# block 1

Block 1, cell density map:
(4 px per um) The die is cut into 6 by 6 equal tiles; white is low, dark blue is high, 0 to 100% covered.
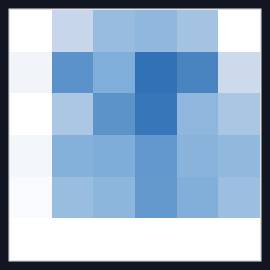
Block 1, floorplan with the power grid:
(8 px per um) Pins as bars on the die edge.
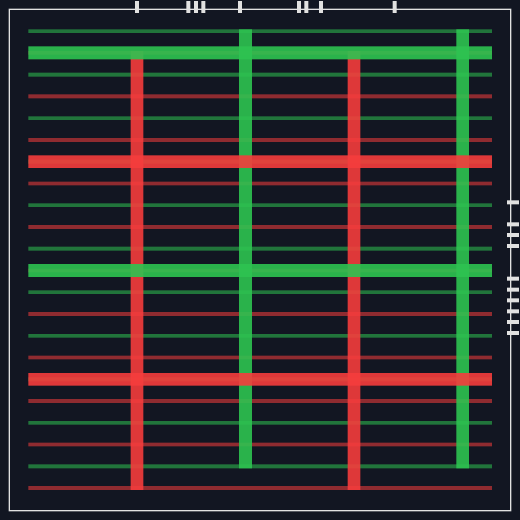
Block 1, routed metal, one color a layer:
(10 px per um) Only two layers are drawn.
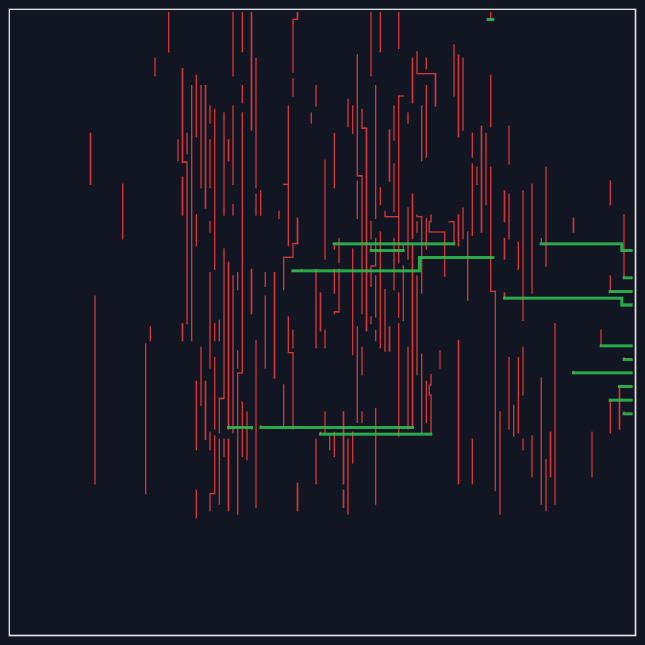
File: config.mk
export PLATFORM = sky130hd
export DESIGN_NAME = cla_result_serializer
export DESIGN_NICKNAME = d
export VERILOG_FILES = /design/src/rtl/cla_result_serializer.sv
export SDC_FILE = /design/constraint.sdc
export NUM_CORES = 1
export LEC_CHECK = 0
export ABC_CLOCK_PERIOD_IN_PS = 3400
export CORE_MARGIN = 2
export CORE_UTILIZATION = 30
export DETAILED_ROUTE_END_ITERATION = 12
export GPL_TIMING_DRIVEN = 0
export SYNTH_ARGS = -nofsm -noshare
export SYNTH_HDL_FRONTEND = slang
export SYNTH_SLANG_ARGS = --single-unit
File: constraint.sdc
create_clock -name clk -period 3.4 [get_ports clk]
set_clock_uncertainty 0.1 [all_clocks]
set_input_delay 0.68 -clock clk [delete_from_list [all_inputs] [get_ports clk]]
set_output_delay 0.68 -clock clk [all_outputs]
set_load 0.02 [all_outputs]
File: src/rtl/cla_result_serializer.sv
// Serializes one registered CLA result word (sum plus carry-out) onto a single
// wire, holding each bit for BIT_CYCLES clocks, with a one-cycle done pulse.
module cla_result_serializer #(
  parameter int WIDTH      = 9,
  parameter int BIT_CYCLES = 4,
  parameter int LSB_FIRST  = 1
) (
  input  logic             clk,
  input  logic             Rs,
  input  logic [WIDTH-1:0] data_in,
  input  logic             load_valid,
  output logic             load_ready,
  output logic             ser_out,
  output logic             ser_valid,
  output logic             frame_done,
  output logic             busy,
  output logic [1:0]       dbg_state_o
);

  // Handshake: a word moves on a rising edge where load_valid and load_ready
  // are both 1; load_ready is a pure function of state, never of load_valid.

  localparam int BW = (WIDTH > 1) ? $clog2(WIDTH) : 1;
  localparam int CW = (BIT_CYCLES > 1) ? $clog2(BIT_CYCLES) : 1;
  localparam logic [BW-1:0] BIT_LAST = BW'(WIDTH - 1);
  localparam logic [CW-1:0] CYC_LAST = CW'(BIT_CYCLES - 1);

  typedef enum logic [1:0] {
    S_IDLE  = 2'd0,
    S_SHIFT = 2'd1,
    S_DONE  = 2'd2
  } state_t;

  state_t           state_q, state_d;
  logic [WIDTH-1:0] shreg_q, shreg_d;
  logic [BW-1:0]    bit_q, bit_d;
  logic [CW-1:0]    cyc_q, cyc_d;

  always_ff @(posedge clk or posedge Rs) begin
    if (Rs) begin
      state_q <= S_IDLE;
      shreg_q <= '0;
      bit_q   <= '0;
      cyc_q   <= '0;
    end else begin
      state_q <= state_d;
      shreg_q <= shreg_d;
      bit_q   <= bit_d;
      cyc_q   <= cyc_d;
    end
  end

  always_comb begin
    state_d    = state_q;
    shreg_d    = shreg_q;
    bit_d      = bit_q;
    cyc_d      = cyc_q;
    load_ready = 1'b0;
    ser_out    = 1'b0;
    ser_valid  = 1'b0;
    frame_done = 1'b0;
    busy       = 1'b0;
    case (state_q)
      S_IDLE: begin
        load_ready = 1'b1;
        if (load_valid) begin
          shreg_d = data_in;
          bit_d   = '0;
          cyc_d   = '0;
          state_d = S_SHIFT;
        end
      end
      S_SHIFT: begin
        busy      = 1'b1;
        ser_valid = 1'b1;
        // The outgoing bit always sits at one end; the register shifts toward it.
        ser_out   = (LSB_FIRST != 0) ? shreg_q[0] : shreg_q[WIDTH-1];
        if (cyc_q == CYC_LAST) begin
          cyc_d = '0;
          if (bit_q == BIT_LAST) begin
            state_d = S_DONE;
          end else begin
            bit_d   = bit_q + 1'b1;
            shreg_d = (LSB_FIRST != 0) ? (shreg_q >> 1) : (shreg_q << 1);
          end
        end else begin
          cyc_d = cyc_q + 1'b1;
        end
      end
      S_DONE: begin
        busy       = 1'b1;
        frame_done = 1'b1;
        state_d    = S_IDLE;
      end
      default: state_d = S_IDLE;
    endcase
  end

  assign dbg_state_o = state_q;

endmodule

==> impl_metrics.toml <==
# flow metrics
[synth]
enable_flop_cells = 0
postSynthCellCount = 100
yosys.cell_types.count = 29
post_synth_main_logic_family = "AND-OR/OR-AND gates"
synth.cellmix.xorXnorShare_pct = 0
fa_ha_maj_cells_area_fraction_pct = 8.54

[worst_setup_path]
path_class = "reg2out"
critPathRequiredTime_ns = 2.62
crit-reg2reg-launch = "dbg_state_o[1]"
cp_cell_sequence = "inv_1, ha_1, buf_2, buf_2, and2_1, clkdlybuf4s50_1"
timing.critical_path.to_type = "output port"
total_stage_count_of_the_critical_path = 6
top_delay_family_on_crit_path = "buffers and inverters"
worst_setup_path_endpoint = "ser_out"

[clocking]
path_clk_slew_ns = 0.10
cts.root.buffer_cell = "sky130_fd_sc_hd__clkbuf_4"
cts-buffers-inserted = 3
cts_sinks = 17
postCtsHoldBufs = 0

[power_and_ir_drop]
share_comb_of_total_power_pct = 59.2
power_clock_mw = 0.107

[finish]
synthToLayoutAreaGrowth_pct = 25.7
clk_share_pct = 2.04
seq_share_pct = 33.0
design_area_um2 = 1290
multi_input_comb_area_um2 = 551
layout.buffer.nonclock.area_share_pct = 16.1

[route]
route.final.wire_length_mm = 2.38
drcViolationCount = 0
detailed_router_s_first_iteration_violation_count = 46
routed_length_per_placed_instance_um = 14.2

[sta]
hold_violations = 0
setup_repair_after_global_routing_missed_its_margin = "no"
period_minus_slack_ns = 3.16
finalWorstSetupSlack_ns = 0.240

[outcome]
status = "finished, final reports clean"

[job]
total_tool_warning_count = 30
Notes on 'cell density map' of block 1 above:
The mean over all tiles is 32%. The densest ninth of the die: center. The fullest tile reaches 74%. 25% of the tiles are nearly empty. The emptiest ninth of the die: south-west.

Notes on 'floorplan with the power grid' of block 1 above:
Key: VDD = green; VSS = red
4 straps on met5. 4 straps on met4. 19 signal pins sit on the boundary.

Notes on 'routed metal, one color a layer' of block 1 above:
Key: met2 = red [wire length 1160 um]; met3 = green [wire length 104 um]


# block 2

$ cat config.mk
export PLATFORM = sky130hd
export DESIGN_NAME = multi_channel_freq_meter
export DESIGN_NICKNAME = d
export VERILOG_FILES = /design/src/rtl/multi_channel_freq_meter.sv
export SDC_FILE = /design/constraint.sdc
export NUM_CORES = 1
export LEC_CHECK = 0
export CORE_MARGIN = 3
export CORE_UTILIZATION = 25
export DETAILED_ROUTE_END_ITERATION = 6
export PLACE_DENSITY = 0.48
export SYNTH_ARGS = -nofsm -noshare
export SYNTH_HDL_FRONTEND = slang
export SYNTH_SLANG_ARGS = --single-unit
$ cat constraint.sdc
create_clock -name clk -period 5.25 [get_ports clk]
set_input_delay 0.525 -clock clk [delete_from_list [all_inputs] [get_ports clk]]
set_output_delay 0.525 -clock clk [all_outputs]
set_load 0.01 [all_outputs]
$ cat src/rtl/multi_channel_freq_meter.sv
// Multi-channel frequency/period/duty/phase measurement core with start/busy/done handshake,
// per-measurement timeout and saturating result counters.
module multi_channel_freq_meter #(
    parameter int N_CH           = 4,
    parameter int CNT_W          = 32,
    parameter int GATE_CYCLES    = 50000000,
    parameter int TIMEOUT_CYCLES = 2**26
) (
    input  logic                     clk,
    input  logic                     rst_n,
    input  logic [N_CH-1:0]          sig,
    input  logic                     start,
    input  logic [1:0]               mode,
    input  logic [$clog2(N_CH)-1:0]  ch_sel,
    input  logic [$clog2(N_CH)-1:0]  ref_sel,
    output logic                     busy,
    output logic                     done,
    output logic [CNT_W-1:0]         result_a,
    output logic [CNT_W-1:0]         result_b,
    output logic                     ovf,
    output logic                     timeout
);

    localparam int SEL_W   = $clog2(N_CH);
    localparam int TMR_MAX = (GATE_CYCLES > TIMEOUT_CYCLES) ? GATE_CYCLES : TIMEOUT_CYCLES;
    localparam int TMR_W   = $clog2(TMR_MAX + 1) + 1;

    localparam logic [1:0] M_FREQ   = 2'b00;
    localparam logic [1:0] M_PERIOD = 2'b01;
    localparam logic [1:0] M_DUTY   = 2'b10;
    localparam logic [1:0] M_PHASE  = 2'b11;

    localparam logic [CNT_W-1:0] CNT_MAX  = {CNT_W{1'b1}};
    localparam logic [TMR_W-1:0] GATE_END = TMR_W'(GATE_CYCLES);
    localparam logic [TMR_W-1:0] TMO_LAST = TMR_W'(TIMEOUT_CYCLES - 1);

    typedef enum logic [1:0] {
        S_IDLE = 2'd0,
        S_ARM  = 2'd1,
        S_MEAS = 2'd2,
        S_DONE = 2'd3
    } state_t;

    state_t             state_q, state_d;
    logic [1:0]         mode_q, mode_d;
    logic [SEL_W-1:0]   ch_q, ch_d;
    logic [SEL_W-1:0]   ref_q, ref_d;
    logic [CNT_W-1:0]   cnt_q, cnt_d;
    logic [TMR_W-1:0]   timer_q, timer_d;
    logic [CNT_W-1:0]   res_a_q, res_a_d;
    logic [CNT_W-1:0]   res_b_q, res_b_d;
    logic               ovf_q, ovf_d;
    logic               timeout_q, timeout_d;
    logic               fell_q, fell_d;

    logic [N_CH-1:0]    sync1_q, sync1_d;
    logic [N_CH-1:0]    sync2_q, sync2_d;
    logic [N_CH-1:0]    prev_q, prev_d;

    logic [N_CH-1:0]    rise;
    logic [N_CH-1:0]    fall;
    logic               ch_rise, ch_fall, ref_rise, end_rise;
    logic               cnt_sat, tmo_hit, accept;
    logic [CNT_W-1:0]   cnt_inc;

    // Two-flop synchronizer followed by a one-flop edge detector per channel.
    always_comb begin
        sync1_d = sig;
        sync2_d = sync1_q;
        prev_d  = sync2_q;
        rise    = sync2_q & ~prev_q;
        fall    = ~sync2_q & prev_q;
    end

    always_comb begin
        ch_rise  = rise[ch_q];
        ch_fall  = fall[ch_q];
        ref_rise = rise[ref_q];
        end_rise = (mode_q == M_PHASE) ? ref_rise : ch_rise;
        cnt_sat  = (cnt_q == CNT_MAX);
        cnt_inc  = cnt_sat ? cnt_q : cnt_q + 1'b1;
        tmo_hit  = (timer_q >= TMO_LAST);
        accept   = start && ((state_q == S_IDLE) || (state_q == S_DONE));
    end

    always_comb begin
        state_d   = state_q;
        mode_d    = mode_q;
        ch_d      = ch_q;
        ref_d     = ref_q;
        cnt_d     = cnt_q;
        timer_d   = timer_q;
        res_a_d   = res_a_q;
        res_b_d   = res_b_q;
        ovf_d     = ovf_q;
        timeout_d = timeout_q;
        fell_d    = fell_q;

        case (state_q)
            S_IDLE: ;
            S_DONE: state_d = S_IDLE;
            S_ARM: begin
                timer_d = timer_q + 1'b1;
                if (ch_rise) begin
                    // A reference rise coincident with t0 is a zero phase, unless ref is ch itself.
                    if ((mode_q == M_PHASE) && ref_rise && (ref_q != ch_q)) begin
                        res_a_d = '0;
                        state_d = S_DONE;
                    end else begin
                        cnt_d   = {{(CNT_W-1){1'b0}}, 1'b1};
                        fell_d  = 1'b0;
                        state_d = S_MEAS;
                    end
                end else if (tmo_hit) begin
                    timeout_d = 1'b1;
                    res_a_d   = CNT_MAX;
                    res_b_d   = CNT_MAX;
                    state_d   = S_DONE;
                end
            end
            S_MEAS: begin
                timer_d = timer_q + 1'b1;
                if (mode_q == M_FREQ) begin
                    if (ch_rise) begin
                        cnt_d = cnt_inc;
                        if (cnt_sat) ovf_d = 1'b1;
                    end
                    if (timer_q >= GATE_END) begin
                        res_a_d = ch_rise ? cnt_inc : cnt_q;
                        state_d = S_DONE;
                    end
                end else begin
                    // cnt_q holds (current cycle - t0) throughout MEAS.
                    if ((mode_q == M_DUTY) && ch_fall && !fell_q) begin
                        res_a_d = cnt_q;
                        fell_d  = 1'b1;
                    end
                    if (end_rise) begin
                        if (mode_q == M_DUTY) res_b_d = cnt_q;
                        else                  res_a_d = cnt_q;
                        state_d = S_DONE;
                    end else if (tmo_hit) begin
                        timeout_d = 1'b1;
                        res_a_d   = CNT_MAX;
                        res_b_d   = CNT_MAX;
                        state_d   = S_DONE;
                    end else begin
                        cnt_d = cnt_inc;
                        if (cnt_sat) ovf_d = 1'b1;
                    end
                end
            end
            default: state_d = S_IDLE;
        endcase

        // Acceptance also overrides DONE->IDLE so back-to-back measurements skip IDLE.
        if (accept) begin
            state_d   = (mode == M_FREQ) ? S_MEAS : S_ARM;
            mode_d    = mode;
            ch_d      = ch_sel;
            ref_d     = ref_sel;
            cnt_d     = '0;
            timer_d   = {{(TMR_W-1){1'b0}}, 1'b1};
            res_a_d   = '0;
            res_b_d   = '0;
            ovf_d     = 1'b0;
            timeout_d = 1'b0;
            fell_d    = 1'b0;
        end
    end

    always_ff @(posedge clk) begin
        if (!rst_n) begin
            state_q   <= S_IDLE;
            mode_q    <= '0;
            ch_q      <= '0;
            ref_q     <= '0;
            cnt_q     <= '0;
            timer_q   <= '0;
            res_a_q   <= '0;
            res_b_q   <= '0;
            ovf_q     <= 1'b0;
            timeout_q <= 1'b0;
            fell_q    <= 1'b0;
            sync1_q   <= '0;
            sync2_q   <= '0;
            prev_q    <= '0;
        end else begin
            state_q   <= state_d;
            mode_q    <= mode_d;
            ch_q      <= ch_d;
            ref_q     <= ref_d;
            cnt_q     <= cnt_d;
            timer_q   <= timer_d;
            res_a_q   <= res_a_d;
            res_b_q   <= res_b_d;
            ovf_q     <= ovf_d;
            timeout_q <= timeout_d;
            fell_q    <= fell_d;
            sync1_q   <= sync1_d;
            sync2_q   <= sync2_d;
            prev_q    <= prev_d;
        end
    end

    assign busy     = (state_q == S_ARM) || (state_q == S_MEAS);
    assign done     = (state_q == S_DONE);
    assign result_a = res_a_q;
    assign result_b = res_b_q;
    assign ovf      = ovf_q;
    assign timeout  = timeout_q;

endmodule
Block 2, floorplan with the power grid:
(2 px per um) Pins as bars on the die edge.
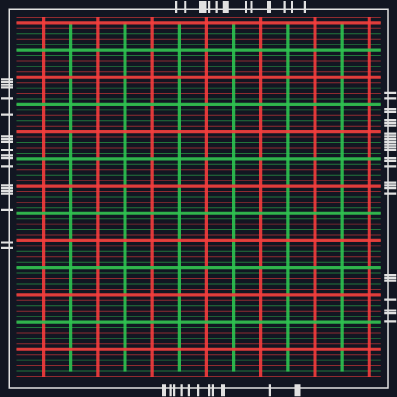
Key: VDD = green; VSS = red
81 signal pins sit on the boundary. 13 straps on met5. The core has 66 rows. 13 straps on met4. 67 met1 rails follow the rows.

==> impl_metrics.toml <==
# flow metrics
[route]
top_signal_layer_used = "met4"
detailed_router_s_first_iteration_violation_count = 675
routed_length_per_placed_instance_um = 19.4

[sta]
worstMarginPinSlew_ns = 1.11
finalWorstSetupSlack_ns = 1.86
finalSetupViolations = 0

[floorplan]
die.size.y_um = 189

[global_routing]
top_usage_layer = "met2"
global_route_met3_utilization_pct = 2.96

[worst_setup_path]
timing.critical_path.to_type = "flip-flop"
regToRegEndpoint = "result_b[27]"
crit-reg2reg-launch = "ref_q[0]"
critPathRequiredTime_ns = 5.63
top_delay_family_on_crit_path = "AND-OR/OR-AND gates"

[clocking]
path_clk_slew_ns = 0.07

[synth]
ys_async_sr_fraction_pct = 0
ys.flops = 147
postSynthCellCount = 1006
yosys.cell_types.count = 81
ys_flop_type = "sky130_fd_sc_hd__dfxtp_1"

[outcome]
status = "finished, final reports clean"

[finish]
mostFrequentLayoutCells = "147 x sky130_fd_sc_hd__dfxtp_1, 97 x sky130_fd_sc_hd__nand2_1, 80 x sky130_fd_sc_hd__clkdlybuf4s50_1"
n_multi_input_combinational_cell = 757
sequential_cell_total = 147

[placed_design]
post_dp_hpwl_mm = 20.1
Block 2, signal wires on met4:
(2 px per um)
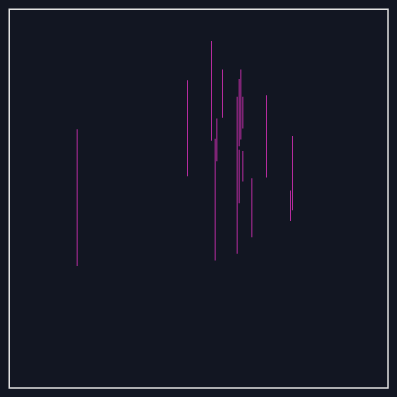
The wires run mostly vertical. The layer carries 596 um of wire. 13 nets have wire on it.


# block 3

Block 3, cell density map:
(2 px per um) The die is cut into 10 by 14 equal tiles; white is low, dark blue is high, 0 to 100% covered.
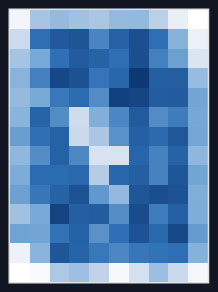
**config.mk**
```make
export PLATFORM = sky130hd
export DESIGN_NAME = dmem_lsu
export DESIGN_NICKNAME = d
export VERILOG_FILES = /design/src/rtl/dmem_lsu.sv
export SDC_FILE = /design/constraint.sdc
export NUM_CORES = 1
export LEC_CHECK = 0
export CAP_MARGIN = 20
export CORE_ASPECT_RATIO = 1.4
export CORE_MARGIN = 3
export CORE_UTILIZATION = 44
export DETAILED_ROUTE_END_ITERATION = 12
export PLACE_DENSITY = 0.81
export SLEW_MARGIN = 30
export SYNTH_ARGS = -nofsm -noshare
export SYNTH_HDL_FRONTEND = slang
export SYNTH_SLANG_ARGS = --single-unit
```
**constraint.sdc**
```tcl
create_clock -name clk -period 3.7 [get_ports clk]
set_clock_uncertainty 0.15 [all_clocks]
set_input_delay 0.555 -clock clk [delete_from_list [all_inputs] [get_ports clk]]
set_output_delay 0.555 -clock clk [all_outputs]
set_load 0.02 [all_outputs]
```
**src/rtl/dmem_lsu.sv**
```systemverilog
// Load/store initiator between the memory-stage request channel and the data memory port.
// Single outstanding request: validate, issue one access, then hold the response until consumed.
module dmem_lsu #(
    parameter int unsigned ADDR_LIMIT  = 32768,
    parameter bit          CHECK_ALIGN = 1'b1
) (
    input  logic        clk,
    input  logic        reset,
    input  logic        req_valid,
    output logic        req_ready,
    input  logic        req_write,
    input  logic [0:1]  req_size,
    input  logic        req_signed,
    input  logic [0:31] req_addr,
    input  logic [0:31] req_wdata,
    output logic        resp_valid,
    input  logic        resp_ready,
    output logic [0:31] resp_data,
    output logic        resp_fault,
    output logic [0:31] mem_addr,
    output logic [0:31] mem_wData,
    output logic        mem_writeEnable,
    output logic [0:1]  mem_dsize,
    input  logic [0:31] mem_rData
);

    localparam int unsigned DW = 32;
    localparam int unsigned SW = 2;
    localparam int unsigned EW = DW + 1;

    typedef enum logic [1:0] {
        S_IDLE   = 2'd0,
        S_ACCESS = 2'd1,
        S_RESP   = 2'd2
    } state_e;

    state_e        state_q, state_d;
    logic          req_ready_q, req_ready_d;
    logic          resp_valid_q, resp_valid_d;
    logic          resp_fault_q, resp_fault_d;
    logic [0:DW-1] resp_data_q, resp_data_d;
    logic [0:DW-1] mem_addr_q, mem_addr_d;
    logic [0:DW-1] mem_wdata_q, mem_wdata_d;
    logic          mem_we_q, mem_we_d;
    logic [0:SW-1] mem_dsize_q, mem_dsize_d;
    logic          write_q, write_d;
    logic          signed_q, signed_d;

    logic [EW-1:0] req_end_c;
    logic          misalign_c;
    logic          req_fault_c;
    logic [0:DW-1] load_ext_c;

    // End address computed one bit wider so requests near the top of the address space cannot wrap.
    assign req_end_c = EW'(req_addr) + EW'(req_size) + EW'(1);

    assign misalign_c = CHECK_ALIGN &&
                        (((req_size == 2'd1) && req_addr[31]) ||
                         ((req_size == 2'd3) && (req_addr[30:31] != 2'b00)));

    assign req_fault_c = (req_size == 2'd2) || misalign_c || (req_end_c > EW'(ADDR_LIMIT));

    // Right-justify and extend the returned data; the first byte at the address sits in rData[0:7].
    always_comb begin
        load_ext_c = mem_rData;
        case (mem_dsize_q)
            2'd0:    load_ext_c = {{24{signed_q & mem_rData[0]}}, mem_rData[0:7]};
            2'd1:    load_ext_c = {{16{signed_q & mem_rData[0]}}, mem_rData[0:15]};
            default: load_ext_c = mem_rData;
        endcase
    end

    always_comb begin
        state_d      = state_q;
        req_ready_d  = req_ready_q;
        resp_valid_d = resp_valid_q;
        resp_fault_d = resp_fault_q;
        resp_data_d  = resp_data_q;
        mem_addr_d   = mem_addr_q;
        mem_wdata_d  = mem_wdata_q;
        mem_dsize_d  = mem_dsize_q;
        mem_we_d     = 1'b0;
        write_d      = write_q;
        signed_d     = signed_q;

        case (state_q)
            S_IDLE: begin
                if (req_valid) begin
                    req_ready_d = 1'b0;
                    if (req_fault_c) begin
                        resp_valid_d = 1'b1;
                        resp_fault_d = 1'b1;
                        resp_data_d  = '0;
                        state_d      = S_RESP;
                    end else begin
                        // Memory-side registers only move for legal requests.
                        mem_addr_d  = req_addr;
                        mem_wdata_d = req_wdata;
                        mem_dsize_d = req_size;
                        mem_we_d    = req_write;
                        write_d     = req_write;
                        signed_d    = req_signed;
                        state_d     = S_ACCESS;
                    end
                end
            end
            S_ACCESS: begin
                resp_valid_d = 1'b1;
                resp_fault_d = 1'b0;
                resp_data_d  = write_q ? '0 : load_ext_c;
                state_d      = S_RESP;
            end
            S_RESP: begin
                if (resp_ready) begin
                    resp_valid_d = 1'b0;
                    req_ready_d  = 1'b1;
                    state_d      = S_IDLE;
                end
            end
            default: begin
                resp_valid_d = 1'b0;
                resp_fault_d = 1'b0;
                req_ready_d  = 1'b1;
                state_d      = S_IDLE;
            end
        endcase
    end

    always_ff @(posedge clk or posedge reset) begin
        if (reset) begin
            state_q      <= S_IDLE;
            req_ready_q  <= 1'b1;
            resp_valid_q <= 1'b0;
            resp_fault_q <= 1'b0;
            resp_data_q  <= '0;
            mem_addr_q   <= '0;
            mem_wdata_q  <= '0;
            mem_dsize_q  <= '0;
            mem_we_q     <= 1'b0;
            write_q      <= 1'b0;
            signed_q     <= 1'b0;
        end else begin
            state_q      <= state_d;
            req_ready_q  <= req_ready_d;
            resp_valid_q <= resp_valid_d;
            resp_fault_q <= resp_fault_d;
            resp_data_q  <= resp_data_d;
            mem_addr_q   <= mem_addr_d;
            mem_wdata_q  <= mem_wdata_d;
            mem_dsize_q  <= mem_dsize_d;
            mem_we_q     <= mem_we_d;
            write_q      <= write_d;
            signed_q     <= signed_d;
        end
    end

    assign req_ready       = req_ready_q;
    assign resp_valid      = resp_valid_q;
    assign resp_fault      = resp_fault_q;
    assign resp_data       = resp_data_q;
    assign mem_addr        = mem_addr_q;
    assign mem_wData       = mem_wdata_q;
    assign mem_dsize       = mem_dsize_q;
    assign mem_writeEnable = mem_we_q;

endmodule

```
==> impl_metrics.toml <==
# flow metrics
[hold_path]
timing.hold.worst.start = "mem_addr[15]"
min_to = "mem_addr[15]"
worst_hold_path.num_cells = 1

[global_routing]
grt_first_pass_wirelength_mm = 25.4
groute.layer.met2.usage_pct = 42.5
grt_remaining_overflow = 0
first_global_vias = 5122

[route]
drt_first_pass_iters = 4
met1_length_mm = 6.09
top_signal_layer_used = "met4"
detailed_router_s_first_iteration_violation_count = 168

[clocking]
cts_tree = "done"
path_clk_slew_ns = 0.08
cts_repair_resize_count = 0
cts_sinks = 106
cts-buffers-inserted = 9
post_cts_buffers = 0

[synth]
ys.flops = 106
enable_flop_cells = 0
ys_async_sr_fraction_pct = 100
synthTopCellsByArea = "sky130_fd_sc_hd__dfrtp_1 49%, sky130_fd_sc_hd__mux2_2 10%, sky130_fd_sc_hd__a21oi_1 5.8%"
syn-num-nets = 638
ys_flop_type = "sky130_fd_sc_hd__dfrtp_1"
postSynthSeqShare_pct = 49.9
synthesis.yosys.warnings = 0
yosysChipArea_um2 = 5310
fa_ha_maj_cells_area_fraction_pct = 0.848
yosys.cell_types.count = 50
synth_simple_gate_area_share_pct = 15.6
postSynthCellCount = 531
netlist.top_cell.by_instances = "sky130_fd_sc_hd__dfrtp_1"
top_area_cell = "sky130_fd_sc_hd__dfrtp_1"
compound_area_share_pct = 14.8

[finish]
seq_share_pct = 32.5
sequential_cell_total = 106
inv_count = 32
mostFrequentLayoutCells = "205 x sky130_fd_sc_hd__clkdlybuf4s50_1, 105 x sky130_fd_sc_hd__dfrtp_1, 62 x sky130_fd_sc_hd__a21oi_1"
number_of_clock_buffers_in_the_layout = 9
multi_input_comb_area_um2 = 2430
layout_top_cell_excl_fill_tap = "sky130_fd_sc_hd__clkdlybuf4s50_1"

[power_and_ir_drop]
sequentialPower_mw = 1.17
power-per-cell-area_nw_per_um2 = 310
share_comb_of_total_power_pct = 11.5
worst_ir_drop_vdd_uv = 210
power_clock_mw = 1.06

[floorplan]
die.size.y_um = 136
top_level_ports = 206

[sta]
worstMarginPinSlew_ns = 0.735
totalNegativeSetupSlack_ns = 0
fin_worst_hold_slack_ns = 0.337
period_minus_slack_ns = 3.55
hold_violations = 0

[worst_setup_path]
crit-reg2reg-launch = "mem_dsize[1]"
critPathArrivalTime_ns = 3.63
worst_setup_path_start_kind = "input pin"
rrSetupSlack_ns = 1.48
critical_path.slowest_cell = "sky130_fd_sc_hd__clkdlybuf4s50_1"
worst-r2r-cell-count = 5

[placed_design]
pre_cts_setup_slack_ns = -0.310
placed_instances = 875
port_buffers = 205

[job]
total_tool_warning_count = 28
maxCapViolations = 0

[outcome]
status = "finished, final reports clean"
About 'cell density map' of block 3:
The mean over all tiles is 59%. 36% of the tiles are over 75% full. The fullest tile reaches 97%.


# block 4

### config.mk
export PLATFORM = sky130hd
export DESIGN_NAME = dsp_ctrl
export DESIGN_NICKNAME = d
export VERILOG_FILES = /design/src/rtl/dsp_ctrl.sv
export SDC_FILE = /design/constraint.sdc
export NUM_CORES = 1
export LEC_CHECK = 0
export CORE_ASPECT_RATIO = 1.4
export CORE_MARGIN = 2
export CORE_UTILIZATION = 56
export DETAILED_ROUTE_END_ITERATION = 16
export GPL_TIMING_DRIVEN = 0
export PLACE_DENSITY = 0.95
export RECOVER_POWER = 50
export SYNTH_ARGS = -nofsm -noshare
export SYNTH_HDL_FRONTEND = slang
export SYNTH_SLANG_ARGS = --single-unit
### constraint.sdc
create_clock -name clk -period 3.6 [get_ports clk]
set_clock_uncertainty 0.15 [all_clocks]
set_input_delay 0.72 -clock clk [delete_from_list [all_inputs] [get_ports clk]]
set_output_delay 0.72 -clock clk [all_outputs]
set_load 0.01 [all_outputs]
### src/rtl/dsp_ctrl.sv
// Character display command sequencer: cursor tracking, put/newline/clear,
// and autonomous one-line scroll over the dsp word bus.
module dsp_ctrl #(
  parameter int          COLS  = 80,
  parameter int          ROWS  = 30,
  parameter logic [15:0] BLANK = 16'h0720
) (
  input  logic        clk,
  input  logic        reset,
  input  logic        cmd_valid,
  output logic        cmd_ready,
  input  logic [1:0]  cmd_op,
  input  logic [15:0] cmd_data,
  output logic        dsp_en,
  output logic        dsp_wr,
  output logic [11:0] dsp_addr,
  output logic [15:0] dsp_wdata,
  input  logic [15:0] dsp_rdata,
  input  logic        dsp_wt,
  output logic [4:0]  cur_row,
  output logic [6:0]  cur_col,
  output logic        busy
);

  localparam logic [4:0] LAST_ROW = 5'(ROWS - 1);
  localparam logic [6:0] LAST_COL = 7'(COLS - 1);

  typedef enum logic [2:0] {
    IDLE, PUT, NL, SCR_RD, SCR_WR, FILL, CLR
  } state_t;

  state_t state, state_n;

  logic        en_n, wr_n;
  logic [11:0] addr_n;
  logic [15:0] wdata_n;
  logic [4:0]  row_n, prow, prow_n;
  logic [6:0]  col_n, pcol, pcol_n;

  logic        done;
  logic        is_putc, is_nl, is_clr, is_set;
  logic [4:0]  set_row;
  logic [6:0]  set_col;
  logic        p_end_col, p_end;
  logic [4:0]  p_nrow;
  logic [6:0]  p_ncol;

  assign done      = dsp_en & ~dsp_wt;
  assign cmd_ready = (state == IDLE);
  assign busy      = (state != IDLE);

  assign is_putc = (cmd_op == 2'b00);
  assign is_nl   = (cmd_op == 2'b01);
  assign is_clr  = (cmd_op == 2'b10);
  assign is_set  = (cmd_op == 2'b11);

  assign set_row = (cmd_data[12:8] > LAST_ROW)
                 ? LAST_ROW : cmd_data[12:8];
  assign set_col = (cmd_data[6:0] > LAST_COL)
                 ? LAST_COL : cmd_data[6:0];

  // Row-major walk shared by scroll source and clear
  assign p_end_col = (pcol == LAST_COL);
  assign p_end     = p_end_col && (prow == LAST_ROW);
  assign p_nrow    = p_end_col ? prow + 5'd1 : prow;
  assign p_ncol    = p_end_col ? 7'd0 : pcol + 7'd1;

  always_comb begin
    state_n = state;
    en_n    = dsp_en;
    wr_n    = dsp_wr;
    addr_n  = dsp_addr;
    wdata_n = dsp_wdata;
    row_n   = cur_row;
    col_n   = cur_col;
    prow_n  = prow;
    pcol_n  = pcol;
    case (state)
      IDLE: begin
        if (cmd_valid) begin
          unique case (1'b1)
            is_putc: begin
              state_n = PUT;
              en_n    = 1'b1;
              wr_n    = 1'b1;
              addr_n  = {cur_row, cur_col};
              wdata_n = cmd_data;
            end
            is_nl: state_n = NL;
            is_clr: begin
              state_n = CLR;
              en_n    = 1'b1;
              wr_n    = 1'b1;
              addr_n  = 12'd0;
              wdata_n = BLANK;
              prow_n  = 5'd0;
              pcol_n  = 7'd0;
            end
            is_set: begin
              row_n = set_row;
              col_n = set_col;
            end
            default: state_n = IDLE;
          endcase
        end
      end
      PUT: begin
        if (done) begin
          en_n = 1'b0;
          if (cur_col == LAST_COL) begin
            col_n   = 7'd0;
            state_n = NL;
          end else begin
            col_n   = cur_col + 7'd1;
            state_n = IDLE;
          end
        end
      end
      NL: begin
        col_n = 7'd0;
        if (cur_row < LAST_ROW) begin
          row_n   = cur_row + 5'd1;
          state_n = IDLE;
        end else begin
          state_n = SCR_RD;
          en_n    = 1'b1;
          wr_n    = 1'b0;
          addr_n  = {5'd1, 7'd0};
          prow_n  = 5'd1;
          pcol_n  = 7'd0;
        end
      end
      SCR_RD: begin
        if (done) begin
          state_n = SCR_WR;
          wr_n    = 1'b1;
          addr_n  = {prow - 5'd1, pcol};
          wdata_n = dsp_rdata;
        end
      end
      SCR_WR: begin
        if (done) begin
          if (p_end) begin
            state_n = FILL;
            addr_n  = {LAST_ROW, 7'd0};
            wdata_n = BLANK;
            pcol_n  = 7'd0;
          end else begin
            state_n = SCR_RD;
            wr_n    = 1'b0;
            addr_n  = {p_nrow, p_ncol};
            prow_n  = p_nrow;
            pcol_n  = p_ncol;
          end
        end
      end
      FILL: begin
        if (done) begin
          if (p_end_col) begin
            state_n = IDLE;
            en_n    = 1'b0;
          end else begin
            pcol_n = pcol + 7'd1;
            addr_n = {prow, pcol + 7'd1};
          end
        end
      end
      CLR: begin
        if (done) begin
          if (p_end) begin
            state_n = IDLE;
            en_n    = 1'b0;
            row_n   = 5'd0;
            col_n   = 7'd0;
          end else begin
            prow_n = p_nrow;
            pcol_n = p_ncol;
            addr_n = {p_nrow, p_ncol};
          end
        end
      end
      default: begin
        state_n = IDLE;
        en_n    = 1'b0;
      end
    endcase
  end

  always_ff @(posedge clk) begin
    if (reset) begin
      state     <= IDLE;
      dsp_en    <= 1'b0;
      dsp_wr    <= 1'b0;
      dsp_addr  <= 12'd0;
      dsp_wdata <= 16'd0;
      cur_row   <= 5'd0;
      cur_col   <= 7'd0;
      prow      <= 5'd0;
      pcol      <= 7'd0;
    end else begin
      state     <= state_n;
      dsp_en    <= en_n;
      dsp_wr    <= wr_n;
      dsp_addr  <= addr_n;
      dsp_wdata <= wdata_n;
      cur_row   <= row_n;
      cur_col   <= col_n;
      prow      <= prow_n;
      pcol      <= pcol_n;
    end
  end

endmodule

Block 4, cell density map:
(3 px per um) The die is cut into 7 by 10 equal tiles; white is low, dark blue is high, 0 to 100% covered.
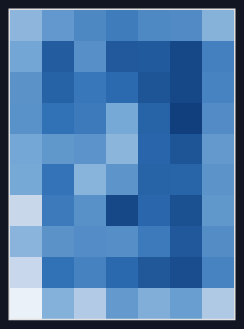
30% of the tiles are over 75% full. The fullest tile reaches 94%. The emptiest ninth of the die: south-west. The mean over all tiles is 64%.

==> impl_metrics.toml <==
# flow metrics
[finish]
clk_share_pct = 4.16
regMostFlops = "dsp_wdata"
mostFrequentLayoutCells = "57 x sky130_fd_sc_hd__dfxtp_1, 44 x sky130_fd_sc_hd__a21oi_1, 44 x sky130_fd_sc_hd__dlygate4sd3_1"
fill_cells = 558
layout_top_cell_excl_fill_tap = "sky130_fd_sc_hd__dfxtp_1"
antennaDiodeCount = 0
final_net_count = 638
layout_top_registers = "dsp_wdata (16), dsp_addr (12)"
design_area_um2 = 5050

[route]
top_signal_layer_used = "met4"
drt_first_pass_iters = 5
route.final.wire_length_mm = 14.3
dr_vias_cell = 6.81
detailed_router_s_first_iteration_violation_count = 480
met1_length_mm = 5.27

[global_routing]
grt_remaining_overflow = 0

[hold_path]
min_to = "dsp_wr"
min-delay-path-class = "reg2reg"
timing.hold.worst.start = "dsp_wr"

[job]
maxCapViolations = 0
total_tool_warning_count = 32

[worst_setup_path]
crit-reg2reg-launch = "state[1]"
critical_path.slowest_cell = "sky130_fd_sc_hd__dlygate4sd3_1"
timing.critical_path.to_type = "flip-flop"
cp-startpoint = "cmd_op[0]"
critPathRequiredTime_ns = 3.68

[sta]
period_minus_slack_ns = 3.31
setup_repair_after_global_routing_missed_its_margin = "no"
report.final.slew_viol_count = 0

[synth]
syn-num-nets = 546
ys_cells = 497
synthTopCellsByArea = "sky130_fd_sc_hd__dfxtp_1 29%, sky130_fd_sc_hd__a211oi_1 5.8%, sky130_fd_sc_hd__a21oi_1 5.5%"
ys_flop_type = "sky130_fd_sc_hd__dfxtp_1"
yosys.cell_types.count = 73
synth_simple_gate_area_share_pct = 22.9

[clocking]
postCtsHoldBufs = 0
ctsLongestPathBuffers = 2
cts.root.buffer_cell = "sky130_fd_sc_hd__clkbuf_8"
cts_repair_resize_count = 0
cts_sinks = 57
path_clk_slew_ns = 0.07

[floorplan]
initial_utilization_pct = 57.1
die_w_um = 74.6

[outcome]
status = "finished, final reports clean"

[placed_design]
port_buffers = 81
place_congestion = 0.988

[power_and_ir_drop]
power_report.internal_total_mw = 1.94
Block 4, track usage over the die:
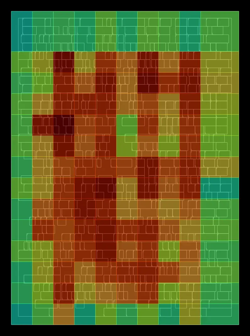
global routing usage on met1: 45.7%
most utilized layer in the global route result: met2
routed length per placed instance: 20.8 um


# block 5

===== config.mk =====
export PLATFORM = sky130hd
export DESIGN_NAME = partition_engine
export DESIGN_NICKNAME = d
export VERILOG_FILES = /design/src/rtl/partition_engine.sv
export SDC_FILE = /design/constraint.sdc
export NUM_CORES = 1
export LEC_CHECK = 0
export CELL_PAD_IN_SITES_DETAIL_PLACEMENT = 0
export CELL_PAD_IN_SITES_GLOBAL_PLACEMENT = 1
export CORE_UTILIZATION = 44
export DETAILED_ROUTE_END_ITERATION = 12
export GPL_TIMING_DRIVEN = 0
export PLACE_DENSITY_LB_ADDON = 0.2
export SYNTH_ARGS = -nofsm -noshare
export SYNTH_HDL_FRONTEND = slang
export SYNTH_SLANG_ARGS = --single-unit

===== constraint.sdc =====
create_clock -name clk -period 4.4 [get_ports clk]
set_clock_uncertainty 0.05 [all_clocks]
set_input_delay 0.88 -clock clk [delete_from_list [all_inputs] [get_ports clk]]
set_output_delay 0.88 -clock clk [all_outputs]
set_load 0.01 [all_outputs]

===== src/rtl/partition_engine.sv =====
// partition_engine: in-place Lomuto partition of one sub-array range held in a
// single-port element memory. The last element of the range is the pivot; the
// pivot's final absolute position is returned on Index with a one-cycle done.
module partition_engine #(
   parameter int K = 10,
   parameter int W = 32,
   parameter int S = $clog2(K) + 1
) (
   input  logic         clk,
   input  logic         rst_n,
   input  logic         start,
   input  logic [S-1:0] start_index,
   input  logic [S-1:0] element_count,
   output logic         busy,
   output logic         done,
   output logic [S-1:0] Index,
   output logic [S-1:0] mem_addr,
   output logic         mem_rd_en,
   input  logic [W-1:0] mem_rdata,
   output logic         mem_we,
   output logic [W-1:0] mem_wdata
);

   typedef enum logic [3:0] {
      IDLE, RD_PIV, CAP_PIV, RD_J, CMP, RD_I, WR_J, WR_I,
      FIN, WR_HI, WR_PIV, DONE_ST
   } state_t;

   state_t         state_reg;
   logic [S-1:0]   hi_reg;
   logic [S-1:0]   i_reg;
   logic [S-1:0]   j_reg;
   logic [W-1:0]   pivot_reg;
   logic [W-1:0]   aj_reg;
   logic [W-1:0]   wdata_reg;
   // When set, the write data is the word the memory is returning this cycle
   // (the element read one cycle earlier), so it is forwarded from mem_rdata.
   logic           wsel_reg;

   logic [S-1:0]   hi_start;
   logic [S-1:0]   i_inc;
   logic [S-1:0]   j_inc;
   logic [S-1:0]   i_adv;
   logic           lt;
   logic           adv_fin;

   // Helper arithmetic for range setup, the compare and the j-advance step.
   always_comb begin
      hi_start = start_index + element_count - S'(1);
      i_inc    = i_reg + S'(1);
      j_inc    = j_reg + S'(1);
      lt       = (mem_rdata < pivot_reg);
      // i moves after a completed swap, or in CMP when A[j] < pivot with i == j
      i_adv    = ((state_reg == WR_I) || lt) ? i_inc : i_reg;
      adv_fin  = (j_inc == hi_reg);
   end

   assign mem_wdata = wsel_reg ? mem_rdata : wdata_reg;

   // Partition sequencer; every strobe is registered on entry to its state.
   always_ff @(posedge clk) begin
      if (!rst_n) begin
         state_reg <= IDLE;
         busy      <= 1'b0;
         done      <= 1'b0;
         Index     <= '0;
         mem_addr  <= '0;
         mem_rd_en <= 1'b0;
         mem_we    <= 1'b0;
         wdata_reg <= '0;
         wsel_reg  <= 1'b0;
         hi_reg    <= '0;
         i_reg     <= '0;
         j_reg     <= '0;
         pivot_reg <= '0;
         aj_reg    <= '0;
      end else begin
         mem_rd_en <= 1'b0;
         mem_we    <= 1'b0;
         done      <= 1'b0;
         wsel_reg  <= 1'b0;
         case (state_reg)
            IDLE: begin
               if (start) begin
                  busy <= 1'b1;
                  if (element_count >= S'(2)) begin
                     hi_reg    <= hi_start;
                     i_reg     <= start_index;
                     j_reg     <= start_index;
                     mem_rd_en <= 1'b1;
                     mem_addr  <= hi_start;
                     state_reg <= RD_PIV;
                  end else begin
                     done      <= 1'b1;
                     Index     <= start_index;
                     state_reg <= DONE_ST;
                  end
               end
            end
            RD_PIV: state_reg <= CAP_PIV;
            CAP_PIV: begin
               pivot_reg <= mem_rdata;
               mem_rd_en <= 1'b1;
               mem_addr  <= j_reg;
               state_reg <= RD_J;
            end
            RD_J: state_reg <= CMP;
            CMP: begin
               aj_reg <= mem_rdata;
               if (lt && (i_reg != j_reg)) begin
                  mem_rd_en <= 1'b1;
                  mem_addr  <= i_reg;
                  state_reg <= RD_I;
               end else begin
                  i_reg <= i_adv;
                  j_reg <= j_inc;
                  if (adv_fin) begin
                     mem_rd_en <= (i_adv != hi_reg);
                     mem_addr  <= i_adv;
                     state_reg <= FIN;
                  end else begin
                     mem_rd_en <= 1'b1;
                     mem_addr  <= j_inc;
                     state_reg <= RD_J;
                  end
               end
            end
            RD_I: begin
               mem_we    <= 1'b1;
               mem_addr  <= j_reg;
               wsel_reg  <= 1'b1;
               state_reg <= WR_J;
            end
            WR_J: begin
               mem_we    <= 1'b1;
               mem_addr  <= i_reg;
               wdata_reg <= aj_reg;
               state_reg <= WR_I;
            end
            WR_I: begin
               i_reg <= i_adv;
               j_reg <= j_inc;
               if (adv_fin) begin
                  mem_rd_en <= (i_adv != hi_reg);
                  mem_addr  <= i_adv;
                  state_reg <= FIN;
               end else begin
                  mem_rd_en <= 1'b1;
                  mem_addr  <= j_inc;
                  state_reg <= RD_J;
               end
            end
            FIN: begin
               if (i_reg == hi_reg) begin
                  done      <= 1'b1;
                  Index     <= i_reg;
                  state_reg <= DONE_ST;
               end else begin
                  mem_we    <= 1'b1;
                  mem_addr  <= hi_reg;
                  wsel_reg  <= 1'b1;
                  state_reg <= WR_HI;
               end
            end
            WR_HI: begin
               mem_we    <= 1'b1;
               mem_addr  <= i_reg;
               wdata_reg <= pivot_reg;
               state_reg <= WR_PIV;
            end
            WR_PIV: begin
               done      <= 1'b1;
               Index     <= i_reg;
               state_reg <= DONE_ST;
            end
            DONE_ST: begin
               busy      <= 1'b0;
               state_reg <= IDLE;
            end
            default: state_reg <= IDLE;
         endcase
      end
   end

endmodule


Block 5, signal wires on met4:
(3 px per um)
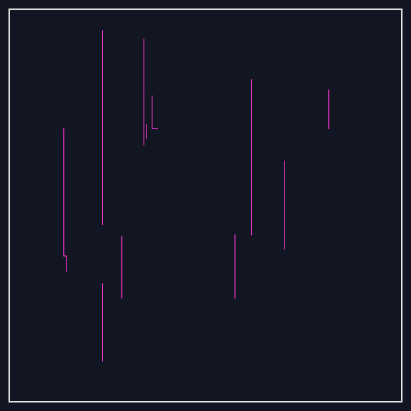
The layer carries 327 um of wire. The layer holds 1.6% of the routed length. The longest straight run is 64.6 um. The wires run mostly vertical. 6 nets have wire on it.

==> impl_metrics.toml <==
# flow metrics
[power_and_ir_drop]
maxPowerGroup = "clock"
sequentialPower_mw = 1.29
power_mw = 3.58
leakage_nw = 3.30
share_comb_of_total_power_pct = 20.6
power.switching_mw = 1.06
power_report.internal_total_mw = 2.52

[finish]
final_core_utilization_pct = 56.6
clk_share_pct = 7.10
post_route_cells_drive_above_1_share_pct = 10.5
final_net_count = 1109
number_of_clock_buffers_in_the_layout = 18
regArea_um2 = 2600
n_all_buffers = 152
synthToLayoutAreaGrowth_pct = 25.0
fill_cells = 1610
sequential_cell_total = 130

[floorplan]
fp.coreArea_um2 = 16000
well_tap_count = 216
die.size.y_um = 130
initial_utilization_pct = 45.3
die_w_um = 130

[sta]
finalWorstSetupSlack_ns = 0.783
period_minus_slack_ns = 3.62
max_clock_freq_mhz = 276
report.final.slew_viol_count = 0

[clocking]
cts.root.buffer_cell = "sky130_fd_sc_hd__clkbuf_16"
path_clk_slew_ns = 0.06
cts-htree-levels = 4
clock_latency_ns = 0.43
cts-buffers-inserted = 17

[route]
route.final.wire_length_mm = 21.0
routed_length_per_placed_instance_um = 16.7

[placed_design]
post_dp_hpwl_mm = 15.2
pre_cts_setup_slack_ns = 0.328
detailed_place.area_um2 = 8410

[job]
total_tool_warning_count = 26

[worst_setup_path]
cp_cell_sequence = "clkdlybuf4s50_1, ha_1, nand4_1, nor4_1, and2_1, a22oi_4, mux2_4, a222oi_1, a211oi_1"
critPathArrivalTime_ns = 3.85
critPathRequiredTime_ns = 4.63
regToRegEndpoint = "mem_addr[1]"
critical_path.slowest_cell = "sky130_fd_sc_hd__nor4_1"
timing.critical_path.to_type = "flip-flop"
timing.critical_path.buf_inv = 1
rrSetupSlack_ns = 1.39
critical_path_peak_fanout = 10
path_class = "in2reg"
worst-r2r-cell-count = 9
total_stage_count_of_the_critical_path = 9

[synth]
syn-num-nets = 1001
syn-mean-instance-area_um2 = 7.92
enable_flop_cells = 0
ys_cells = 915
muxShareOfSynthArea_pct = 6.30
synth_simple_gate_area_share_pct = 17.9
netlist.top_cell.by_instances = "sky130_fd_sc_hd__nand2_1"
top_area_cell = "sky130_fd_sc_hd__dfxtp_1"
fa_ha_maj_cells_area_fraction_pct = 7.18
top_cells_by_count = "196 x sky130_fd_sc_hd__nand2_1, 132 x sky130_fd_sc_hd__a21oi_1, 130 x sky130_fd_sc_hd__dfxtp_1, 63 x sky130_fd_sc_hd__inv_1, 46 x sky130_fd_sc_hd__nor2_1"
share_of_yosys_cell_area_claimed_by_the_top_area_cell_type_pct = 35.9

[global_routing]
grt_antenna_before_repair = 0
pin_count_of_the_biggest_net_entering_global_routing = 17
groute.layer.met2.usage_pct = 41.2

[outcome]
status = "finished, final reports clean"

[hold_path]
min-delay-path-class = "reg2reg"

# block 6

Block 6, clock wires, drivers and flops:
(6 px per um)
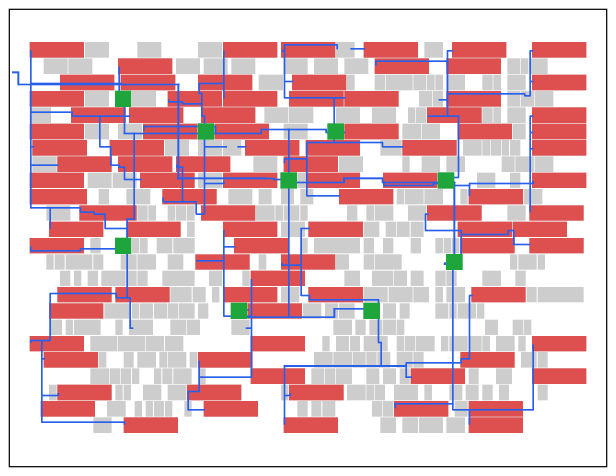
Block 6, routed metal, one color a layer:
(6 px per um) Only two layers are drawn.
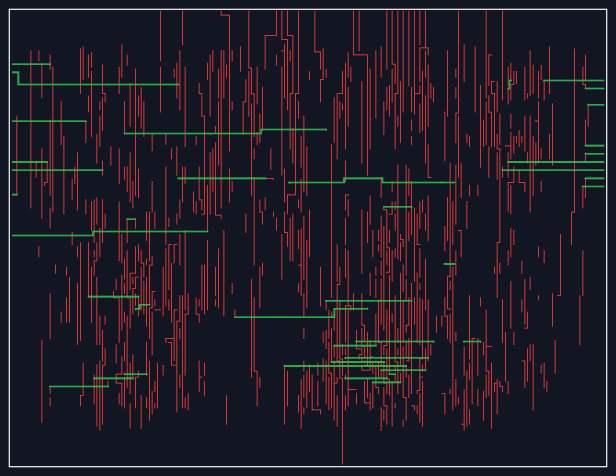
$ cat src/rtl/uart_prog_loader_pkg.sv
// rtl/uart_prog_loader_pkg.sv - shared RX state encoding and baud constant for the program loader
package uart_prog_loader_pkg;

    localparam int CLKS_PER_BIT_115200 = 434;

    typedef enum logic [2:0] {
        RX_IDLE,
        RX_START,
        RX_DATA,
        RX_STOP,
        RX_BREAK
    } rx_state_t;

endpackage

$ cat src/rtl/uart_prog_loader_rx_byte.sv
// rtl/uart_prog_loader_rx_byte.sv - 8N1 receiver: synchronizer, bit timer, shift register
module uart_rx_byte
    import uart_prog_loader_pkg::*;
#(
    parameter int CLKS_PER_BIT = CLKS_PER_BIT_115200
) (
    input  logic       clk,
    input  logic       rst,
    input  logic       rx,
    output logic       byte_valid,
    output logic [7:0] byte_data,
    output logic       framing_err,
    output logic       start_ok
);

    localparam int TW = $clog2(CLKS_PER_BIT);
    localparam logic [TW-1:0] HALF_LAST = TW'(CLKS_PER_BIT / 2 - 1);
    localparam logic [TW-1:0] FULL_LAST = TW'(CLKS_PER_BIT - 1);

    rx_state_t       state, state_n;
    logic [TW-1:0]   timer, timer_n;
    logic [2:0]      bit_idx, bit_n;
    logic [7:0]      shift, shift_n;
    logic            rx_meta, rx_s;
    logic            valid_n, ferr_n, start_n;

    always_ff @(posedge clk or posedge rst) begin
        if (rst) begin
            rx_meta     <= 1'b1;
            rx_s        <= 1'b1;
            state       <= RX_IDLE;
            timer       <= '0;
            bit_idx     <= '0;
            shift       <= '0;
            byte_valid  <= 1'b0;
            framing_err <= 1'b0;
            start_ok    <= 1'b0;
        end else begin
            rx_meta     <= rx;
            rx_s        <= rx_meta;
            state       <= state_n;
            timer       <= timer_n;
            bit_idx     <= bit_n;
            shift       <= shift_n;
            byte_valid  <= valid_n;
            framing_err <= ferr_n;
            start_ok    <= start_n;
        end
    end

    always_comb begin
        state_n = state;
        timer_n = timer + 1'b1;
        bit_n   = bit_idx;
        shift_n = shift;
        valid_n = 1'b0;
        ferr_n  = 1'b0;
        start_n = 1'b0;
        case (state)
            RX_IDLE: begin
                timer_n = '0;
                if (!rx_s) state_n = RX_START;
            end
            RX_START: begin
                // Mid-start-bit check rejects short glitches on the line
                if (timer == HALF_LAST) begin
                    timer_n = '0;
                    bit_n   = '0;
                    if (rx_s) begin
                        state_n = RX_IDLE;
                    end else begin
                        state_n = RX_DATA;
                        start_n = 1'b1;
                    end
                end
            end
            RX_DATA: begin
                if (timer == FULL_LAST) begin
                    timer_n = '0;
                    shift_n = {rx_s, shift[7:1]};
                    bit_n   = bit_idx + 1'b1;
                    if (bit_idx == 3'd7) state_n = RX_STOP;
                end
            end
            RX_STOP: begin
                if (timer == FULL_LAST) begin
                    timer_n = '0;
                    if (rx_s) begin
                        valid_n = 1'b1;
                        state_n = RX_IDLE;
                    end else begin
                        ferr_n  = 1'b1;
                        state_n = RX_BREAK;
                    end
                end
            end
            RX_BREAK: begin
                timer_n = '0;
                if (rx_s) state_n = RX_IDLE;
            end
            default: begin
                timer_n = '0;
                state_n = RX_IDLE;
            end
        endcase
    end

    assign byte_data = shift;

endmodule

$ cat src/rtl/uart_prog_loader.sv
// rtl/uart_prog_loader.sv - pairs UART bytes into 16-bit words with auto-incrementing write address
module uart_prog_loader
    import uart_prog_loader_pkg::*;
#(
    parameter int CLKS_PER_BIT = CLKS_PER_BIT_115200,
    parameter int ADDR_W       = 16,
    parameter int TIMEOUT_CLKS = 5000000
) (
    input  logic              clk,
    input  logic              rst,
    input  logic              rx,
    output logic [15:0]       prog_data,
    output logic [ADDR_W-1:0] prog_addr,
    output logic              prog_we,
    output logic              byte_cnt,
    output logic              framing_err,
    output logic              loading
);

    localparam int TOW = $clog2(TIMEOUT_CLKS + 1);
    localparam logic [TOW-1:0] TO_LAST = TOW'(TIMEOUT_CLKS - 1);

    logic           byte_valid;
    logic [7:0]     byte_data;
    logic           start_ok;
    logic [7:0]     hi;
    logic [TOW-1:0] to_cnt;

    uart_rx_byte #(
        .CLKS_PER_BIT(CLKS_PER_BIT)
    ) u_rx (
        .clk        (clk),
        .rst        (rst),
        .rx         (rx),
        .byte_valid (byte_valid),
        .byte_data  (byte_data),
        .framing_err(framing_err),
        .start_ok   (start_ok)
    );

    always_ff @(posedge clk or posedge rst) begin
        if (rst) begin
            prog_data <= '0;
            prog_addr <= '0;
            prog_we   <= 1'b0;
            byte_cnt  <= 1'b0;
            loading   <= 1'b0;
            hi        <= '0;
            to_cnt    <= '0;
        end else begin
            prog_we <= 1'b0;
            // Address advances as the strobe drops, so it is stable for the whole strobe
            if (prog_we) prog_addr <= prog_addr + 1'b1;

            if (start_ok) begin
                loading <= 1'b1;
                to_cnt  <= '0;
            end else if (loading) begin
                if (to_cnt == TO_LAST) begin
                    loading  <= 1'b0;
                    byte_cnt <= 1'b0;
                    to_cnt   <= '0;
                end else begin
                    to_cnt <= to_cnt + 1'b1;
                end
            end

            if (framing_err) begin
                byte_cnt <= 1'b0;
            end else if (byte_valid) begin
                to_cnt <= '0;
                if (!byte_cnt) begin
                    hi       <= byte_data;
                    byte_cnt <= 1'b1;
                end else begin
                    prog_data <= {hi, byte_data};
                    prog_we   <= 1'b1;
                    byte_cnt  <= 1'b0;
                end
            end
        end
    end

endmodule

$ cat config.mk
export PLATFORM = sky130hd
export DESIGN_NAME = uart_prog_loader
export DESIGN_NICKNAME = d
export VERILOG_FILES = /design/src/rtl/uart_prog_loader_pkg.sv /design/src/rtl/uart_prog_loader_rx_byte.sv /design/src/rtl/uart_prog_loader.sv
export SDC_FILE = /design/constraint.sdc
export NUM_CORES = 1
export LEC_CHECK = 0
export CORE_ASPECT_RATIO = 0.75
export CORE_MARGIN = 3
export CORE_UTILIZATION = 65
export CTS_BUF_LIST = sky130_fd_sc_hd__clkbuf_4
export DETAILED_ROUTE_END_ITERATION = 10
export DONT_BUFFER_PORTS = 1
export PLACE_DENSITY_LB_ADDON = 0.1
export SLEW_MARGIN = 25
export SYNTH_ARGS = -nofsm -noshare
export SYNTH_HDL_FRONTEND = slang
export SYNTH_SLANG_ARGS = --single-unit
$ cat constraint.sdc
create_clock -name clk -period 5.6 [get_ports clk]
set_clock_uncertainty 0.2 [all_clocks]
set_input_delay 0.56 -clock clk [delete_from_list [all_inputs] [get_ports clk]]
set_output_delay 0.56 -clock clk [all_outputs]
set_load 0.01 [all_outputs]
==> impl_metrics.toml <==
# flow metrics
[clocking]
clock_latency_ns = 0.44
post_cts_buffers = 0

[route]
route.final.wire_length_mm = 7.59
dr_vias_cell = 6.06
drcViolationCount = 0
drt_first_pass_iters = 4

[synth]
ys.flops = 94
postSynthSeqShare_pct = 55.5
netlist_area_um2 = 4250
enable_flop_cells = 0
ys_cells = 368

[worst_setup_path]
critical_path.slowest_cell = "sky130_fd_sc_hd__o31ai_4"
cp_cell_sequence = "ha_1, nand3_1, or4_4, o31ai_4, nor2_1"
timing.critical_path.to_type = "flip-flop"

[finish]
regMostFlops = "to_cnt"
antennaDiodeCount = 0
inv_count = 10
layout_top_registers = "to_cnt (23), prog_addr (16), prog_data (16)"
final_core_utilization_pct = 73.5
n_all_buffers = 3

[placed_design]
port_buffers = 0

[power_and_ir_drop]
worst_ir_drop_vdd_uv = 190
clockPowerShare_pct = 33.2
seq_power_share_pct = 65.4

[outcome]
status = "finished, final reports clean"

[global_routing]
top_usage_layer = "met2"
grt_remaining_overflow = 0

[floorplan]
initial_utilization_pct = 70.0
top_level_ports = 39

[hold_path]
timing.hold.worst.start = "u_rx.rx_meta"
Notes on 'clock wires, drivers and flops' of block 6 above:
Key: clock wires = blue [length 944 um]; flip-flops = red [count 94]; cells driving clock nets = green [count 9]
Position of the flops: all over the die.

Notes on 'routed metal, one color a layer' of block 6 above:
Key: met2 = red [wire length 3580 um]; met3 = green [wire length 404 um]


# block 7

Block 7, routed metal, one color a layer:
(4 px per um) Only two layers are drawn.
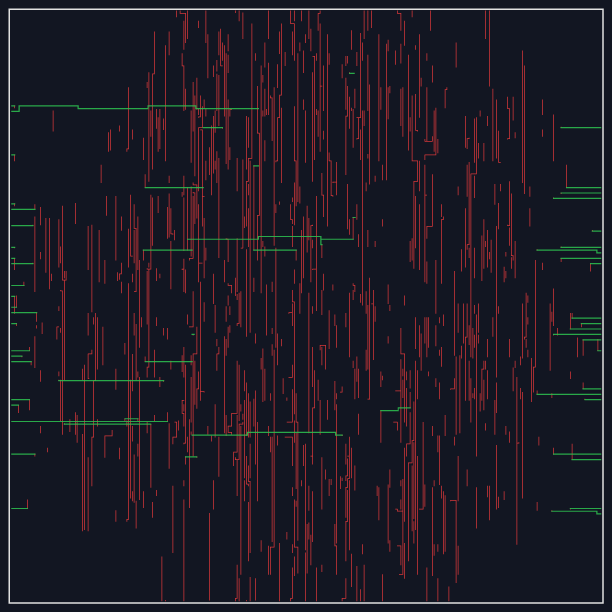
Block 7, floorplan with the power grid:
(3 px per um) Pins as bars on the die edge.
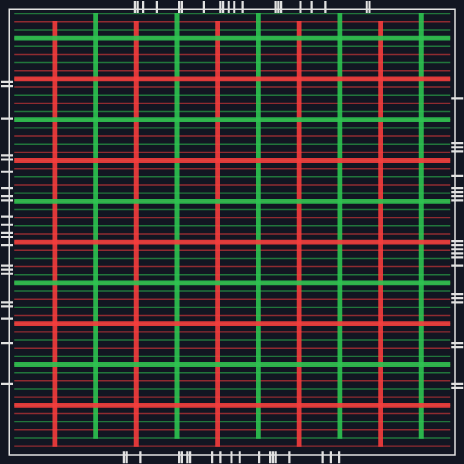
Block 7, clock wires, drivers and flops:
(4 px per um)
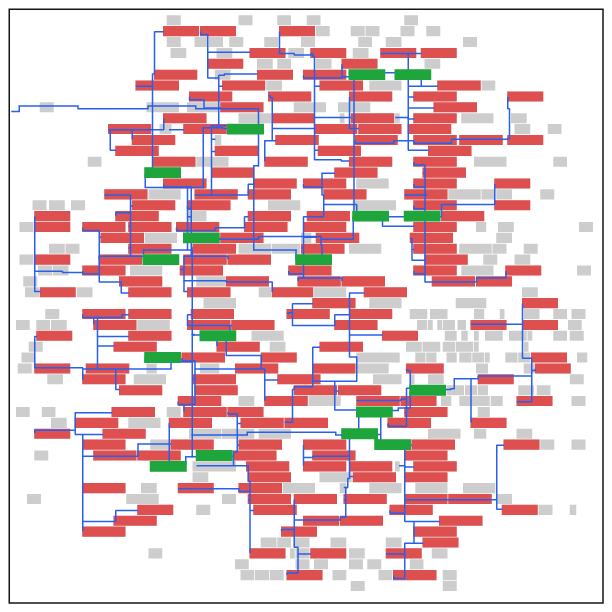
File: src/rtl/noc_link_tx_pkg.sv
// Shared types for the NoC output-link transmitter: flit format, flit kinds
// and the wormhole framing states.
package noc_link_tx_pkg;

  localparam int DEST_W    = 4;
  localparam int PAYLOAD_W = 32;

  typedef enum logic [1:0] {
    HEAD     = 2'd0,
    BODY     = 2'd1,
    TAIL     = 2'd2,
    HEADTAIL = 2'd3
  } flit_type;

  typedef struct packed {
    flit_type               flit_Type;
    logic [DEST_W-1:0]      dest;
    logic [PAYLOAD_W-1:0]   payload;
  } flit_Data;

  localparam int FLIT_W = $bits(flit_Data);

  typedef enum logic {
    IDLE   = 1'b0,
    ACTIVE = 1'b1
  } tx_state_e;

endpackage

File: src/rtl/noc_link_tx_if.sv
// Upstream flit handshake plus the on/off flow-controlled link.
// master = transmitter view, slave = surrounding router/link view.
interface noc_link_tx_if;
  import noc_link_tx_pkg::*;

  logic     in_valid;
  flit_Data in_flit;
  logic     in_ready;
  logic     link_on_off;
  logic     link_valid;
  flit_Data link_flit;

  modport master (
    input  in_valid,
    input  in_flit,
    output in_ready,
    input  link_on_off,
    output link_valid,
    output link_flit
  );

  modport slave (
    output in_valid,
    output in_flit,
    input  in_ready,
    output link_on_off,
    input  link_valid,
    input  link_flit
  );

endinterface

File: src/rtl/noc_link_tx_fifo.sv
// Transmit queue: DEPTH flits, pointers carry one extra wrap bit so that
// full and empty can be told apart without a separate counter.
module link_tx_fifo
  import noc_link_tx_pkg::*;
#(
  parameter int DEPTH = 4
) (
  input  logic     clk,
  input  logic     rst,
  input  logic     push,
  input  flit_Data push_data,
  input  logic     pop,
  output flit_Data pop_data,
  output logic     full,
  output logic     empty
);

  localparam int AW = $clog2(DEPTH);
  localparam int PW = AW + 1;

  flit_Data       mem [DEPTH];
  logic [PW-1:0]  wr_ptr;
  logic [PW-1:0]  rd_ptr;
  logic           do_push;
  logic           do_pop;

  assign do_push = push && !full;
  assign do_pop  = pop && !empty;

  always_ff @(posedge clk or negedge rst) begin
    if (!rst) begin
      wr_ptr <= '0;
      rd_ptr <= '0;
    end else begin
      if (do_push) wr_ptr <= wr_ptr + PW'(1);
      if (do_pop)  rd_ptr <= rd_ptr + PW'(1);
    end
  end

  // Storage needs no reset: the pointers alone decide what is valid.
  always_ff @(posedge clk) begin
    if (do_push) mem[wr_ptr[AW-1:0]] <= push_data;
  end

  assign pop_data = mem[rd_ptr[AW-1:0]];
  assign empty    = (wr_ptr == rd_ptr);
  assign full     = (wr_ptr[AW] != rd_ptr[AW]) && (wr_ptr[AW-1:0] == rd_ptr[AW-1:0]);

endmodule

File: src/rtl/noc_link_tx.sv
// NoC output-link transmitter: queues flits, sends one per cycle while the
// downstream buffer is ON, checks wormhole framing. NOC_TX_STATS_EN adds counters.
module noc_link_tx
  import noc_link_tx_pkg::*;
#(
  parameter int TX_DEPTH = 4
`ifdef NOC_TX_STATS_EN
  , parameter int CNT_W  = 16
`endif
) (
  input  logic              clk,
  input  logic              rst,
  noc_link_tx_if.master     tx,
  output logic              proto_err
`ifdef NOC_TX_STATS_EN
  , output logic [CNT_W-1:0] flits_sent,
  output logic [CNT_W-1:0]   stall_cycles
`endif
);

  logic      on_off_q;
  logic      q_full;
  logic      q_empty;
  logic      do_pop;
  flit_Data  head_flit;
  tx_state_e state;
  tx_state_e next_state;
  logic      err_set;

  assign tx.in_ready = !q_full;
  assign do_pop      = !q_empty && on_off_q;

  link_tx_fifo #(.DEPTH(TX_DEPTH)) u_fifo (
    .clk       (clk),
    .rst       (rst),
    .push      (tx.in_valid && !q_full),
    .push_data (tx.in_flit),
    .pop       (do_pop),
    .pop_data  (head_flit),
    .full      (q_full),
    .empty     (q_empty)
  );

  // Single sync stage: the link can deliver up to two more flits after OFF.
  always_ff @(posedge clk or negedge rst) begin
    if (!rst) on_off_q <= 1'b0;
    else      on_off_q <= tx.link_on_off;
  end

  always_ff @(posedge clk or negedge rst) begin
    if (!rst) begin
      tx.link_valid <= 1'b0;
      tx.link_flit  <= '0;
    end else begin
      tx.link_valid <= do_pop;
      if (do_pop) tx.link_flit <= head_flit;
    end
  end

  always_ff @(posedge clk or negedge rst) begin
    if (!rst) begin
      state     <= IDLE;
      proto_err <= 1'b0;
    end else begin
      state     <= next_state;
      proto_err <= proto_err | err_set;
    end
  end

  // Framing advances on the flit being sent; a bad flit still goes out and
  // an unexpected head simply starts the next packet.
  always_comb begin
    next_state = state;
    err_set    = 1'b0;
    if (do_pop) begin
      case (state)
        IDLE: begin
          case (head_flit.flit_Type)
            HEAD:     next_state = ACTIVE;
            HEADTAIL: next_state = IDLE;
            default:  err_set    = 1'b1;
          endcase
        end
        ACTIVE: begin
          case (head_flit.flit_Type)
            BODY:     next_state = ACTIVE;
            TAIL:     next_state = IDLE;
            HEAD: begin
              err_set    = 1'b1;
              next_state = ACTIVE;
            end
            default: begin
              err_set    = 1'b1;
              next_state = IDLE;
            end
          endcase
        end
        default: next_state = IDLE;
      endcase
    end
  end

`ifdef NOC_TX_STATS_EN
  always_ff @(posedge clk or negedge rst) begin
    if (!rst) begin
      flits_sent   <= '0;
      stall_cycles <= '0;
    end else begin
      if (tx.link_valid && (flits_sent != '1))
        flits_sent <= flits_sent + CNT_W'(1);
      if (!q_empty && !on_off_q && (stall_cycles != '1))
        stall_cycles <= stall_cycles + CNT_W'(1);
    end
  end
`endif

endmodule

File: src/flat_wrapper.sv
// flat-port wrapper written by rule: the top's interface ports become plain ports
module noc_link_tx_flat import noc_link_tx_pkg::*;
#(
  parameter int TX_DEPTH = 4

)
  (clk, rst, proto_err, tx_in_valid, tx_in_flit, tx_in_ready, tx_link_on_off, tx_link_valid, tx_link_flit);
  noc_link_tx_if tx_i ();
  input  logic clk;
  input  logic rst;
  output logic proto_err;
  input wire logic [$bits(tx_i.in_valid)-1:0] tx_in_valid;
  input wire logic [$bits(tx_i.in_flit)-1:0] tx_in_flit;
  output wire logic [$bits(tx_i.in_ready)-1:0] tx_in_ready;
  input wire logic [$bits(tx_i.link_on_off)-1:0] tx_link_on_off;
  output wire logic [$bits(tx_i.link_valid)-1:0] tx_link_valid;
  output wire logic [$bits(tx_i.link_flit)-1:0] tx_link_flit;
  assign tx_i.in_valid = tx_in_valid;
  assign tx_i.in_flit = tx_in_flit;
  assign tx_in_ready = tx_i.in_ready;
  assign tx_i.link_on_off = tx_link_on_off;
  assign tx_link_valid = tx_i.link_valid;
  assign tx_link_flit = tx_i.link_flit;
  noc_link_tx #(.TX_DEPTH(TX_DEPTH)) u_core (.clk(clk), .rst(rst), .tx(tx_i), .proto_err(proto_err));
endmodule
File: config.mk
export PLATFORM = sky130hd
export DESIGN_NAME = noc_link_tx_flat
export DESIGN_NICKNAME = d
export VERILOG_FILES = /design/src/rtl/noc_link_tx_pkg.sv /design/src/rtl/noc_link_tx_if.sv /design/src/rtl/noc_link_tx_fifo.sv /design/src/rtl/noc_link_tx.sv /design/src/flat_wrapper.sv
export SDC_FILE = /design/constraint.sdc
export NUM_CORES = 1
export LEC_CHECK = 0
export ABC_AREA = 0
export ABC_CLOCK_PERIOD_IN_PS = 3700
export CORE_UTILIZATION = 35
export CTS_CLUSTER_SIZE = 28
export DETAILED_ROUTE_END_ITERATION = 16
export HOLD_SLACK_MARGIN = 0.03
export MAX_ROUTING_LAYER = met4
export PLACE_DENSITY = 0.58
export SYNTH_ARGS = -nofsm -noshare
export SYNTH_HDL_FRONTEND = slang
export SYNTH_SLANG_ARGS = --single-unit
File: constraint.sdc
create_clock -name clk -period 3.7 [get_ports clk]
set_clock_uncertainty 0.05 [all_clocks]
set_input_delay 0.555 -clock clk [delete_from_list [all_inputs] [get_ports clk]]
set_output_delay 0.555 -clock clk [all_outputs]
set_load 0.1 [all_outputs]
==> impl_metrics.toml <==
# flow metrics
[outcome]
status = "finished, final reports clean"

[sta]
fin_worst_hold_slack_ns = 0.204
totalNegativeSetupSlack_ns = 0
max_clock_freq_mhz = 385
finalCritPeriodShare_pct = 70.2
finalSetupViolations = 0

[route]
met1_length_mm = 6.12
drt_first_pass_iters = 5
wl_met2_mm = 6.60

[global_routing]
grt_first_pass_wirelength_mm = 20.9
groute.layer.met2.usage_pct = 21.4
top_usage_layer = "met2"
grt_antenna_before_repair = 0
global_route_met3_utilization_pct = 3.68
grt_remaining_overflow = 0

[finish]
clk_share_pct = 6.46
inv_count = 8
comb_total_area_pct = 17.2
design_area_um2 = 9260
post_route_cells_drive_above_1_share_pct = 27.5
mostFrequentLayoutCells = "152 x sky130_fd_sc_hd__edfxtp_1, 80 x sky130_fd_sc_hd__clkdlybuf4s50_1, 46 x sky130_fd_sc_hd__dfrtp_1"
layout.buffer.nonclock.area_share_pct = 9.92
fill_cells = 1842
n_multi_input_combinational_cell = 107
final_net_count = 474

[synth]
share_of_yosys_cell_area_claimed_by_the_top_area_cell_type_pct = 61.1
muxShareOfSynthArea_pct = 17.5
yosysChipArea_um2 = 7470
ys_async_sr_fraction_pct = 24.0
top_area_cell = "sky130_fd_sc_hd__edfxtp_1"
synthTopCellsByArea = "sky130_fd_sc_hd__edfxtp_1 61%, sky130_fd_sc_hd__dfrtp_1 16%, sky130_fd_sc_hd__mux4_2 11%"
compound_area_share_pct = 0.905
postSynthSeqShare_pct = 77.2
enable_flop_cells = 152
syn-mean-instance-area_um2 = 22.7
synth_simple_gate_area_share_pct = 0.369

[floorplan]
std_cell_rows = 53
initial_utilization_pct = 35.6
die_w_um = 148

[worst_setup_path]
critPathArrivalTime_ns = 2.68
worst-r2r-cell-count = 4
timing.critical_path.to_type = "flip-flop"
rrSetupSlack_ns = 1.10
timing.critical_path.buf_inv = 1

[placed_design]
place_congestion = 0.692
pre_cts_setup_slack_ns = 0.964

[clocking]
cts-htree-levels = 4
cts.root.buffer_cell = "sky130_fd_sc_hd__clkbuf_16"
post_cts_buffers = 0

[job]
total_tool_warning_count = 30
maxCapViolations = 0

[hold_path]
min-delay-path-class = "in2async"
## Picture notes: 'routed metal, one color a layer' of block 7
Key: met2 = red [wire length 6600 um]; met3 = green [wire length 546 um]

## Picture notes: 'floorplan with the power grid' of block 7
Key: VSS = red; VDD = green
54 met1 rails follow the rows. The core has 53 rows. 10 straps on met5.

## Picture notes: 'clock wires, drivers and flops' of block 7
Key: cells driving clock nets = green [count 17]; flip-flops = red [count 200]; clock wires = blue [length 2090 um]
There are 18 routed clock nets.


# block 8

[config.mk]
export PLATFORM = sky130hd
export DESIGN_NAME = line_fetch_engine
export DESIGN_NICKNAME = d
export VERILOG_FILES = /design/src/rtl/line_fetch_engine.sv
export SDC_FILE = /design/constraint.sdc
export NUM_CORES = 2
export LEC_CHECK = 0
export CORE_AREA = 2 2 456 458
export DETAILED_ROUTE_END_ITERATION = 7
export DIE_AREA = 0 0 458 460
export GPL_ROUTABILITY_DRIVEN = 1
export PLACE_DENSITY_LB_ADDON = 0.3
export SYNTH_ARGS = -nofsm -noshare
export SYNTH_HDL_FRONTEND = slang
export SYNTH_SLANG_ARGS = --single-unit
[constraint.sdc]
create_clock -name clk -period 3.9 [get_ports clk]
set_input_delay 1.17 -clock clk [delete_from_list [all_inputs] [get_ports clk]]
set_output_delay 1.17 -clock clk [all_outputs]
set_load 0.005 [all_outputs]
[src/rtl/line_fetch_engine.sv]
// line_fetch_engine: miss-fill stage behind the LRU cache way.
// Turns one line tag into one AXI4 INCR read burst covering the whole line.
// The burst beats come back through a 2-entry output buffer, in order.
// Malformed responses are counted but never stall the fill: a line always
// terminates on the beat count, not on rlast.
module line_fetch_engine #(
    parameter int TAGS_WIDTH     = 48,
    parameter int CACHE_SIZE     = 512,
    parameter int DATA_PORT_SIZE = 512,
    parameter int AXI_ADDR_WIDTH = 64
) (
    input  logic                      clk,
    input  logic                      rstn,
    // tag request stream from the cache way
    input  logic                      s_addr_tvalid,
    output logic                      s_addr_tready,
    input  logic [TAGS_WIDTH-1:0]     s_addr_tdata,
    // line beat stream back to the cache way
    output logic                      m_data_tvalid,
    input  logic                      m_data_tready,
    output logic [DATA_PORT_SIZE-1:0] m_data_tdata,
    output logic                      m_data_tlast,
    // AXI4 read address channel
    output logic                      m_axi_arvalid,
    input  logic                      m_axi_arready,
    output logic [AXI_ADDR_WIDTH-1:0] m_axi_araddr,
    output logic [7:0]                m_axi_arlen,
    output logic [2:0]                m_axi_arsize,
    output logic [1:0]                m_axi_arburst,
    // AXI4 read data channel
    input  logic                      m_axi_rvalid,
    output logic                      m_axi_rready,
    input  logic [DATA_PORT_SIZE-1:0] m_axi_rdata,
    input  logic [1:0]                m_axi_rresp,
    input  logic                      m_axi_rlast,
    // status
    output logic                      busy,
    output logic [15:0]               err_cnt
);

    localparam int BEATS  = CACHE_SIZE / DATA_PORT_SIZE;
    localparam int LSB    = $clog2(CACHE_SIZE / 8);
    localparam int FULL_W = TAGS_WIDTH + LSB;
    localparam int WIDE_W = (FULL_W > AXI_ADDR_WIDTH) ? FULL_W : AXI_ADDR_WIDTH;

    localparam logic [7:0] LAST_BEAT = 8'(BEATS - 1);

    localparam logic [1:0] ST_IDLE = 2'd0;
    localparam logic [1:0] ST_AR   = 2'd1;
    localparam logic [1:0] ST_R    = 2'd2;

    logic [1:0]                state_q, state_d;
    logic [AXI_ADDR_WIDTH-1:0] araddr_q, araddr_d;
    logic [7:0]                beat_cnt_q, beat_cnt_d;
    logic [15:0]               err_cnt_q, err_cnt_d;

    // output buffer bookkeeping
    logic                      wr_ptr_q, wr_ptr_d;
    logic                      rd_ptr_q, rd_ptr_d;
    logic [1:0]                count_q, count_d;
    logic [DATA_PORT_SIZE-1:0] entry_data [2];
    logic                      entry_last [2];

    logic [WIDE_W-1:0] tag_addr_wide;
    logic              r_fire;
    logic              push;
    logic              pop;
    logic              at_last;
    logic              err_event;

    // Line byte address: tag shifted past the in-line offset, then fitted to
    // the AXI address width (zero-extended or truncated).
    assign tag_addr_wide = WIDE_W'(s_addr_tdata) << LSB;

    assign m_axi_arlen   = LAST_BEAT;
    assign m_axi_arsize  = 3'($clog2(DATA_PORT_SIZE / 8));
    assign m_axi_arburst = 2'b01;
    assign m_axi_araddr  = araddr_q;
    assign m_axi_arvalid = (state_q == ST_AR);
    assign s_addr_tready = (state_q == ST_IDLE);
    assign busy          = (state_q != ST_IDLE);
    assign err_cnt       = err_cnt_q;

    // rready: always sink in IDLE (strays), never in AR, buffer space in R.
    always_comb begin
        m_axi_rready = 1'b0;
        case (state_q)
            ST_IDLE: m_axi_rready = 1'b1;
            ST_R:    m_axi_rready = (count_q != 2'd2);
            default: m_axi_rready = 1'b0;
        endcase
    end

    assign r_fire    = m_axi_rvalid & m_axi_rready;
    assign push      = r_fire & (state_q == ST_R);
    assign pop       = m_data_tvalid & m_data_tready;
    assign at_last   = (beat_cnt_q == LAST_BEAT);
    // One increment per offending beat, however many faults it carries.
    assign err_event = r_fire & ((state_q == ST_IDLE) |
                                 ((state_q == ST_R) &
                                  ((m_axi_rresp != 2'b00) | (m_axi_rlast != at_last))));

    // Fetch sequencing, beat counting and error accounting.
    always_comb begin
        state_d    = state_q;
        araddr_d   = araddr_q;
        beat_cnt_d = beat_cnt_q;
        err_cnt_d  = err_cnt_q;
        case (state_q)
            ST_IDLE: begin
                if (s_addr_tvalid) begin
                    araddr_d = tag_addr_wide[AXI_ADDR_WIDTH-1:0];
                    state_d  = ST_AR;
                end
            end
            ST_AR: begin
                if (m_axi_arready) begin
                    beat_cnt_d = 8'd0;
                    state_d    = ST_R;
                end
            end
            ST_R: begin
                if (push) begin
                    if (at_last) begin
                        state_d = ST_IDLE;
                    end else begin
                        beat_cnt_d = beat_cnt_q + 8'd1;
                    end
                end
            end
            default: state_d = ST_IDLE;
        endcase
        if (err_event && (err_cnt_q != 16'hFFFF)) begin
            err_cnt_d = err_cnt_q + 16'd1;
        end
    end

    // Buffer pointers and occupancy; a push is only possible with space left.
    always_comb begin
        wr_ptr_d = push ? ~wr_ptr_q : wr_ptr_q;
        rd_ptr_d = pop  ? ~rd_ptr_q : rd_ptr_q;
        count_d  = count_q;
        case ({push, pop})
            2'b10:   count_d = count_q + 2'd1;
            2'b01:   count_d = count_q - 2'd1;
            default: count_d = count_q;
        endcase
    end

    // Control registers; reset also abandons any burst in flight.
    always_ff @(posedge clk) begin
        if (!rstn) begin
            state_q    <= ST_IDLE;
            araddr_q   <= '0;
            beat_cnt_q <= 8'd0;
            err_cnt_q  <= 16'd0;
            wr_ptr_q   <= 1'b0;
            rd_ptr_q   <= 1'b0;
            count_q    <= 2'd0;
        end else begin
            state_q    <= state_d;
            araddr_q   <= araddr_d;
            beat_cnt_q <= beat_cnt_d;
            err_cnt_q  <= err_cnt_d;
            wr_ptr_q   <= wr_ptr_d;
            rd_ptr_q   <= rd_ptr_d;
            count_q    <= count_d;
        end
    end

    // Buffer entries: each captures {rdata, tlast} when it is the write slot.
    for (genvar gi = 0; gi < 2; gi++) begin : gen_entry
        logic [DATA_PORT_SIZE-1:0] data_q, data_d;
        logic                      last_q, last_d;

        // Capture the beat when this slot is written.
        always_comb begin
            data_d = data_q;
            last_d = last_q;
            if (push && (wr_ptr_q == 1'(gi))) begin
                data_d = m_axi_rdata;
                last_d = at_last;
            end
        end

        // Entry storage, cleared on reset so the idle output reads zero.
        always_ff @(posedge clk) begin
            if (!rstn) begin
                data_q <= '0;
                last_q <= 1'b0;
            end else begin
                data_q <= data_d;
                last_q <= last_d;
            end
        end

        assign entry_data[gi] = data_q;
        assign entry_last[gi] = last_q;
    end

    assign m_data_tvalid = (count_q != 2'd0);
    assign m_data_tdata  = entry_data[rd_ptr_q];
    assign m_data_tlast  = entry_last[rd_ptr_q];

endmodule
==> impl_metrics.toml <==
# flow metrics
[route]
met1_length_mm = 80.6
detailroute.wirelength.met3_mm = 20.5
route.vias.total = 41600

[finish]
layout.buffer.nonclock.area_share_pct = 21.4
regMostFlops = "gen_entry.data_q"
instances_no_fill = 9324
antennaDiodeCount = 34
layout_top_cell_excl_fill_tap = "sky130_fd_sc_hd__nand2_1"
design_area_um2 = 64400
n_all_buffers = 1311

[synth]
syn-mean-instance-area_um2 = 8.18
synthTopCellsByArea = "sky130_fd_sc_hd__dfxtp_1 50%, sky130_fd_sc_hd__nand2_1 18%, sky130_fd_sc_hd__mux2_2 13%"
share_of_yosys_cell_area_claimed_by_the_top_area_cell_type_pct = 49.5
post_synth_main_logic_family = "simple AND/OR/NAND/NOR gates"

[clocking]
cts-buffers-inserted = 138
cts-htree-levels = 4
post_cts_buffers = 7
cts.root.buffer_cell = "sky130_fd_sc_hd__clkbuf_16"
cts_repair_resize_count = 64

[hold_path]
worst_hold_path.num_cells = 2

[placed_design]
place_congestion = 0.855
post_dp_hpwl_mm = 144

[sta]
finalWorstSetupSlack_ns = 0.0250
fin_worst_hold_slack_ns = 0.449
finalSetupViolations = 0
finalCritPeriodShare_pct = 99.4

[job]
total_tool_warning_count = 30

[outcome]
status = "finished, final reports clean"

[power_and_ir_drop]
share_comb_of_total_power_pct = 7.7
seq_power_share_pct = 43.4

[worst_setup_path]
critical_path.slowest_cell = "sky130_fd_sc_hd__clkdlybuf4s50_1"
cp-startpoint = "rd_ptr_q"

[global_routing]
grt_antenna_before_repair = 65
global_route_met3_utilization_pct = 7.95
first_global_vias = 40300

[floorplan]
fp.dieArea_um2 = 211000
die.size.y_um = 460
Block 8, cell density map:
(0.5 px per um) The die is cut into 23 by 23 equal tiles; white is low, dark blue is high, 0 to 100% covered.
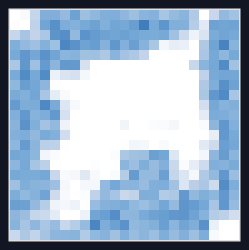
The emptiest ninth of the die: center. 27% of the tiles are nearly empty. The fullest tile reaches 69%. The mean over all tiles is 29%.

Block 8, track usage over the die:
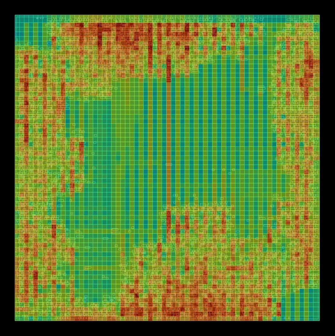
grt met2 use: 28.5%
global-route usage over all layers: 17.9%
global routing usage on met1: 21.0%


# block 9

Block 9, clock wires, drivers and flops:
(6 px per um)
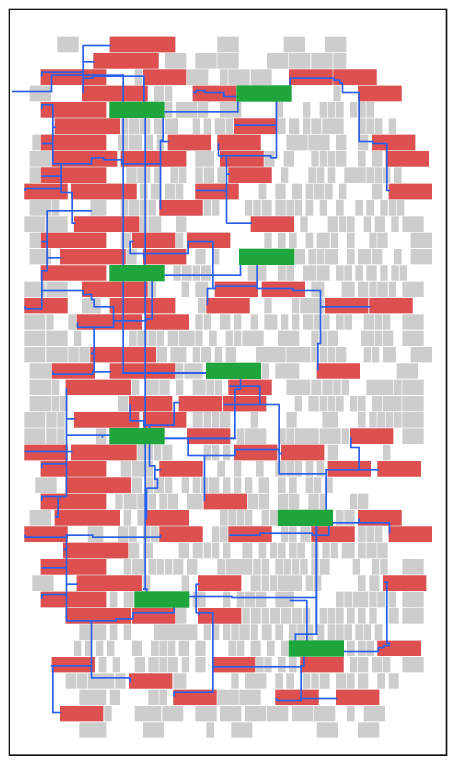
==> config.mk <==
export PLATFORM = sky130hd
export DESIGN_NAME = and_txn_driver_flat
export DESIGN_NICKNAME = d
export VERILOG_FILES = /design/src/rtl/and_txn_driver_if.sv /design/src/rtl/and_txn_driver.sv /design/src/flat_wrapper.sv
export SDC_FILE = /design/constraint.sdc
export NUM_CORES = 1
export LEC_CHECK = 0
export ABC_AREA = 1
export CAP_MARGIN = 20
export CORE_ASPECT_RATIO = 1.75
export CORE_MARGIN = 2
export CORE_UTILIZATION = 55
export CTS_BUF_LIST = sky130_fd_sc_hd__clkbuf_4 sky130_fd_sc_hd__clkbuf_8 sky130_fd_sc_hd__clkbuf_16
export DETAILED_ROUTE_END_ITERATION = 16
export GPL_TIMING_DRIVEN = 0
export PLACE_DENSITY = 0.82
export SYNTH_ARGS = -nofsm -noshare
export SYNTH_HDL_FRONTEND = slang
export SYNTH_SLANG_ARGS = --single-unit
export TNS_END_PERCENT = 30
==> constraint.sdc <==
create_clock -name clk -period 3.84 [get_ports clk]
set_input_delay 0.384 -clock clk [delete_from_list [all_inputs] [get_ports clk]]
set_output_delay 0.384 -clock clk [all_outputs]
set_load 0.05 [all_outputs]
==> src/rtl/and_txn_driver_if.sv <==
`default_nettype none
// ---------------------------------------------------------------------------
// and_txn_driver_if : request, DUT-drive and result signals of and_txn_driver
// Revision: 1.0
// ---------------------------------------------------------------------------
interface and_txn_driver_if #(
  parameter int WIDTH = 4
);
  logic             in_valid;
  logic             in_ready;
  logic [WIDTH-1:0] in_a;
  logic [WIDTH-1:0] in_b;
  logic [WIDTH-1:0] a_o;
  logic [WIDTH-1:0] b_o;
  logic [WIDTH-1:0] y_i;
  logic             out_valid;
  logic             out_ready;
  logic [WIDTH-1:0] out_a;
  logic [WIDTH-1:0] out_b;
  logic [WIDTH-1:0] out_y;
  logic             out_err;
  logic [15:0]      pass_cnt;
  logic [15:0]      err_cnt;
  logic             busy;

  modport master (
    input  in_valid, in_a, in_b, y_i, out_ready,
    output in_ready, a_o, b_o, out_valid, out_a, out_b, out_y, out_err,
           pass_cnt, err_cnt, busy
  );

  modport slave (
    output in_valid, in_a, in_b, y_i, out_ready,
    input  in_ready, a_o, b_o, out_valid, out_a, out_b, out_y, out_err,
           pass_cnt, err_cnt, busy
  );
endinterface
`default_nettype wire

==> src/rtl/and_txn_driver.sv <==
`default_nettype none
// ---------------------------------------------------------------------------
// and_txn_driver : queues operand pairs, drives them to an AND DUT, samples y
// after SETTLE cycles and reports each result with a correctness flag.
// Revision: 1.0
// ---------------------------------------------------------------------------
module and_txn_driver #(
  parameter int WIDTH  = 4,
  parameter int DEPTH  = 4,
  parameter int SETTLE = 2
) (
  input wire               clk,
  input wire               rst,
  and_txn_driver_if.master bus
);

  localparam int C_AW = (DEPTH > 1) ? $clog2(DEPTH) : 1;
  localparam int C_CW = (SETTLE > 1) ? $clog2(SETTLE) : 1;
  localparam logic [C_CW-1:0] C_SETTLE_LAST = C_CW'(SETTLE - 1);
  localparam logic [C_AW:0]   C_DEPTH       = (C_AW + 1)'(DEPTH);
  localparam logic [15:0]     C_CNT_MAX     = 16'hFFFF;

  localparam logic [1:0] S_IDLE   = 2'd0;
  localparam logic [1:0] S_DRIVE  = 2'd1;
  localparam logic [1:0] S_REPORT = 2'd2;

  logic [2*WIDTH-1:0] r_mem [DEPTH];
  logic [C_AW-1:0]    r_wr_ptr;
  logic [C_AW-1:0]    r_rd_ptr;
  logic [C_AW:0]      r_count;

  logic [1:0]         r_state;
  logic [C_CW-1:0]    r_settle;
  logic [WIDTH-1:0]   r_a_drv;
  logic [WIDTH-1:0]   r_b_drv;
  logic [WIDTH-1:0]   r_out_a;
  logic [WIDTH-1:0]   r_out_b;
  logic [WIDTH-1:0]   r_out_y;
  logic               r_out_err;
  logic [15:0]        r_pass_cnt;
  logic [15:0]        r_err_cnt;

  logic               w_full;
  logic               w_empty;
  logic               w_in_ready;
  logic               w_push;
  logic               w_pop;
  logic [2*WIDTH-1:0] w_head;

  // Readiness depends only on occupancy, so a same-cycle pop never frees a slot early.
  assign w_full     = (r_count == C_DEPTH);
  assign w_empty    = (r_count == '0);
  assign w_in_ready = !w_full && !rst;
  assign w_push     = bus.in_valid && w_in_ready;
  assign w_pop      = (r_state == S_IDLE) && !w_empty;
  assign w_head     = r_mem[r_rd_ptr];

  always_ff @(posedge clk) begin
    if (w_push) begin
      r_mem[r_wr_ptr] <= {bus.in_a, bus.in_b};
    end
  end

  always_ff @(posedge clk) begin
    if (rst) begin
      r_wr_ptr <= '0;
      r_rd_ptr <= '0;
      r_count  <= '0;
    end else begin
      if (w_push) begin
        r_wr_ptr <= r_wr_ptr + C_AW'(1);
      end
      if (w_pop) begin
        r_rd_ptr <= r_rd_ptr + C_AW'(1);
      end
      case ({w_push, w_pop})
        2'b10:   r_count <= r_count + (C_AW + 1)'(1);
        2'b01:   r_count <= r_count - (C_AW + 1)'(1);
        default: r_count <= r_count;
      endcase
    end
  end

  always_ff @(posedge clk) begin
    if (rst) begin
      r_state    <= S_IDLE;
      r_settle   <= '0;
      r_a_drv    <= '0;
      r_b_drv    <= '0;
      r_out_a    <= '0;
      r_out_b    <= '0;
      r_out_y    <= '0;
      r_out_err  <= 1'b0;
      r_pass_cnt <= '0;
      r_err_cnt  <= '0;
    end else begin
      case (r_state)
        S_IDLE: begin
          if (!w_empty) begin
            r_a_drv  <= w_head[2*WIDTH-1:WIDTH];
            r_b_drv  <= w_head[WIDTH-1:0];
            r_settle <= '0;
            r_state  <= S_DRIVE;
          end
        end
        S_DRIVE: begin
          r_settle <= r_settle + C_CW'(1);
          if (r_settle == C_SETTLE_LAST) begin
            r_out_a   <= r_a_drv;
            r_out_b   <= r_b_drv;
            r_out_y   <= bus.y_i;
            r_out_err <= (bus.y_i != (r_a_drv & r_b_drv));
            r_state   <= S_REPORT;
          end
        end
        S_REPORT: begin
          if (bus.out_ready) begin
            r_state <= S_IDLE;
            if (r_out_err) begin
              if (r_err_cnt != C_CNT_MAX) begin
                r_err_cnt <= r_err_cnt + 16'd1;
              end
            end else begin
              if (r_pass_cnt != C_CNT_MAX) begin
                r_pass_cnt <= r_pass_cnt + 16'd1;
              end
            end
          end
        end
        default: r_state <= S_IDLE;
      endcase
    end
  end

  assign bus.in_ready  = w_in_ready;
  assign bus.a_o       = r_a_drv;
  assign bus.b_o       = r_b_drv;
  assign bus.out_valid = (r_state == S_REPORT);
  assign bus.out_a     = r_out_a;
  assign bus.out_b     = r_out_b;
  assign bus.out_y     = r_out_y;
  assign bus.out_err   = r_out_err;
  assign bus.pass_cnt  = r_pass_cnt;
  assign bus.err_cnt   = r_err_cnt;
  assign bus.busy      = (r_state != S_IDLE) || !w_empty;

endmodule
`default_nettype wire

==> src/flat_wrapper.sv <==
// flat-port wrapper written by rule: the top's interface ports become plain ports
module and_txn_driver_flat 
#(
  parameter int WIDTH  = 4,
  parameter int DEPTH  = 4,
  parameter int SETTLE = 2
)
  (clk, rst, bus_in_valid, bus_in_a, bus_in_b, bus_y_i, bus_out_ready, bus_in_ready, bus_a_o, bus_b_o, bus_out_valid, bus_out_a, bus_out_b, bus_out_y, bus_out_err, bus_pass_cnt, bus_err_cnt, bus_busy);
  and_txn_driver_if #(.WIDTH(WIDTH)) bus_i ();
  input wire clk;
  input wire rst;
  input wire logic [$bits(bus_i.in_valid)-1:0] bus_in_valid;
  input wire logic [$bits(bus_i.in_a)-1:0] bus_in_a;
  input wire logic [$bits(bus_i.in_b)-1:0] bus_in_b;
  input wire logic [$bits(bus_i.y_i)-1:0] bus_y_i;
  input wire logic [$bits(bus_i.out_ready)-1:0] bus_out_ready;
  output wire logic [$bits(bus_i.in_ready)-1:0] bus_in_ready;
  output wire logic [$bits(bus_i.a_o)-1:0] bus_a_o;
  output wire logic [$bits(bus_i.b_o)-1:0] bus_b_o;
  output wire logic [$bits(bus_i.out_valid)-1:0] bus_out_valid;
  output wire logic [$bits(bus_i.out_a)-1:0] bus_out_a;
  output wire logic [$bits(bus_i.out_b)-1:0] bus_out_b;
  output wire logic [$bits(bus_i.out_y)-1:0] bus_out_y;
  output wire logic [$bits(bus_i.out_err)-1:0] bus_out_err;
  output wire logic [$bits(bus_i.pass_cnt)-1:0] bus_pass_cnt;
  output wire logic [$bits(bus_i.err_cnt)-1:0] bus_err_cnt;
  output wire logic [$bits(bus_i.busy)-1:0] bus_busy;
  assign bus_i.in_valid = bus_in_valid;
  assign bus_i.in_a = bus_in_a;
  assign bus_i.in_b = bus_in_b;
  assign bus_i.y_i = bus_y_i;
  assign bus_i.out_ready = bus_out_ready;
  assign bus_in_ready = bus_i.in_ready;
  assign bus_a_o = bus_i.a_o;
  assign bus_b_o = bus_i.b_o;
  assign bus_out_valid = bus_i.out_valid;
  assign bus_out_a = bus_i.out_a;
  assign bus_out_b = bus_i.out_b;
  assign bus_out_y = bus_i.out_y;
  assign bus_out_err = bus_i.out_err;
  assign bus_pass_cnt = bus_i.pass_cnt;
  assign bus_err_cnt = bus_i.err_cnt;
  assign bus_busy = bus_i.busy;
  and_txn_driver #(.WIDTH(WIDTH), .DEPTH(DEPTH), .SETTLE(SETTLE)) u_core (.clk(clk), .rst(rst), .bus(bus_i));
endmodule
==> impl_metrics.toml <==
# flow metrics
[synth]
syn-num-nets = 621
synth_simple_gate_area_share_pct = 29.8
share_of_yosys_cell_area_claimed_by_the_top_area_cell_type_pct = 27.8
enable_flop_cells = 32
ys_cells = 597
synthTopCellsByArea = "sky130_fd_sc_hd__dfxtp_1 28%, sky130_fd_sc_hd__edfxtp_1 21%, sky130_fd_sc_hd__nand2_1 10%"
fa_ha_maj_cells_area_fraction_pct = 2.37

[worst_setup_path]
critPathArrivalTime_ns = 2.08
cpMostUsedCell = "sky130_fd_sc_hd__inv_1"
timing.critical_path.buf_inv = 4
regToRegEndpoint = "u_core.r_count[2]"
path_class = "reg2out"
timing.critical_path.to_type = "output port"

[finish]
instances_no_fill = 772
flip_flop_count_of_the_largest_register_all_copies_and_words_added = 32
inv_count = 80
antennaDiodeCount = 0
design_area_um2 = 5610
n_multi_input_combinational_cell = 402
layout.buffer.nonclock.area_share_pct = 14.6

[clocking]
clock_latency_ns = 0.35
cts_sinks = 95
cts_repair_resize_count = 0
ctsLongestPathBuffers = 2
cts-buffers-inserted = 9

[placed_design]
pre_cts_setup_slack_ns = 1.47

[sta]
finalWorstSetupSlack_ns = 1.38
skew_ns = 0.00585
hold_violations = 0
totalNegativeSetupSlack_ns = 0
finalCritPeriodShare_pct = 64.2

[global_routing]
grt_first_pass_wirelength_mm = 17.0
global_route_met3_utilization_pct = 4.69
grt_antenna_before_repair = 0

[power_and_ir_drop]
power_mw = 3.01
combinationalPower_mw = 0.957
maxPowerGroup = "sequential cells"

[job]
total_tool_warning_count = 29

[route]
top_signal_layer_used = "met4"
drcViolationCount = 0

[floorplan]
die.size.y_um = 124

[outcome]
status = "finished, final reports clean"
## Picture notes: 'clock wires, drivers and flops' of block 9
Key: cells driving clock nets = green [count 9]; flip-flops = red [count 95]; clock wires = blue [length 1110 um]
There are 10 routed clock nets.


# block 10

Block 10, track usage over the die:
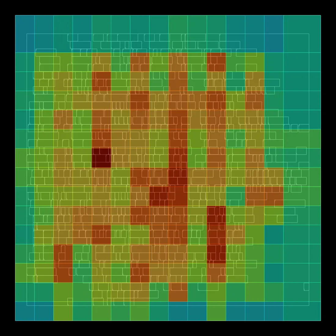
Block 10, floorplan with the power grid:
(4 px per um) Pins as bars on the die edge.
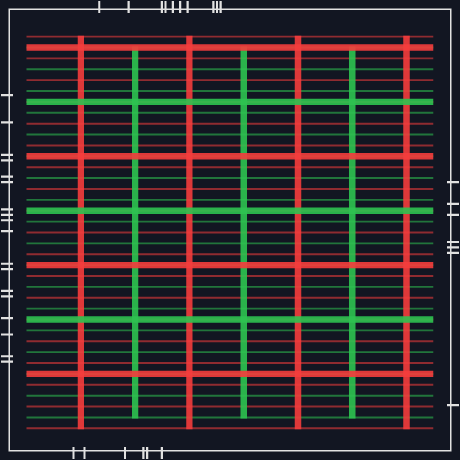
Block 10, clock wires, drivers and flops:
(4 px per um)
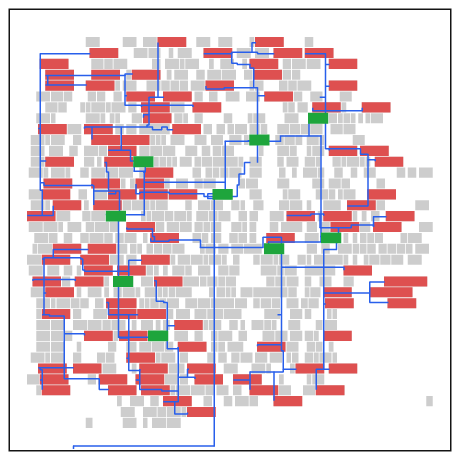
### src/rtl/clock_pkg.sv
// Shared encodings for the CPU clock controller.
// Build option CLOCK_CPU_DEBOUNCE_EN enables the step-input stability filter.
package clock_pkg;

  typedef enum logic [1:0] {
    StRun      = 2'd0,
    StStepIdle = 2'd1,
    StStepHigh = 2'd2,
    StHalted   = 2'd3
  } state_e;

  localparam logic MODE_RUN  = 1'b0;
  localparam logic MODE_STEP = 1'b1;

`ifdef CLOCK_CPU_DEBOUNCE_EN
  localparam bit DEBOUNCE_EN = 1'b1;
`else
  localparam bit DEBOUNCE_EN = 1'b0;
`endif

endpackage

### src/rtl/clock_debounce.sv
// Two-flop synchroniser for the step button, plus an optional stability filter
// (present only when CLOCK_CPU_DEBOUNCE_EN is defined).
module clock_debounce
  import clock_pkg::*;
#(
  parameter int unsigned DEBOUNCE_CYCLES = 50000
) (
  input  logic clk,
  input  logic reset,
  input  logic in,
  output logic out
);

  // Zero stable cycles means the filter is bypassed entirely.
  localparam int unsigned StableCycles = DEBOUNCE_EN ? DEBOUNCE_CYCLES : 0;

  logic [1:0] sync_q;

  always_ff @(posedge clk) begin
    if (reset) begin
      sync_q <= 2'b00;
    end else begin
      sync_q <= {sync_q[0], in};
    end
  end

  if (StableCycles != 0) begin : g_filter
    localparam int unsigned CntW = (StableCycles > 1) ? $clog2(StableCycles) : 1;
    localparam logic [CntW-1:0] CntMax = CntW'(StableCycles - 1);

    logic [CntW-1:0] cnt_q;
    logic            out_q;

    // Accept a new level only after it differs from the output for StableCycles clks.
    always_ff @(posedge clk) begin
      if (reset) begin
        cnt_q <= '0;
        out_q <= 1'b0;
      end else if (sync_q[1] == out_q) begin
        cnt_q <= '0;
      end else if (cnt_q == CntMax) begin
        cnt_q <= '0;
        out_q <= sync_q[1];
      end else begin
        cnt_q <= cnt_q + 1'b1;
      end
    end

    assign out = out_q;
  end else begin : g_bypass
    assign out = sync_q[1];
  end

endmodule

### src/rtl/clock_cpu_ctrl.sv
// CPU clock generator: programmable free-run divider, single-step and halt.
// CLOCK_CPU_DEBOUNCE_EN (see clock_pkg) adds a stability filter on step.
module clock_cpu_ctrl
  import clock_pkg::*;
#(
  parameter int unsigned CNT_WIDTH       = 32,
  parameter int unsigned DEFAULT_HALF    = 5000000,
  parameter int unsigned DEBOUNCE_CYCLES = 50000
) (
  input  logic                 clk,
  input  logic                 reset,
  input  logic [CNT_WIDTH-1:0] half_period,
  input  logic                 load,
  input  logic                 mode,
  input  logic                 step,
  input  logic                 halt,
  output logic                 clk_cpu,
  output logic                 clk_cpu_rise,
  output logic                 clk_cpu_fall
);

  localparam logic [CNT_WIDTH-1:0] One = CNT_WIDTH'(1);

  function automatic logic [CNT_WIDTH-1:0] norm_half(input logic [CNT_WIDTH-1:0] v);
    return (v == '0) ? One : v;
  endfunction

  state_e               state_q;
  logic [CNT_WIDTH-1:0] period_q;
  logic [CNT_WIDTH-1:0] half_q;
  logic [CNT_WIDTH-1:0] cnt_q;
  logic                 clk_cpu_q;
  logic                 rise_q;
  logic                 fall_q;
  logic                 step_db;
  logic                 step_db_q;
  logic                 step_rise;
  logic                 phase_end;

  clock_debounce #(
    .DEBOUNCE_CYCLES(DEBOUNCE_CYCLES)
  ) u_debounce (
    .clk  (clk),
    .reset(reset),
    .in   (step),
    .out  (step_db)
  );

  assign step_rise = step_db & ~step_db_q;
  // half_q is the length of the phase in progress; period_q only lands at a boundary.
  assign phase_end = (cnt_q == half_q - One);

  always_ff @(posedge clk) begin
    if (reset) begin
      state_q   <= (mode == MODE_STEP) ? StStepIdle : StRun;
      period_q  <= CNT_WIDTH'(DEFAULT_HALF);
      half_q    <= norm_half(CNT_WIDTH'(DEFAULT_HALF));
      cnt_q     <= '0;
      clk_cpu_q <= 1'b0;
      rise_q    <= 1'b0;
      fall_q    <= 1'b0;
      step_db_q <= 1'b0;
    end else begin
      rise_q    <= 1'b0;
      fall_q    <= 1'b0;
      step_db_q <= step_db;
      if (load) begin
        period_q <= half_period;
      end
      unique case (state_q)
        StRun, StStepHigh: begin
          if (!clk_cpu_q && halt) begin
            state_q <= StHalted;
            cnt_q   <= '0;
          end else if (!clk_cpu_q && (mode == MODE_STEP)) begin
            state_q <= StStepIdle;
            cnt_q   <= '0;
          end else if (phase_end) begin
            cnt_q     <= '0;
            half_q    <= norm_half(period_q);
            clk_cpu_q <= ~clk_cpu_q;
            rise_q    <= ~clk_cpu_q;
            fall_q    <= clk_cpu_q;
            if (clk_cpu_q) begin
              if (halt) begin
                state_q <= StHalted;
              end else if (mode == MODE_STEP) begin
                state_q <= StStepIdle;
              end else begin
                state_q <= StRun;
              end
            end
          end else begin
            cnt_q <= cnt_q + One;
          end
        end
        StStepIdle: begin
          cnt_q  <= '0;
          half_q <= norm_half(period_q);
          if (halt) begin
            state_q <= StHalted;
          end else if (mode == MODE_RUN) begin
            state_q <= StRun;
          end else if (step_rise) begin
            clk_cpu_q <= 1'b1;
            rise_q    <= 1'b1;
            state_q   <= StStepHigh;
          end
        end
        StHalted: begin
          cnt_q     <= '0;
          half_q    <= norm_half(period_q);
          clk_cpu_q <= 1'b0;
          if (!halt) begin
            state_q <= (mode == MODE_STEP) ? StStepIdle : StRun;
          end
        end
        default: state_q <= StRun;
      endcase
    end
  end

  assign clk_cpu      = clk_cpu_q;
  assign clk_cpu_rise = rise_q;
  assign clk_cpu_fall = fall_q;

endmodule

### config.mk
export PLATFORM = sky130hd
export DESIGN_NAME = clock_cpu_ctrl
export DESIGN_NICKNAME = d
export VERILOG_FILES = /design/src/rtl/clock_pkg.sv /design/src/rtl/clock_debounce.sv /design/src/rtl/clock_cpu_ctrl.sv
export SDC_FILE = /design/constraint.sdc
export NUM_CORES = 1
export LEC_CHECK = 0
export CORE_MARGIN = 4
export CORE_UTILIZATION = 53
export DETAILED_ROUTE_END_ITERATION = 8
export PLACE_DENSITY = 0.86
export REMOVE_ABC_BUFFERS = 1
export SLEW_MARGIN = 20
export SYNTH_ARGS = -nofsm -noshare
export SYNTH_HDL_FRONTEND = slang
export SYNTH_SLANG_ARGS = --single-unit
### constraint.sdc
create_clock -name clk -period 3.3 [get_ports clk]
set_input_delay 0.495 -clock clk [delete_from_list [all_inputs] [get_ports clk]]
set_output_delay 0.495 -clock clk [all_outputs]
set_load 0.02 [all_outputs]
==> impl_metrics.toml <==
# flow metrics
[finish]
clk_share_pct = 2.83
layout_top_cell_excl_fill_tap = "sky130_fd_sc_hd__dfxtp_1"
inv_count = 6
layout_top_registers = "cnt_q (32), half_q (32), period_q (32)"
antennaDiodeCount = 0
multi_input_comb_area_um2 = 3270
layout.buffer.nonclock.area_share_pct = 8.14
post_route_cells_drive_above_1_share_pct = 7.13
fill_cells = 795
n_all_buffers = 54
seq_share_pct = 33.7
synthToLayoutAreaGrowth_pct = 13.2

[synth]
yosysChipArea_um2 = 5520
ys.flops = 104
ys_cells = 625
netlist_area_um2 = 5520
post_synth_main_logic_family = "simple AND/OR/NAND/NOR gates"
synth.cellmix.xorXnorShare_pct = 11.1
top_area_cell = "sky130_fd_sc_hd__dfxtp_1"

[hold_path]
worst_hold_path.num_cells = 1
min_to = "u_debounce.sync_q[1]"

[power_and_ir_drop]
power.switching_mw = 0.712
combinationalPower_mw = 0.379
seq_power_share_pct = 55.1
power_mw = 2.50
p_sw_share_pct = 28.4
leakage_nw = 2.29
power_clock_mw = 0.745
power-per-cell-area_nw_per_um2 = 401

[route]
wl_met2_mm = 5.79
route.final.wire_length_mm = 12.2
detailed_router_s_first_iteration_violation_count = 327
met1_length_mm = 5.57
drcViolationCount = 0

[sta]
hold_violations = 0
finalSetupViolations = 0
totalNegativeSetupSlack_ns = 0
fin_worst_hold_slack_ns = 0.461
report.final.slew_viol_count = 0

[global_routing]
global_route_met3_utilization_pct = 3.03
pin_count_of_the_biggest_net_entering_global_routing = 56
groute.layer.met2.usage_pct = 35.8
grt_antenna_before_repair = 0
first_global_vias = 4244

[worst_setup_path]
rrSetupSlack_ns = 0.13
total_stage_count_of_the_critical_path = 8
worst-r2r-cell-count = 8
path_class = "reg2reg"
critical_path_peak_fanout = 8

[placed_design]
post_dp_hpwl_mm = 9.04

[job]
maxCapViolations = 0

[floorplan]
well_tap_count = 133
top_level_ports = 41
fp.coreArea_um2 = 9950

[clocking]
path_clk_slew_ns = 0.10
cts_tree = "done"
cts_sinks = 104
clock_latency_ns = 0.38

[outcome]
status = "finished, final reports clean"
About 'track usage over the die' of block 10:
global routing usage on met1: 27.6%
routed length per placed instance: 15.4 um

About 'floorplan with the power grid' of block 10:
Key: VDD = green; VSS = red
37 met1 rails follow the rows. The core has 36 rows. 41 signal pins sit on the boundary. 7 straps on met4. 7 straps on met5.

About 'clock wires, drivers and flops' of block 10:
Key: clock wires = blue [length 1180 um]; cells driving clock nets = green [count 9]; flip-flops = red [count 104]
There are 10 routed clock nets. Position of the flops: all over the die.


# block 11

Block 11, clock wires, drivers and flops:
(6 px per um)
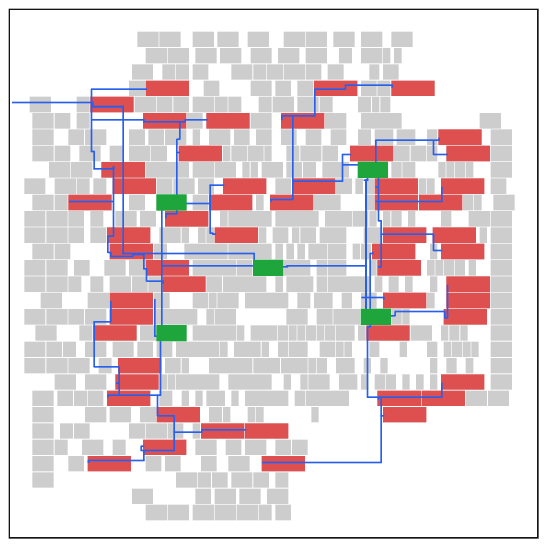
`config.mk`:
```
export PLATFORM = sky130hd
export DESIGN_NAME = red_arbiter
export DESIGN_NICKNAME = d
export VERILOG_FILES = /design/src/rtl/red_pkg.sv /design/src/rtl/red_16bit.sv /design/src/rtl/red_arbiter.sv
export SDC_FILE = /design/constraint.sdc
export NUM_CORES = 1
export LEC_CHECK = 0
export CORE_MARGIN = 2
export CORE_UTILIZATION = 49
export CTS_CLUSTER_SIZE = 14
export DETAILED_ROUTE_END_ITERATION = 6
export PLACE_DENSITY = 0.91
export SLEW_MARGIN = 20
export SYNTH_ARGS = -nofsm -noshare
export SYNTH_HDL_FRONTEND = slang
export SYNTH_HIERARCHICAL = 1
export SYNTH_SLANG_ARGS = --single-unit
```
`constraint.sdc`:
```
create_clock -name clk -period 3.7 [get_ports clk]
set_clock_uncertainty 0.05 [all_clocks]
set_input_delay 0.555 -clock clk [delete_from_list [all_inputs] [get_ports clk]]
set_output_delay 0.555 -clock clk [all_outputs]
set_load 0.01 [all_outputs]
```
`src/rtl/red_pkg.sv`:
```
// Shared definitions for the RED reduction arbiter: FSM encoding, datapath
// width, requester id width and the latched-operand record.
package red_pkg;

  localparam int RED_W = 16;
  localparam int ID_W  = 1;

  localparam logic [1:0] ST_IDLE = 2'd0;
  localparam logic [1:0] ST_EXEC = 2'd1;
  localparam logic [1:0] ST_HOLD = 2'd2;

  typedef logic [RED_W-1:0] red_word_t;
  typedef logic [ID_W-1:0]  red_id_t;

  typedef struct packed {
    red_id_t   id;
    red_word_t a;
    red_word_t b;
  } red_op_t;

endpackage

```
`src/rtl/red_16bit.sv`:
```
// Combinational RED reduction: A={a,b}, B={c,d}, all signed 8-bit;
// result is the exact (a+b)+(c+d) sign-extended to RED_W bits.
module red_16bit
  import red_pkg::*;
(
  input  logic [RED_W-1:0] i_a,
  input  logic [RED_W-1:0] i_b,
  output logic [RED_W-1:0] o_sum
);

  logic [8:0] w_sum_ab;
  logic [8:0] w_sum_cd;
  logic [9:0] w_sum;

  // One guard bit per stage keeps every partial sum exact.
  assign w_sum_ab = {i_a[15], i_a[15:8]} + {i_a[7], i_a[7:0]};
  assign w_sum_cd = {i_b[15], i_b[15:8]} + {i_b[7], i_b[7:0]};
  assign w_sum    = {w_sum_ab[8], w_sum_ab} + {w_sum_cd[8], w_sum_cd};
  assign o_sum    = {{(RED_W-10){w_sum[9]}}, w_sum};

endmodule

```
`src/rtl/red_arbiter.sv`:
```
// Two-requester round-robin front end for a single red_16bit datapath.
// Define RED_ARB_STATS_EN to add saturating per-requester grant counters.
module red_arbiter
  import red_pkg::*;
#(
  parameter bit RR_RESET_PRI = 1'b0
) (
  input  logic             clk,
  input  logic             rst_n,
  input  logic             req0_vld,
  input  logic [RED_W-1:0] req0_A,
  input  logic [RED_W-1:0] req0_B,
  output logic             req0_rdy,
  input  logic             req1_vld,
  input  logic [RED_W-1:0] req1_A,
  input  logic [RED_W-1:0] req1_B,
  output logic             req1_rdy,
  output logic             rsp_vld,
  output logic [ID_W-1:0]  rsp_id,
  output logic [RED_W-1:0] rsp_sum,
  input  logic             rsp_rdy
`ifdef RED_ARB_STATS_EN
  ,
  output logic [15:0]      gnt0_cnt,
  output logic [15:0]      gnt1_cnt
`endif
);

  logic [1:0] r_state;
  logic       r_last_grant;
  red_op_t    r_op;
  logic       r_rsp_vld;
  red_id_t    r_rsp_id;
  red_word_t  r_rsp_sum;

  logic       w_idle;
  logic       w_gnt0;
  logic       w_gnt1;
  red_word_t  w_red_sum;

  // Grants are mutually exclusive: under contention r_last_grant picks exactly one.
  assign w_idle = (r_state == ST_IDLE);
  assign w_gnt0 = w_idle & req0_vld & (~req1_vld | r_last_grant);
  assign w_gnt1 = w_idle & req1_vld & (~req0_vld | ~r_last_grant);

  assign req0_rdy = w_gnt0;
  assign req1_rdy = w_gnt1;

  red_16bit u_red (
    .i_a   (r_op.a),
    .i_b   (r_op.b),
    .o_sum (w_red_sum)
  );

  always_ff @(posedge clk) begin
    if (!rst_n) begin
      r_state      <= ST_IDLE;
      r_last_grant <= ~RR_RESET_PRI;
      r_op         <= '0;
      r_rsp_vld    <= 1'b0;
      r_rsp_id     <= '0;
      r_rsp_sum    <= '0;
    end else begin
      case (r_state)
        ST_IDLE: begin
          if (w_gnt0 | w_gnt1) begin
            r_state      <= ST_EXEC;
            r_last_grant <= w_gnt1;
            r_op.id      <= w_gnt1;
            r_op.a       <= w_gnt1 ? req1_A : req0_A;
            r_op.b       <= w_gnt1 ? req1_B : req0_B;
          end
        end
        ST_EXEC: begin
          r_rsp_sum <= w_red_sum;
          r_rsp_id  <= r_op.id;
          r_rsp_vld <= 1'b1;
          r_state   <= ST_HOLD;
        end
        ST_HOLD: begin
          if (rsp_rdy) begin
            r_rsp_vld <= 1'b0;
            r_state   <= ST_IDLE;
          end
        end
        default: r_state <= ST_IDLE;
      endcase
    end
  end

  assign rsp_vld = r_rsp_vld;
  assign rsp_id  = r_rsp_id;
  assign rsp_sum = r_rsp_sum;

`ifdef RED_ARB_STATS_EN
  logic [15:0] r_gnt0_cnt;
  logic [15:0] r_gnt1_cnt;

  always_ff @(posedge clk) begin
    if (!rst_n) begin
      r_gnt0_cnt <= '0;
      r_gnt1_cnt <= '0;
    end else begin
      if (w_gnt0 && (r_gnt0_cnt != 16'hFFFF)) r_gnt0_cnt <= r_gnt0_cnt + 16'd1;
      if (w_gnt1 && (r_gnt1_cnt != 16'hFFFF)) r_gnt1_cnt <= r_gnt1_cnt + 16'd1;
    end
  end

  assign gnt0_cnt = r_gnt0_cnt;
  assign gnt1_cnt = r_gnt1_cnt;
`endif

endmodule

```
==> impl_metrics.toml <==
# flow metrics
[clocking]
clock_latency_ns = 0.31
postCtsHoldBufs = 0
cts.root.buffer_cell = "sky130_fd_sc_hd__clkbuf_8"
path_clk_slew_ns = 0.10

[outcome]
status = "finished, final reports clean"

[synth]
ys_async_sr_fraction_pct = 0
ys.flops = 54
postSynthCellCount = 390

[finish]
clk_share_pct = 1.92
instances_no_fill = 546
layout_top_cell_excl_fill_tap = "sky130_fd_sc_hd__clkdlybuf4s50_1"
inv_count = 38
seq_share_pct = 24.7
synthToLayoutAreaGrowth_pct = 27.0

[worst_setup_path]
top_delay_family_on_crit_path = "adder cells"

[sta]
finalCritPeriodShare_pct = 93.5

[global_routing]
top_usage_layer = "met2"

[route]
routed_length_per_placed_instance_um = 14.5
dr_vias_cell = 5.45
top_signal_layer_used = "met4"

[floorplan]
fp.coreArea_um2 = 6790
std_cell_rows = 30

[placed_design]
placed_instances = 539
place_congestion = 0.829
pre_cts_setup_slack_ns = 0.303

[power_and_ir_drop]
share_comb_of_total_power_pct = 49.7
leakage_nw = 1.90
seq_power_share_pct = 35.0
Notes on 'clock wires, drivers and flops' of block 11 above:
Key: flip-flops = red [count 54]; cells driving clock nets = green [count 5]; clock wires = blue [length 590 um]
There are 6 routed clock nets.


# block 12

Block 12, track usage over the die:
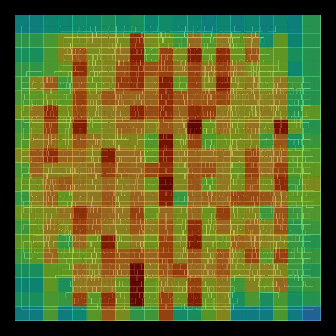
[src/rtl/fb_fifo_packer.sv]
// fb_fifo_packer: drains a show-ahead FIFO and packs PACK words into one wide
// beat on a valid/ready stream. A flush closes a partial beat early.
module fb_fifo_packer #(
    parameter int unsigned WIDTH = 32,
    parameter int unsigned PACK  = 4,
    parameter int unsigned CNT_W = $clog2(PACK + 1)
) (
    input  logic                    clk,
    input  logic                    rst,
    input  logic [WIDTH-1:0]        fifo_out,
    input  logic                    fifo_empty,
    output logic                    fifo_pop,
    input  logic                    flush,
    output logic [PACK*WIDTH-1:0]   out_data,
    output logic [CNT_W-1:0]        out_count,
    output logic                    out_last,
    output logic                    out_valid,
    input  logic                    out_ready,
    output logic                    busy
);

    typedef enum logic [0:0] {StFill, StHold} state_e;

    localparam logic [CNT_W-1:0] PackCnt = CNT_W'(PACK);
    localparam logic [CNT_W-1:0] OneCnt  = CNT_W'(1);

    state_e                  state_q, state_d;
    logic [CNT_W-1:0]        cnt_q, cnt_d;
    logic [PACK*WIDTH-1:0]   acc_q, acc_d;
    logic [PACK*WIDTH-1:0]   data_q, data_d;
    logic [CNT_W-1:0]        count_q, count_d;
    logic                    last_q, last_d;

    logic                    pop;
    logic [PACK*WIDTH-1:0]   acc_wr;
    logic [CNT_W-1:0]        cnt_inc;

    // Next-state: fill lanes in FILL, hold the beat in HOLD until the handshake.
    always_comb begin
        state_d = state_q;
        cnt_d   = cnt_q;
        acc_d   = acc_q;
        data_d  = data_q;
        count_d = count_q;
        last_d  = last_q;
        pop     = 1'b0;
        acc_wr  = acc_q;
        cnt_inc = cnt_q;

        unique case (state_q)
            StFill: begin
                pop = !fifo_empty;
                if (pop) begin
                    for (int i = 0; i < int'(PACK); i++) begin
                        if (cnt_q == CNT_W'(i)) begin
                            acc_wr[i*WIDTH +: WIDTH] = fifo_out;
                        end
                    end
                end
                cnt_inc = cnt_q + CNT_W'(pop);
                // Close the beat when full, or on flush if anything is held.
                if (cnt_inc == PackCnt || (flush && cnt_inc != '0)) begin
                    state_d = StHold;
                    data_d  = acc_wr;
                    count_d = cnt_inc;
                    last_d  = flush;
                    acc_d   = '0;
                    cnt_d   = '0;
                end else begin
                    acc_d = acc_wr;
                    cnt_d = cnt_inc;
                end
            end
            StHold: begin
                if (out_ready) begin
                    pop                 = !fifo_empty;
                    acc_wr              = '0;
                    acc_wr[WIDTH-1:0]   = fifo_out;
                    acc_d               = '0;
                    cnt_d               = '0;
                    if (pop && PackCnt == OneCnt) begin
                        // Single-word beats: the popped word is itself the next beat.
                        data_d  = acc_wr;
                        count_d = OneCnt;
                        last_d  = 1'b0;
                    end else begin
                        state_d = StFill;
                        data_d  = '0;
                        count_d = '0;
                        last_d  = 1'b0;
                        if (pop) begin
                            // Zero-bubble restart: popped word lands in lane 0.
                            acc_d = acc_wr;
                            cnt_d = OneCnt;
                        end
                    end
                end
            end
            default: state_d = StFill;
        endcase
    end

    // State registers with synchronous reset.
    always_ff @(posedge clk) begin
        if (rst) begin
            state_q <= StFill;
            cnt_q   <= '0;
            acc_q   <= '0;
            data_q  <= '0;
            count_q <= '0;
            last_q  <= 1'b0;
        end else begin
            state_q <= state_d;
            cnt_q   <= cnt_d;
            acc_q   <= acc_d;
            data_q  <= data_d;
            count_q <= count_d;
            last_q  <= last_d;
        end
    end

    // Outputs; reset suppresses the pop so no word is lost.
    always_comb begin
        fifo_pop  = pop & ~rst;
        out_data  = data_q;
        out_count = count_q;
        out_last  = last_q;
        out_valid = (state_q == StHold);
        busy      = (cnt_q != '0) || (state_q == StHold);
    end

endmodule

[config.mk]
export PLATFORM = sky130hd
export DESIGN_NAME = fb_fifo_packer
export DESIGN_NICKNAME = d
export VERILOG_FILES = /design/src/rtl/fb_fifo_packer.sv
export SDC_FILE = /design/constraint.sdc
export NUM_CORES = 1
export LEC_CHECK = 0
export CAP_MARGIN = 25
export CORE_MARGIN = 3
export CORE_UTILIZATION = 58
export DETAILED_ROUTE_END_ITERATION = 8
export PLACE_DENSITY = 0.85
export SYNTH_ARGS = -nofsm -noshare
export SYNTH_HDL_FRONTEND = slang
export SYNTH_SLANG_ARGS = --single-unit
[constraint.sdc]
create_clock -name clk -period 8.1 [get_ports clk]
set_clock_uncertainty 0.15 [all_clocks]
set_input_delay 1.62 -clock clk [delete_from_list [all_inputs] [get_ports clk]]
set_output_delay 1.62 -clock clk [all_outputs]
set_load 0.02 [all_outputs]
==> impl_metrics.toml <==
# flow metrics
[sta]
report.final.slew_viol_count = 0

[clocking]
post_cts_buffers = 0
cts_repair_resize_count = 0
clock_latency_ns = 0.53
cts.root.buffer_cell = "sky130_fd_sc_hd__clkbuf_16"

[worst_setup_path]
critPathArrivalTime_ns = 3.47
worst_setup_path_start_kind = "input pin"
critPathRequiredTime_ns = 6.33
path_class = "in2out"
crit-reg2reg-launch = "cnt_q[0]"

[power_and_ir_drop]
share_comb_of_total_power_pct = 15.5
seq_power_share_pct = 44.8

[placed_design]
place_congestion = 0.846
port_buffers = 171

[route]
drtAntennaViolNets = 0
dr_vias_cell = 5.99

[synth]
yosysChipArea_um2 = 11500
synthTopCellsByArea = "sky130_fd_sc_hd__dfxtp_1 46%, sky130_fd_sc_hd__mux2_2 9.4%, sky130_fd_sc_hd__o2bb2ai_1 7.3%"
compound_area_share_pct = 17.9
post_synth_main_logic_family = "AND-OR/OR-AND gates"
netlist_area_um2 = 11500
top_cells_by_count = "264 x sky130_fd_sc_hd__dfxtp_1, 136 x sky130_fd_sc_hd__nand2_1, 134 x sky130_fd_sc_hd__a21oi_1, 131 x sky130_fd_sc_hd__nand3_1, 97 x sky130_fd_sc_hd__nand2b_1"
syn-num-nets = 1305

[finish]
layout_top_cell_excl_fill_tap = "sky130_fd_sc_hd__dfxtp_1"
inv_count = 35
fill_cells = 1383
sequential_cell_total = 264
regArea_um2 = 5290
n_all_buffers = 191

[hold_path]
min-delay-path-class = "reg2reg"
worst_hold_path.num_cells = 1

[global_routing]
grt_antenna_before_repair = 0
top_usage_layer = "met2"

[outcome]
status = "finished, final reports clean"
Notes on 'track usage over the die' of block 12 above:
grt met2 use: 43.4%
global-route usage over all layers: 28.0%
global-route met3 utilization: 5.68%
routed length per placed instance: 19.2 um



## Gallery

Track usage over the die.
picture 1
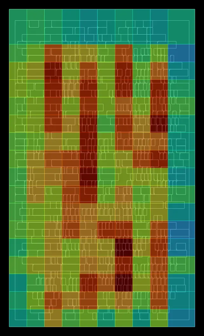
picture 2
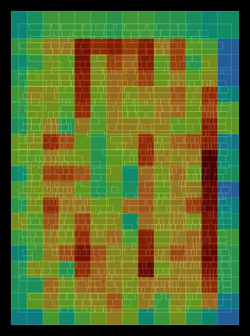
picture 3
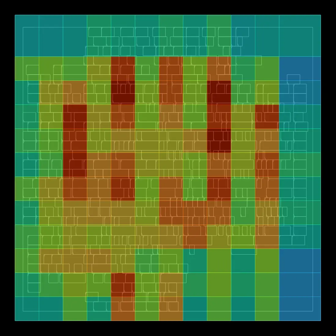
picture 4
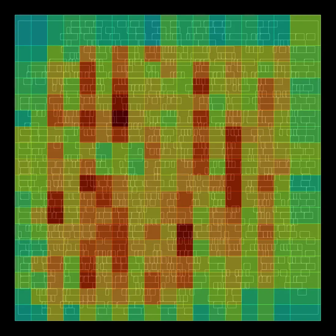
picture 5
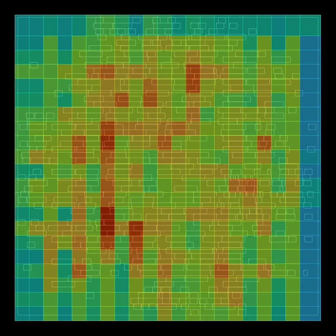
picture 6
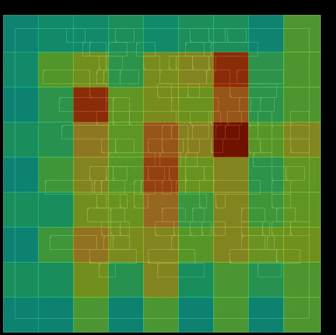
Picture 3 comes from block 11.
Picture 4 comes from block 5.
Picture 1 comes from block 9.
Picture 2 comes from block 3.
Picture 5 comes from block 7.
Picture 6 comes from block 1.


==> gallery <==
Cell density map.
Plate I
(3 px per um) The die is cut into 7 by 12 equal tiles; white is low, dark blue is high, 0 to 100% covered.
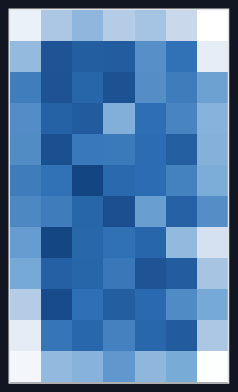
Plate II
(1.5 px per um) The die is cut into 19 by 19 equal tiles; white is low, dark blue is high, 0 to 100% covered.
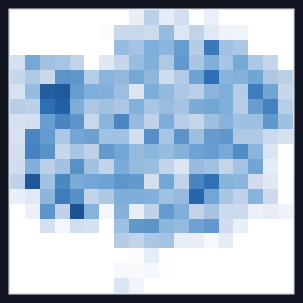
Plate III
(2 px per um) The die is cut into 15 by 15 equal tiles; white is low, dark blue is high, 0 to 100% covered.
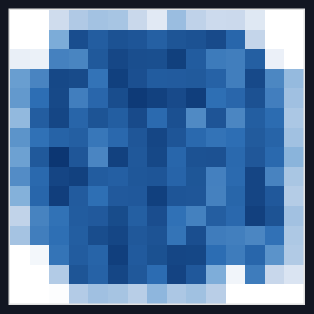
Plate IV
(3 px per um) The die is cut into 10 by 8 equal tiles; white is low, dark blue is high, 0 to 100% covered.
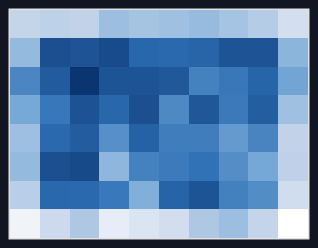
Plate V
(2 px per um) The die is cut into 11 by 11 equal tiles; white is low, dark blue is high, 0 to 100% covered.
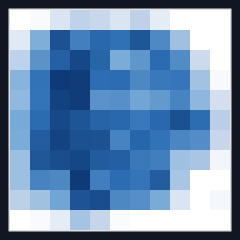
Plate VI
(3 px per um) The die is cut into 9 by 9 equal tiles; white is low, dark blue is high, 0 to 100% covered.
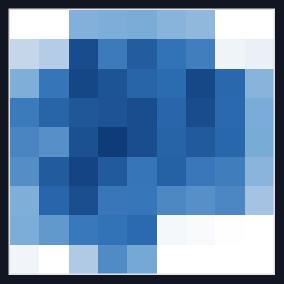
- block 10 = Plate V
- block 11 = Plate VI
- block 6 = Plate IV
- block 12 = Plate III
- block 9 = Plate I
- block 2 = Plate II

Power figures rest on the tool's default switching activity, not on a simulated workload.
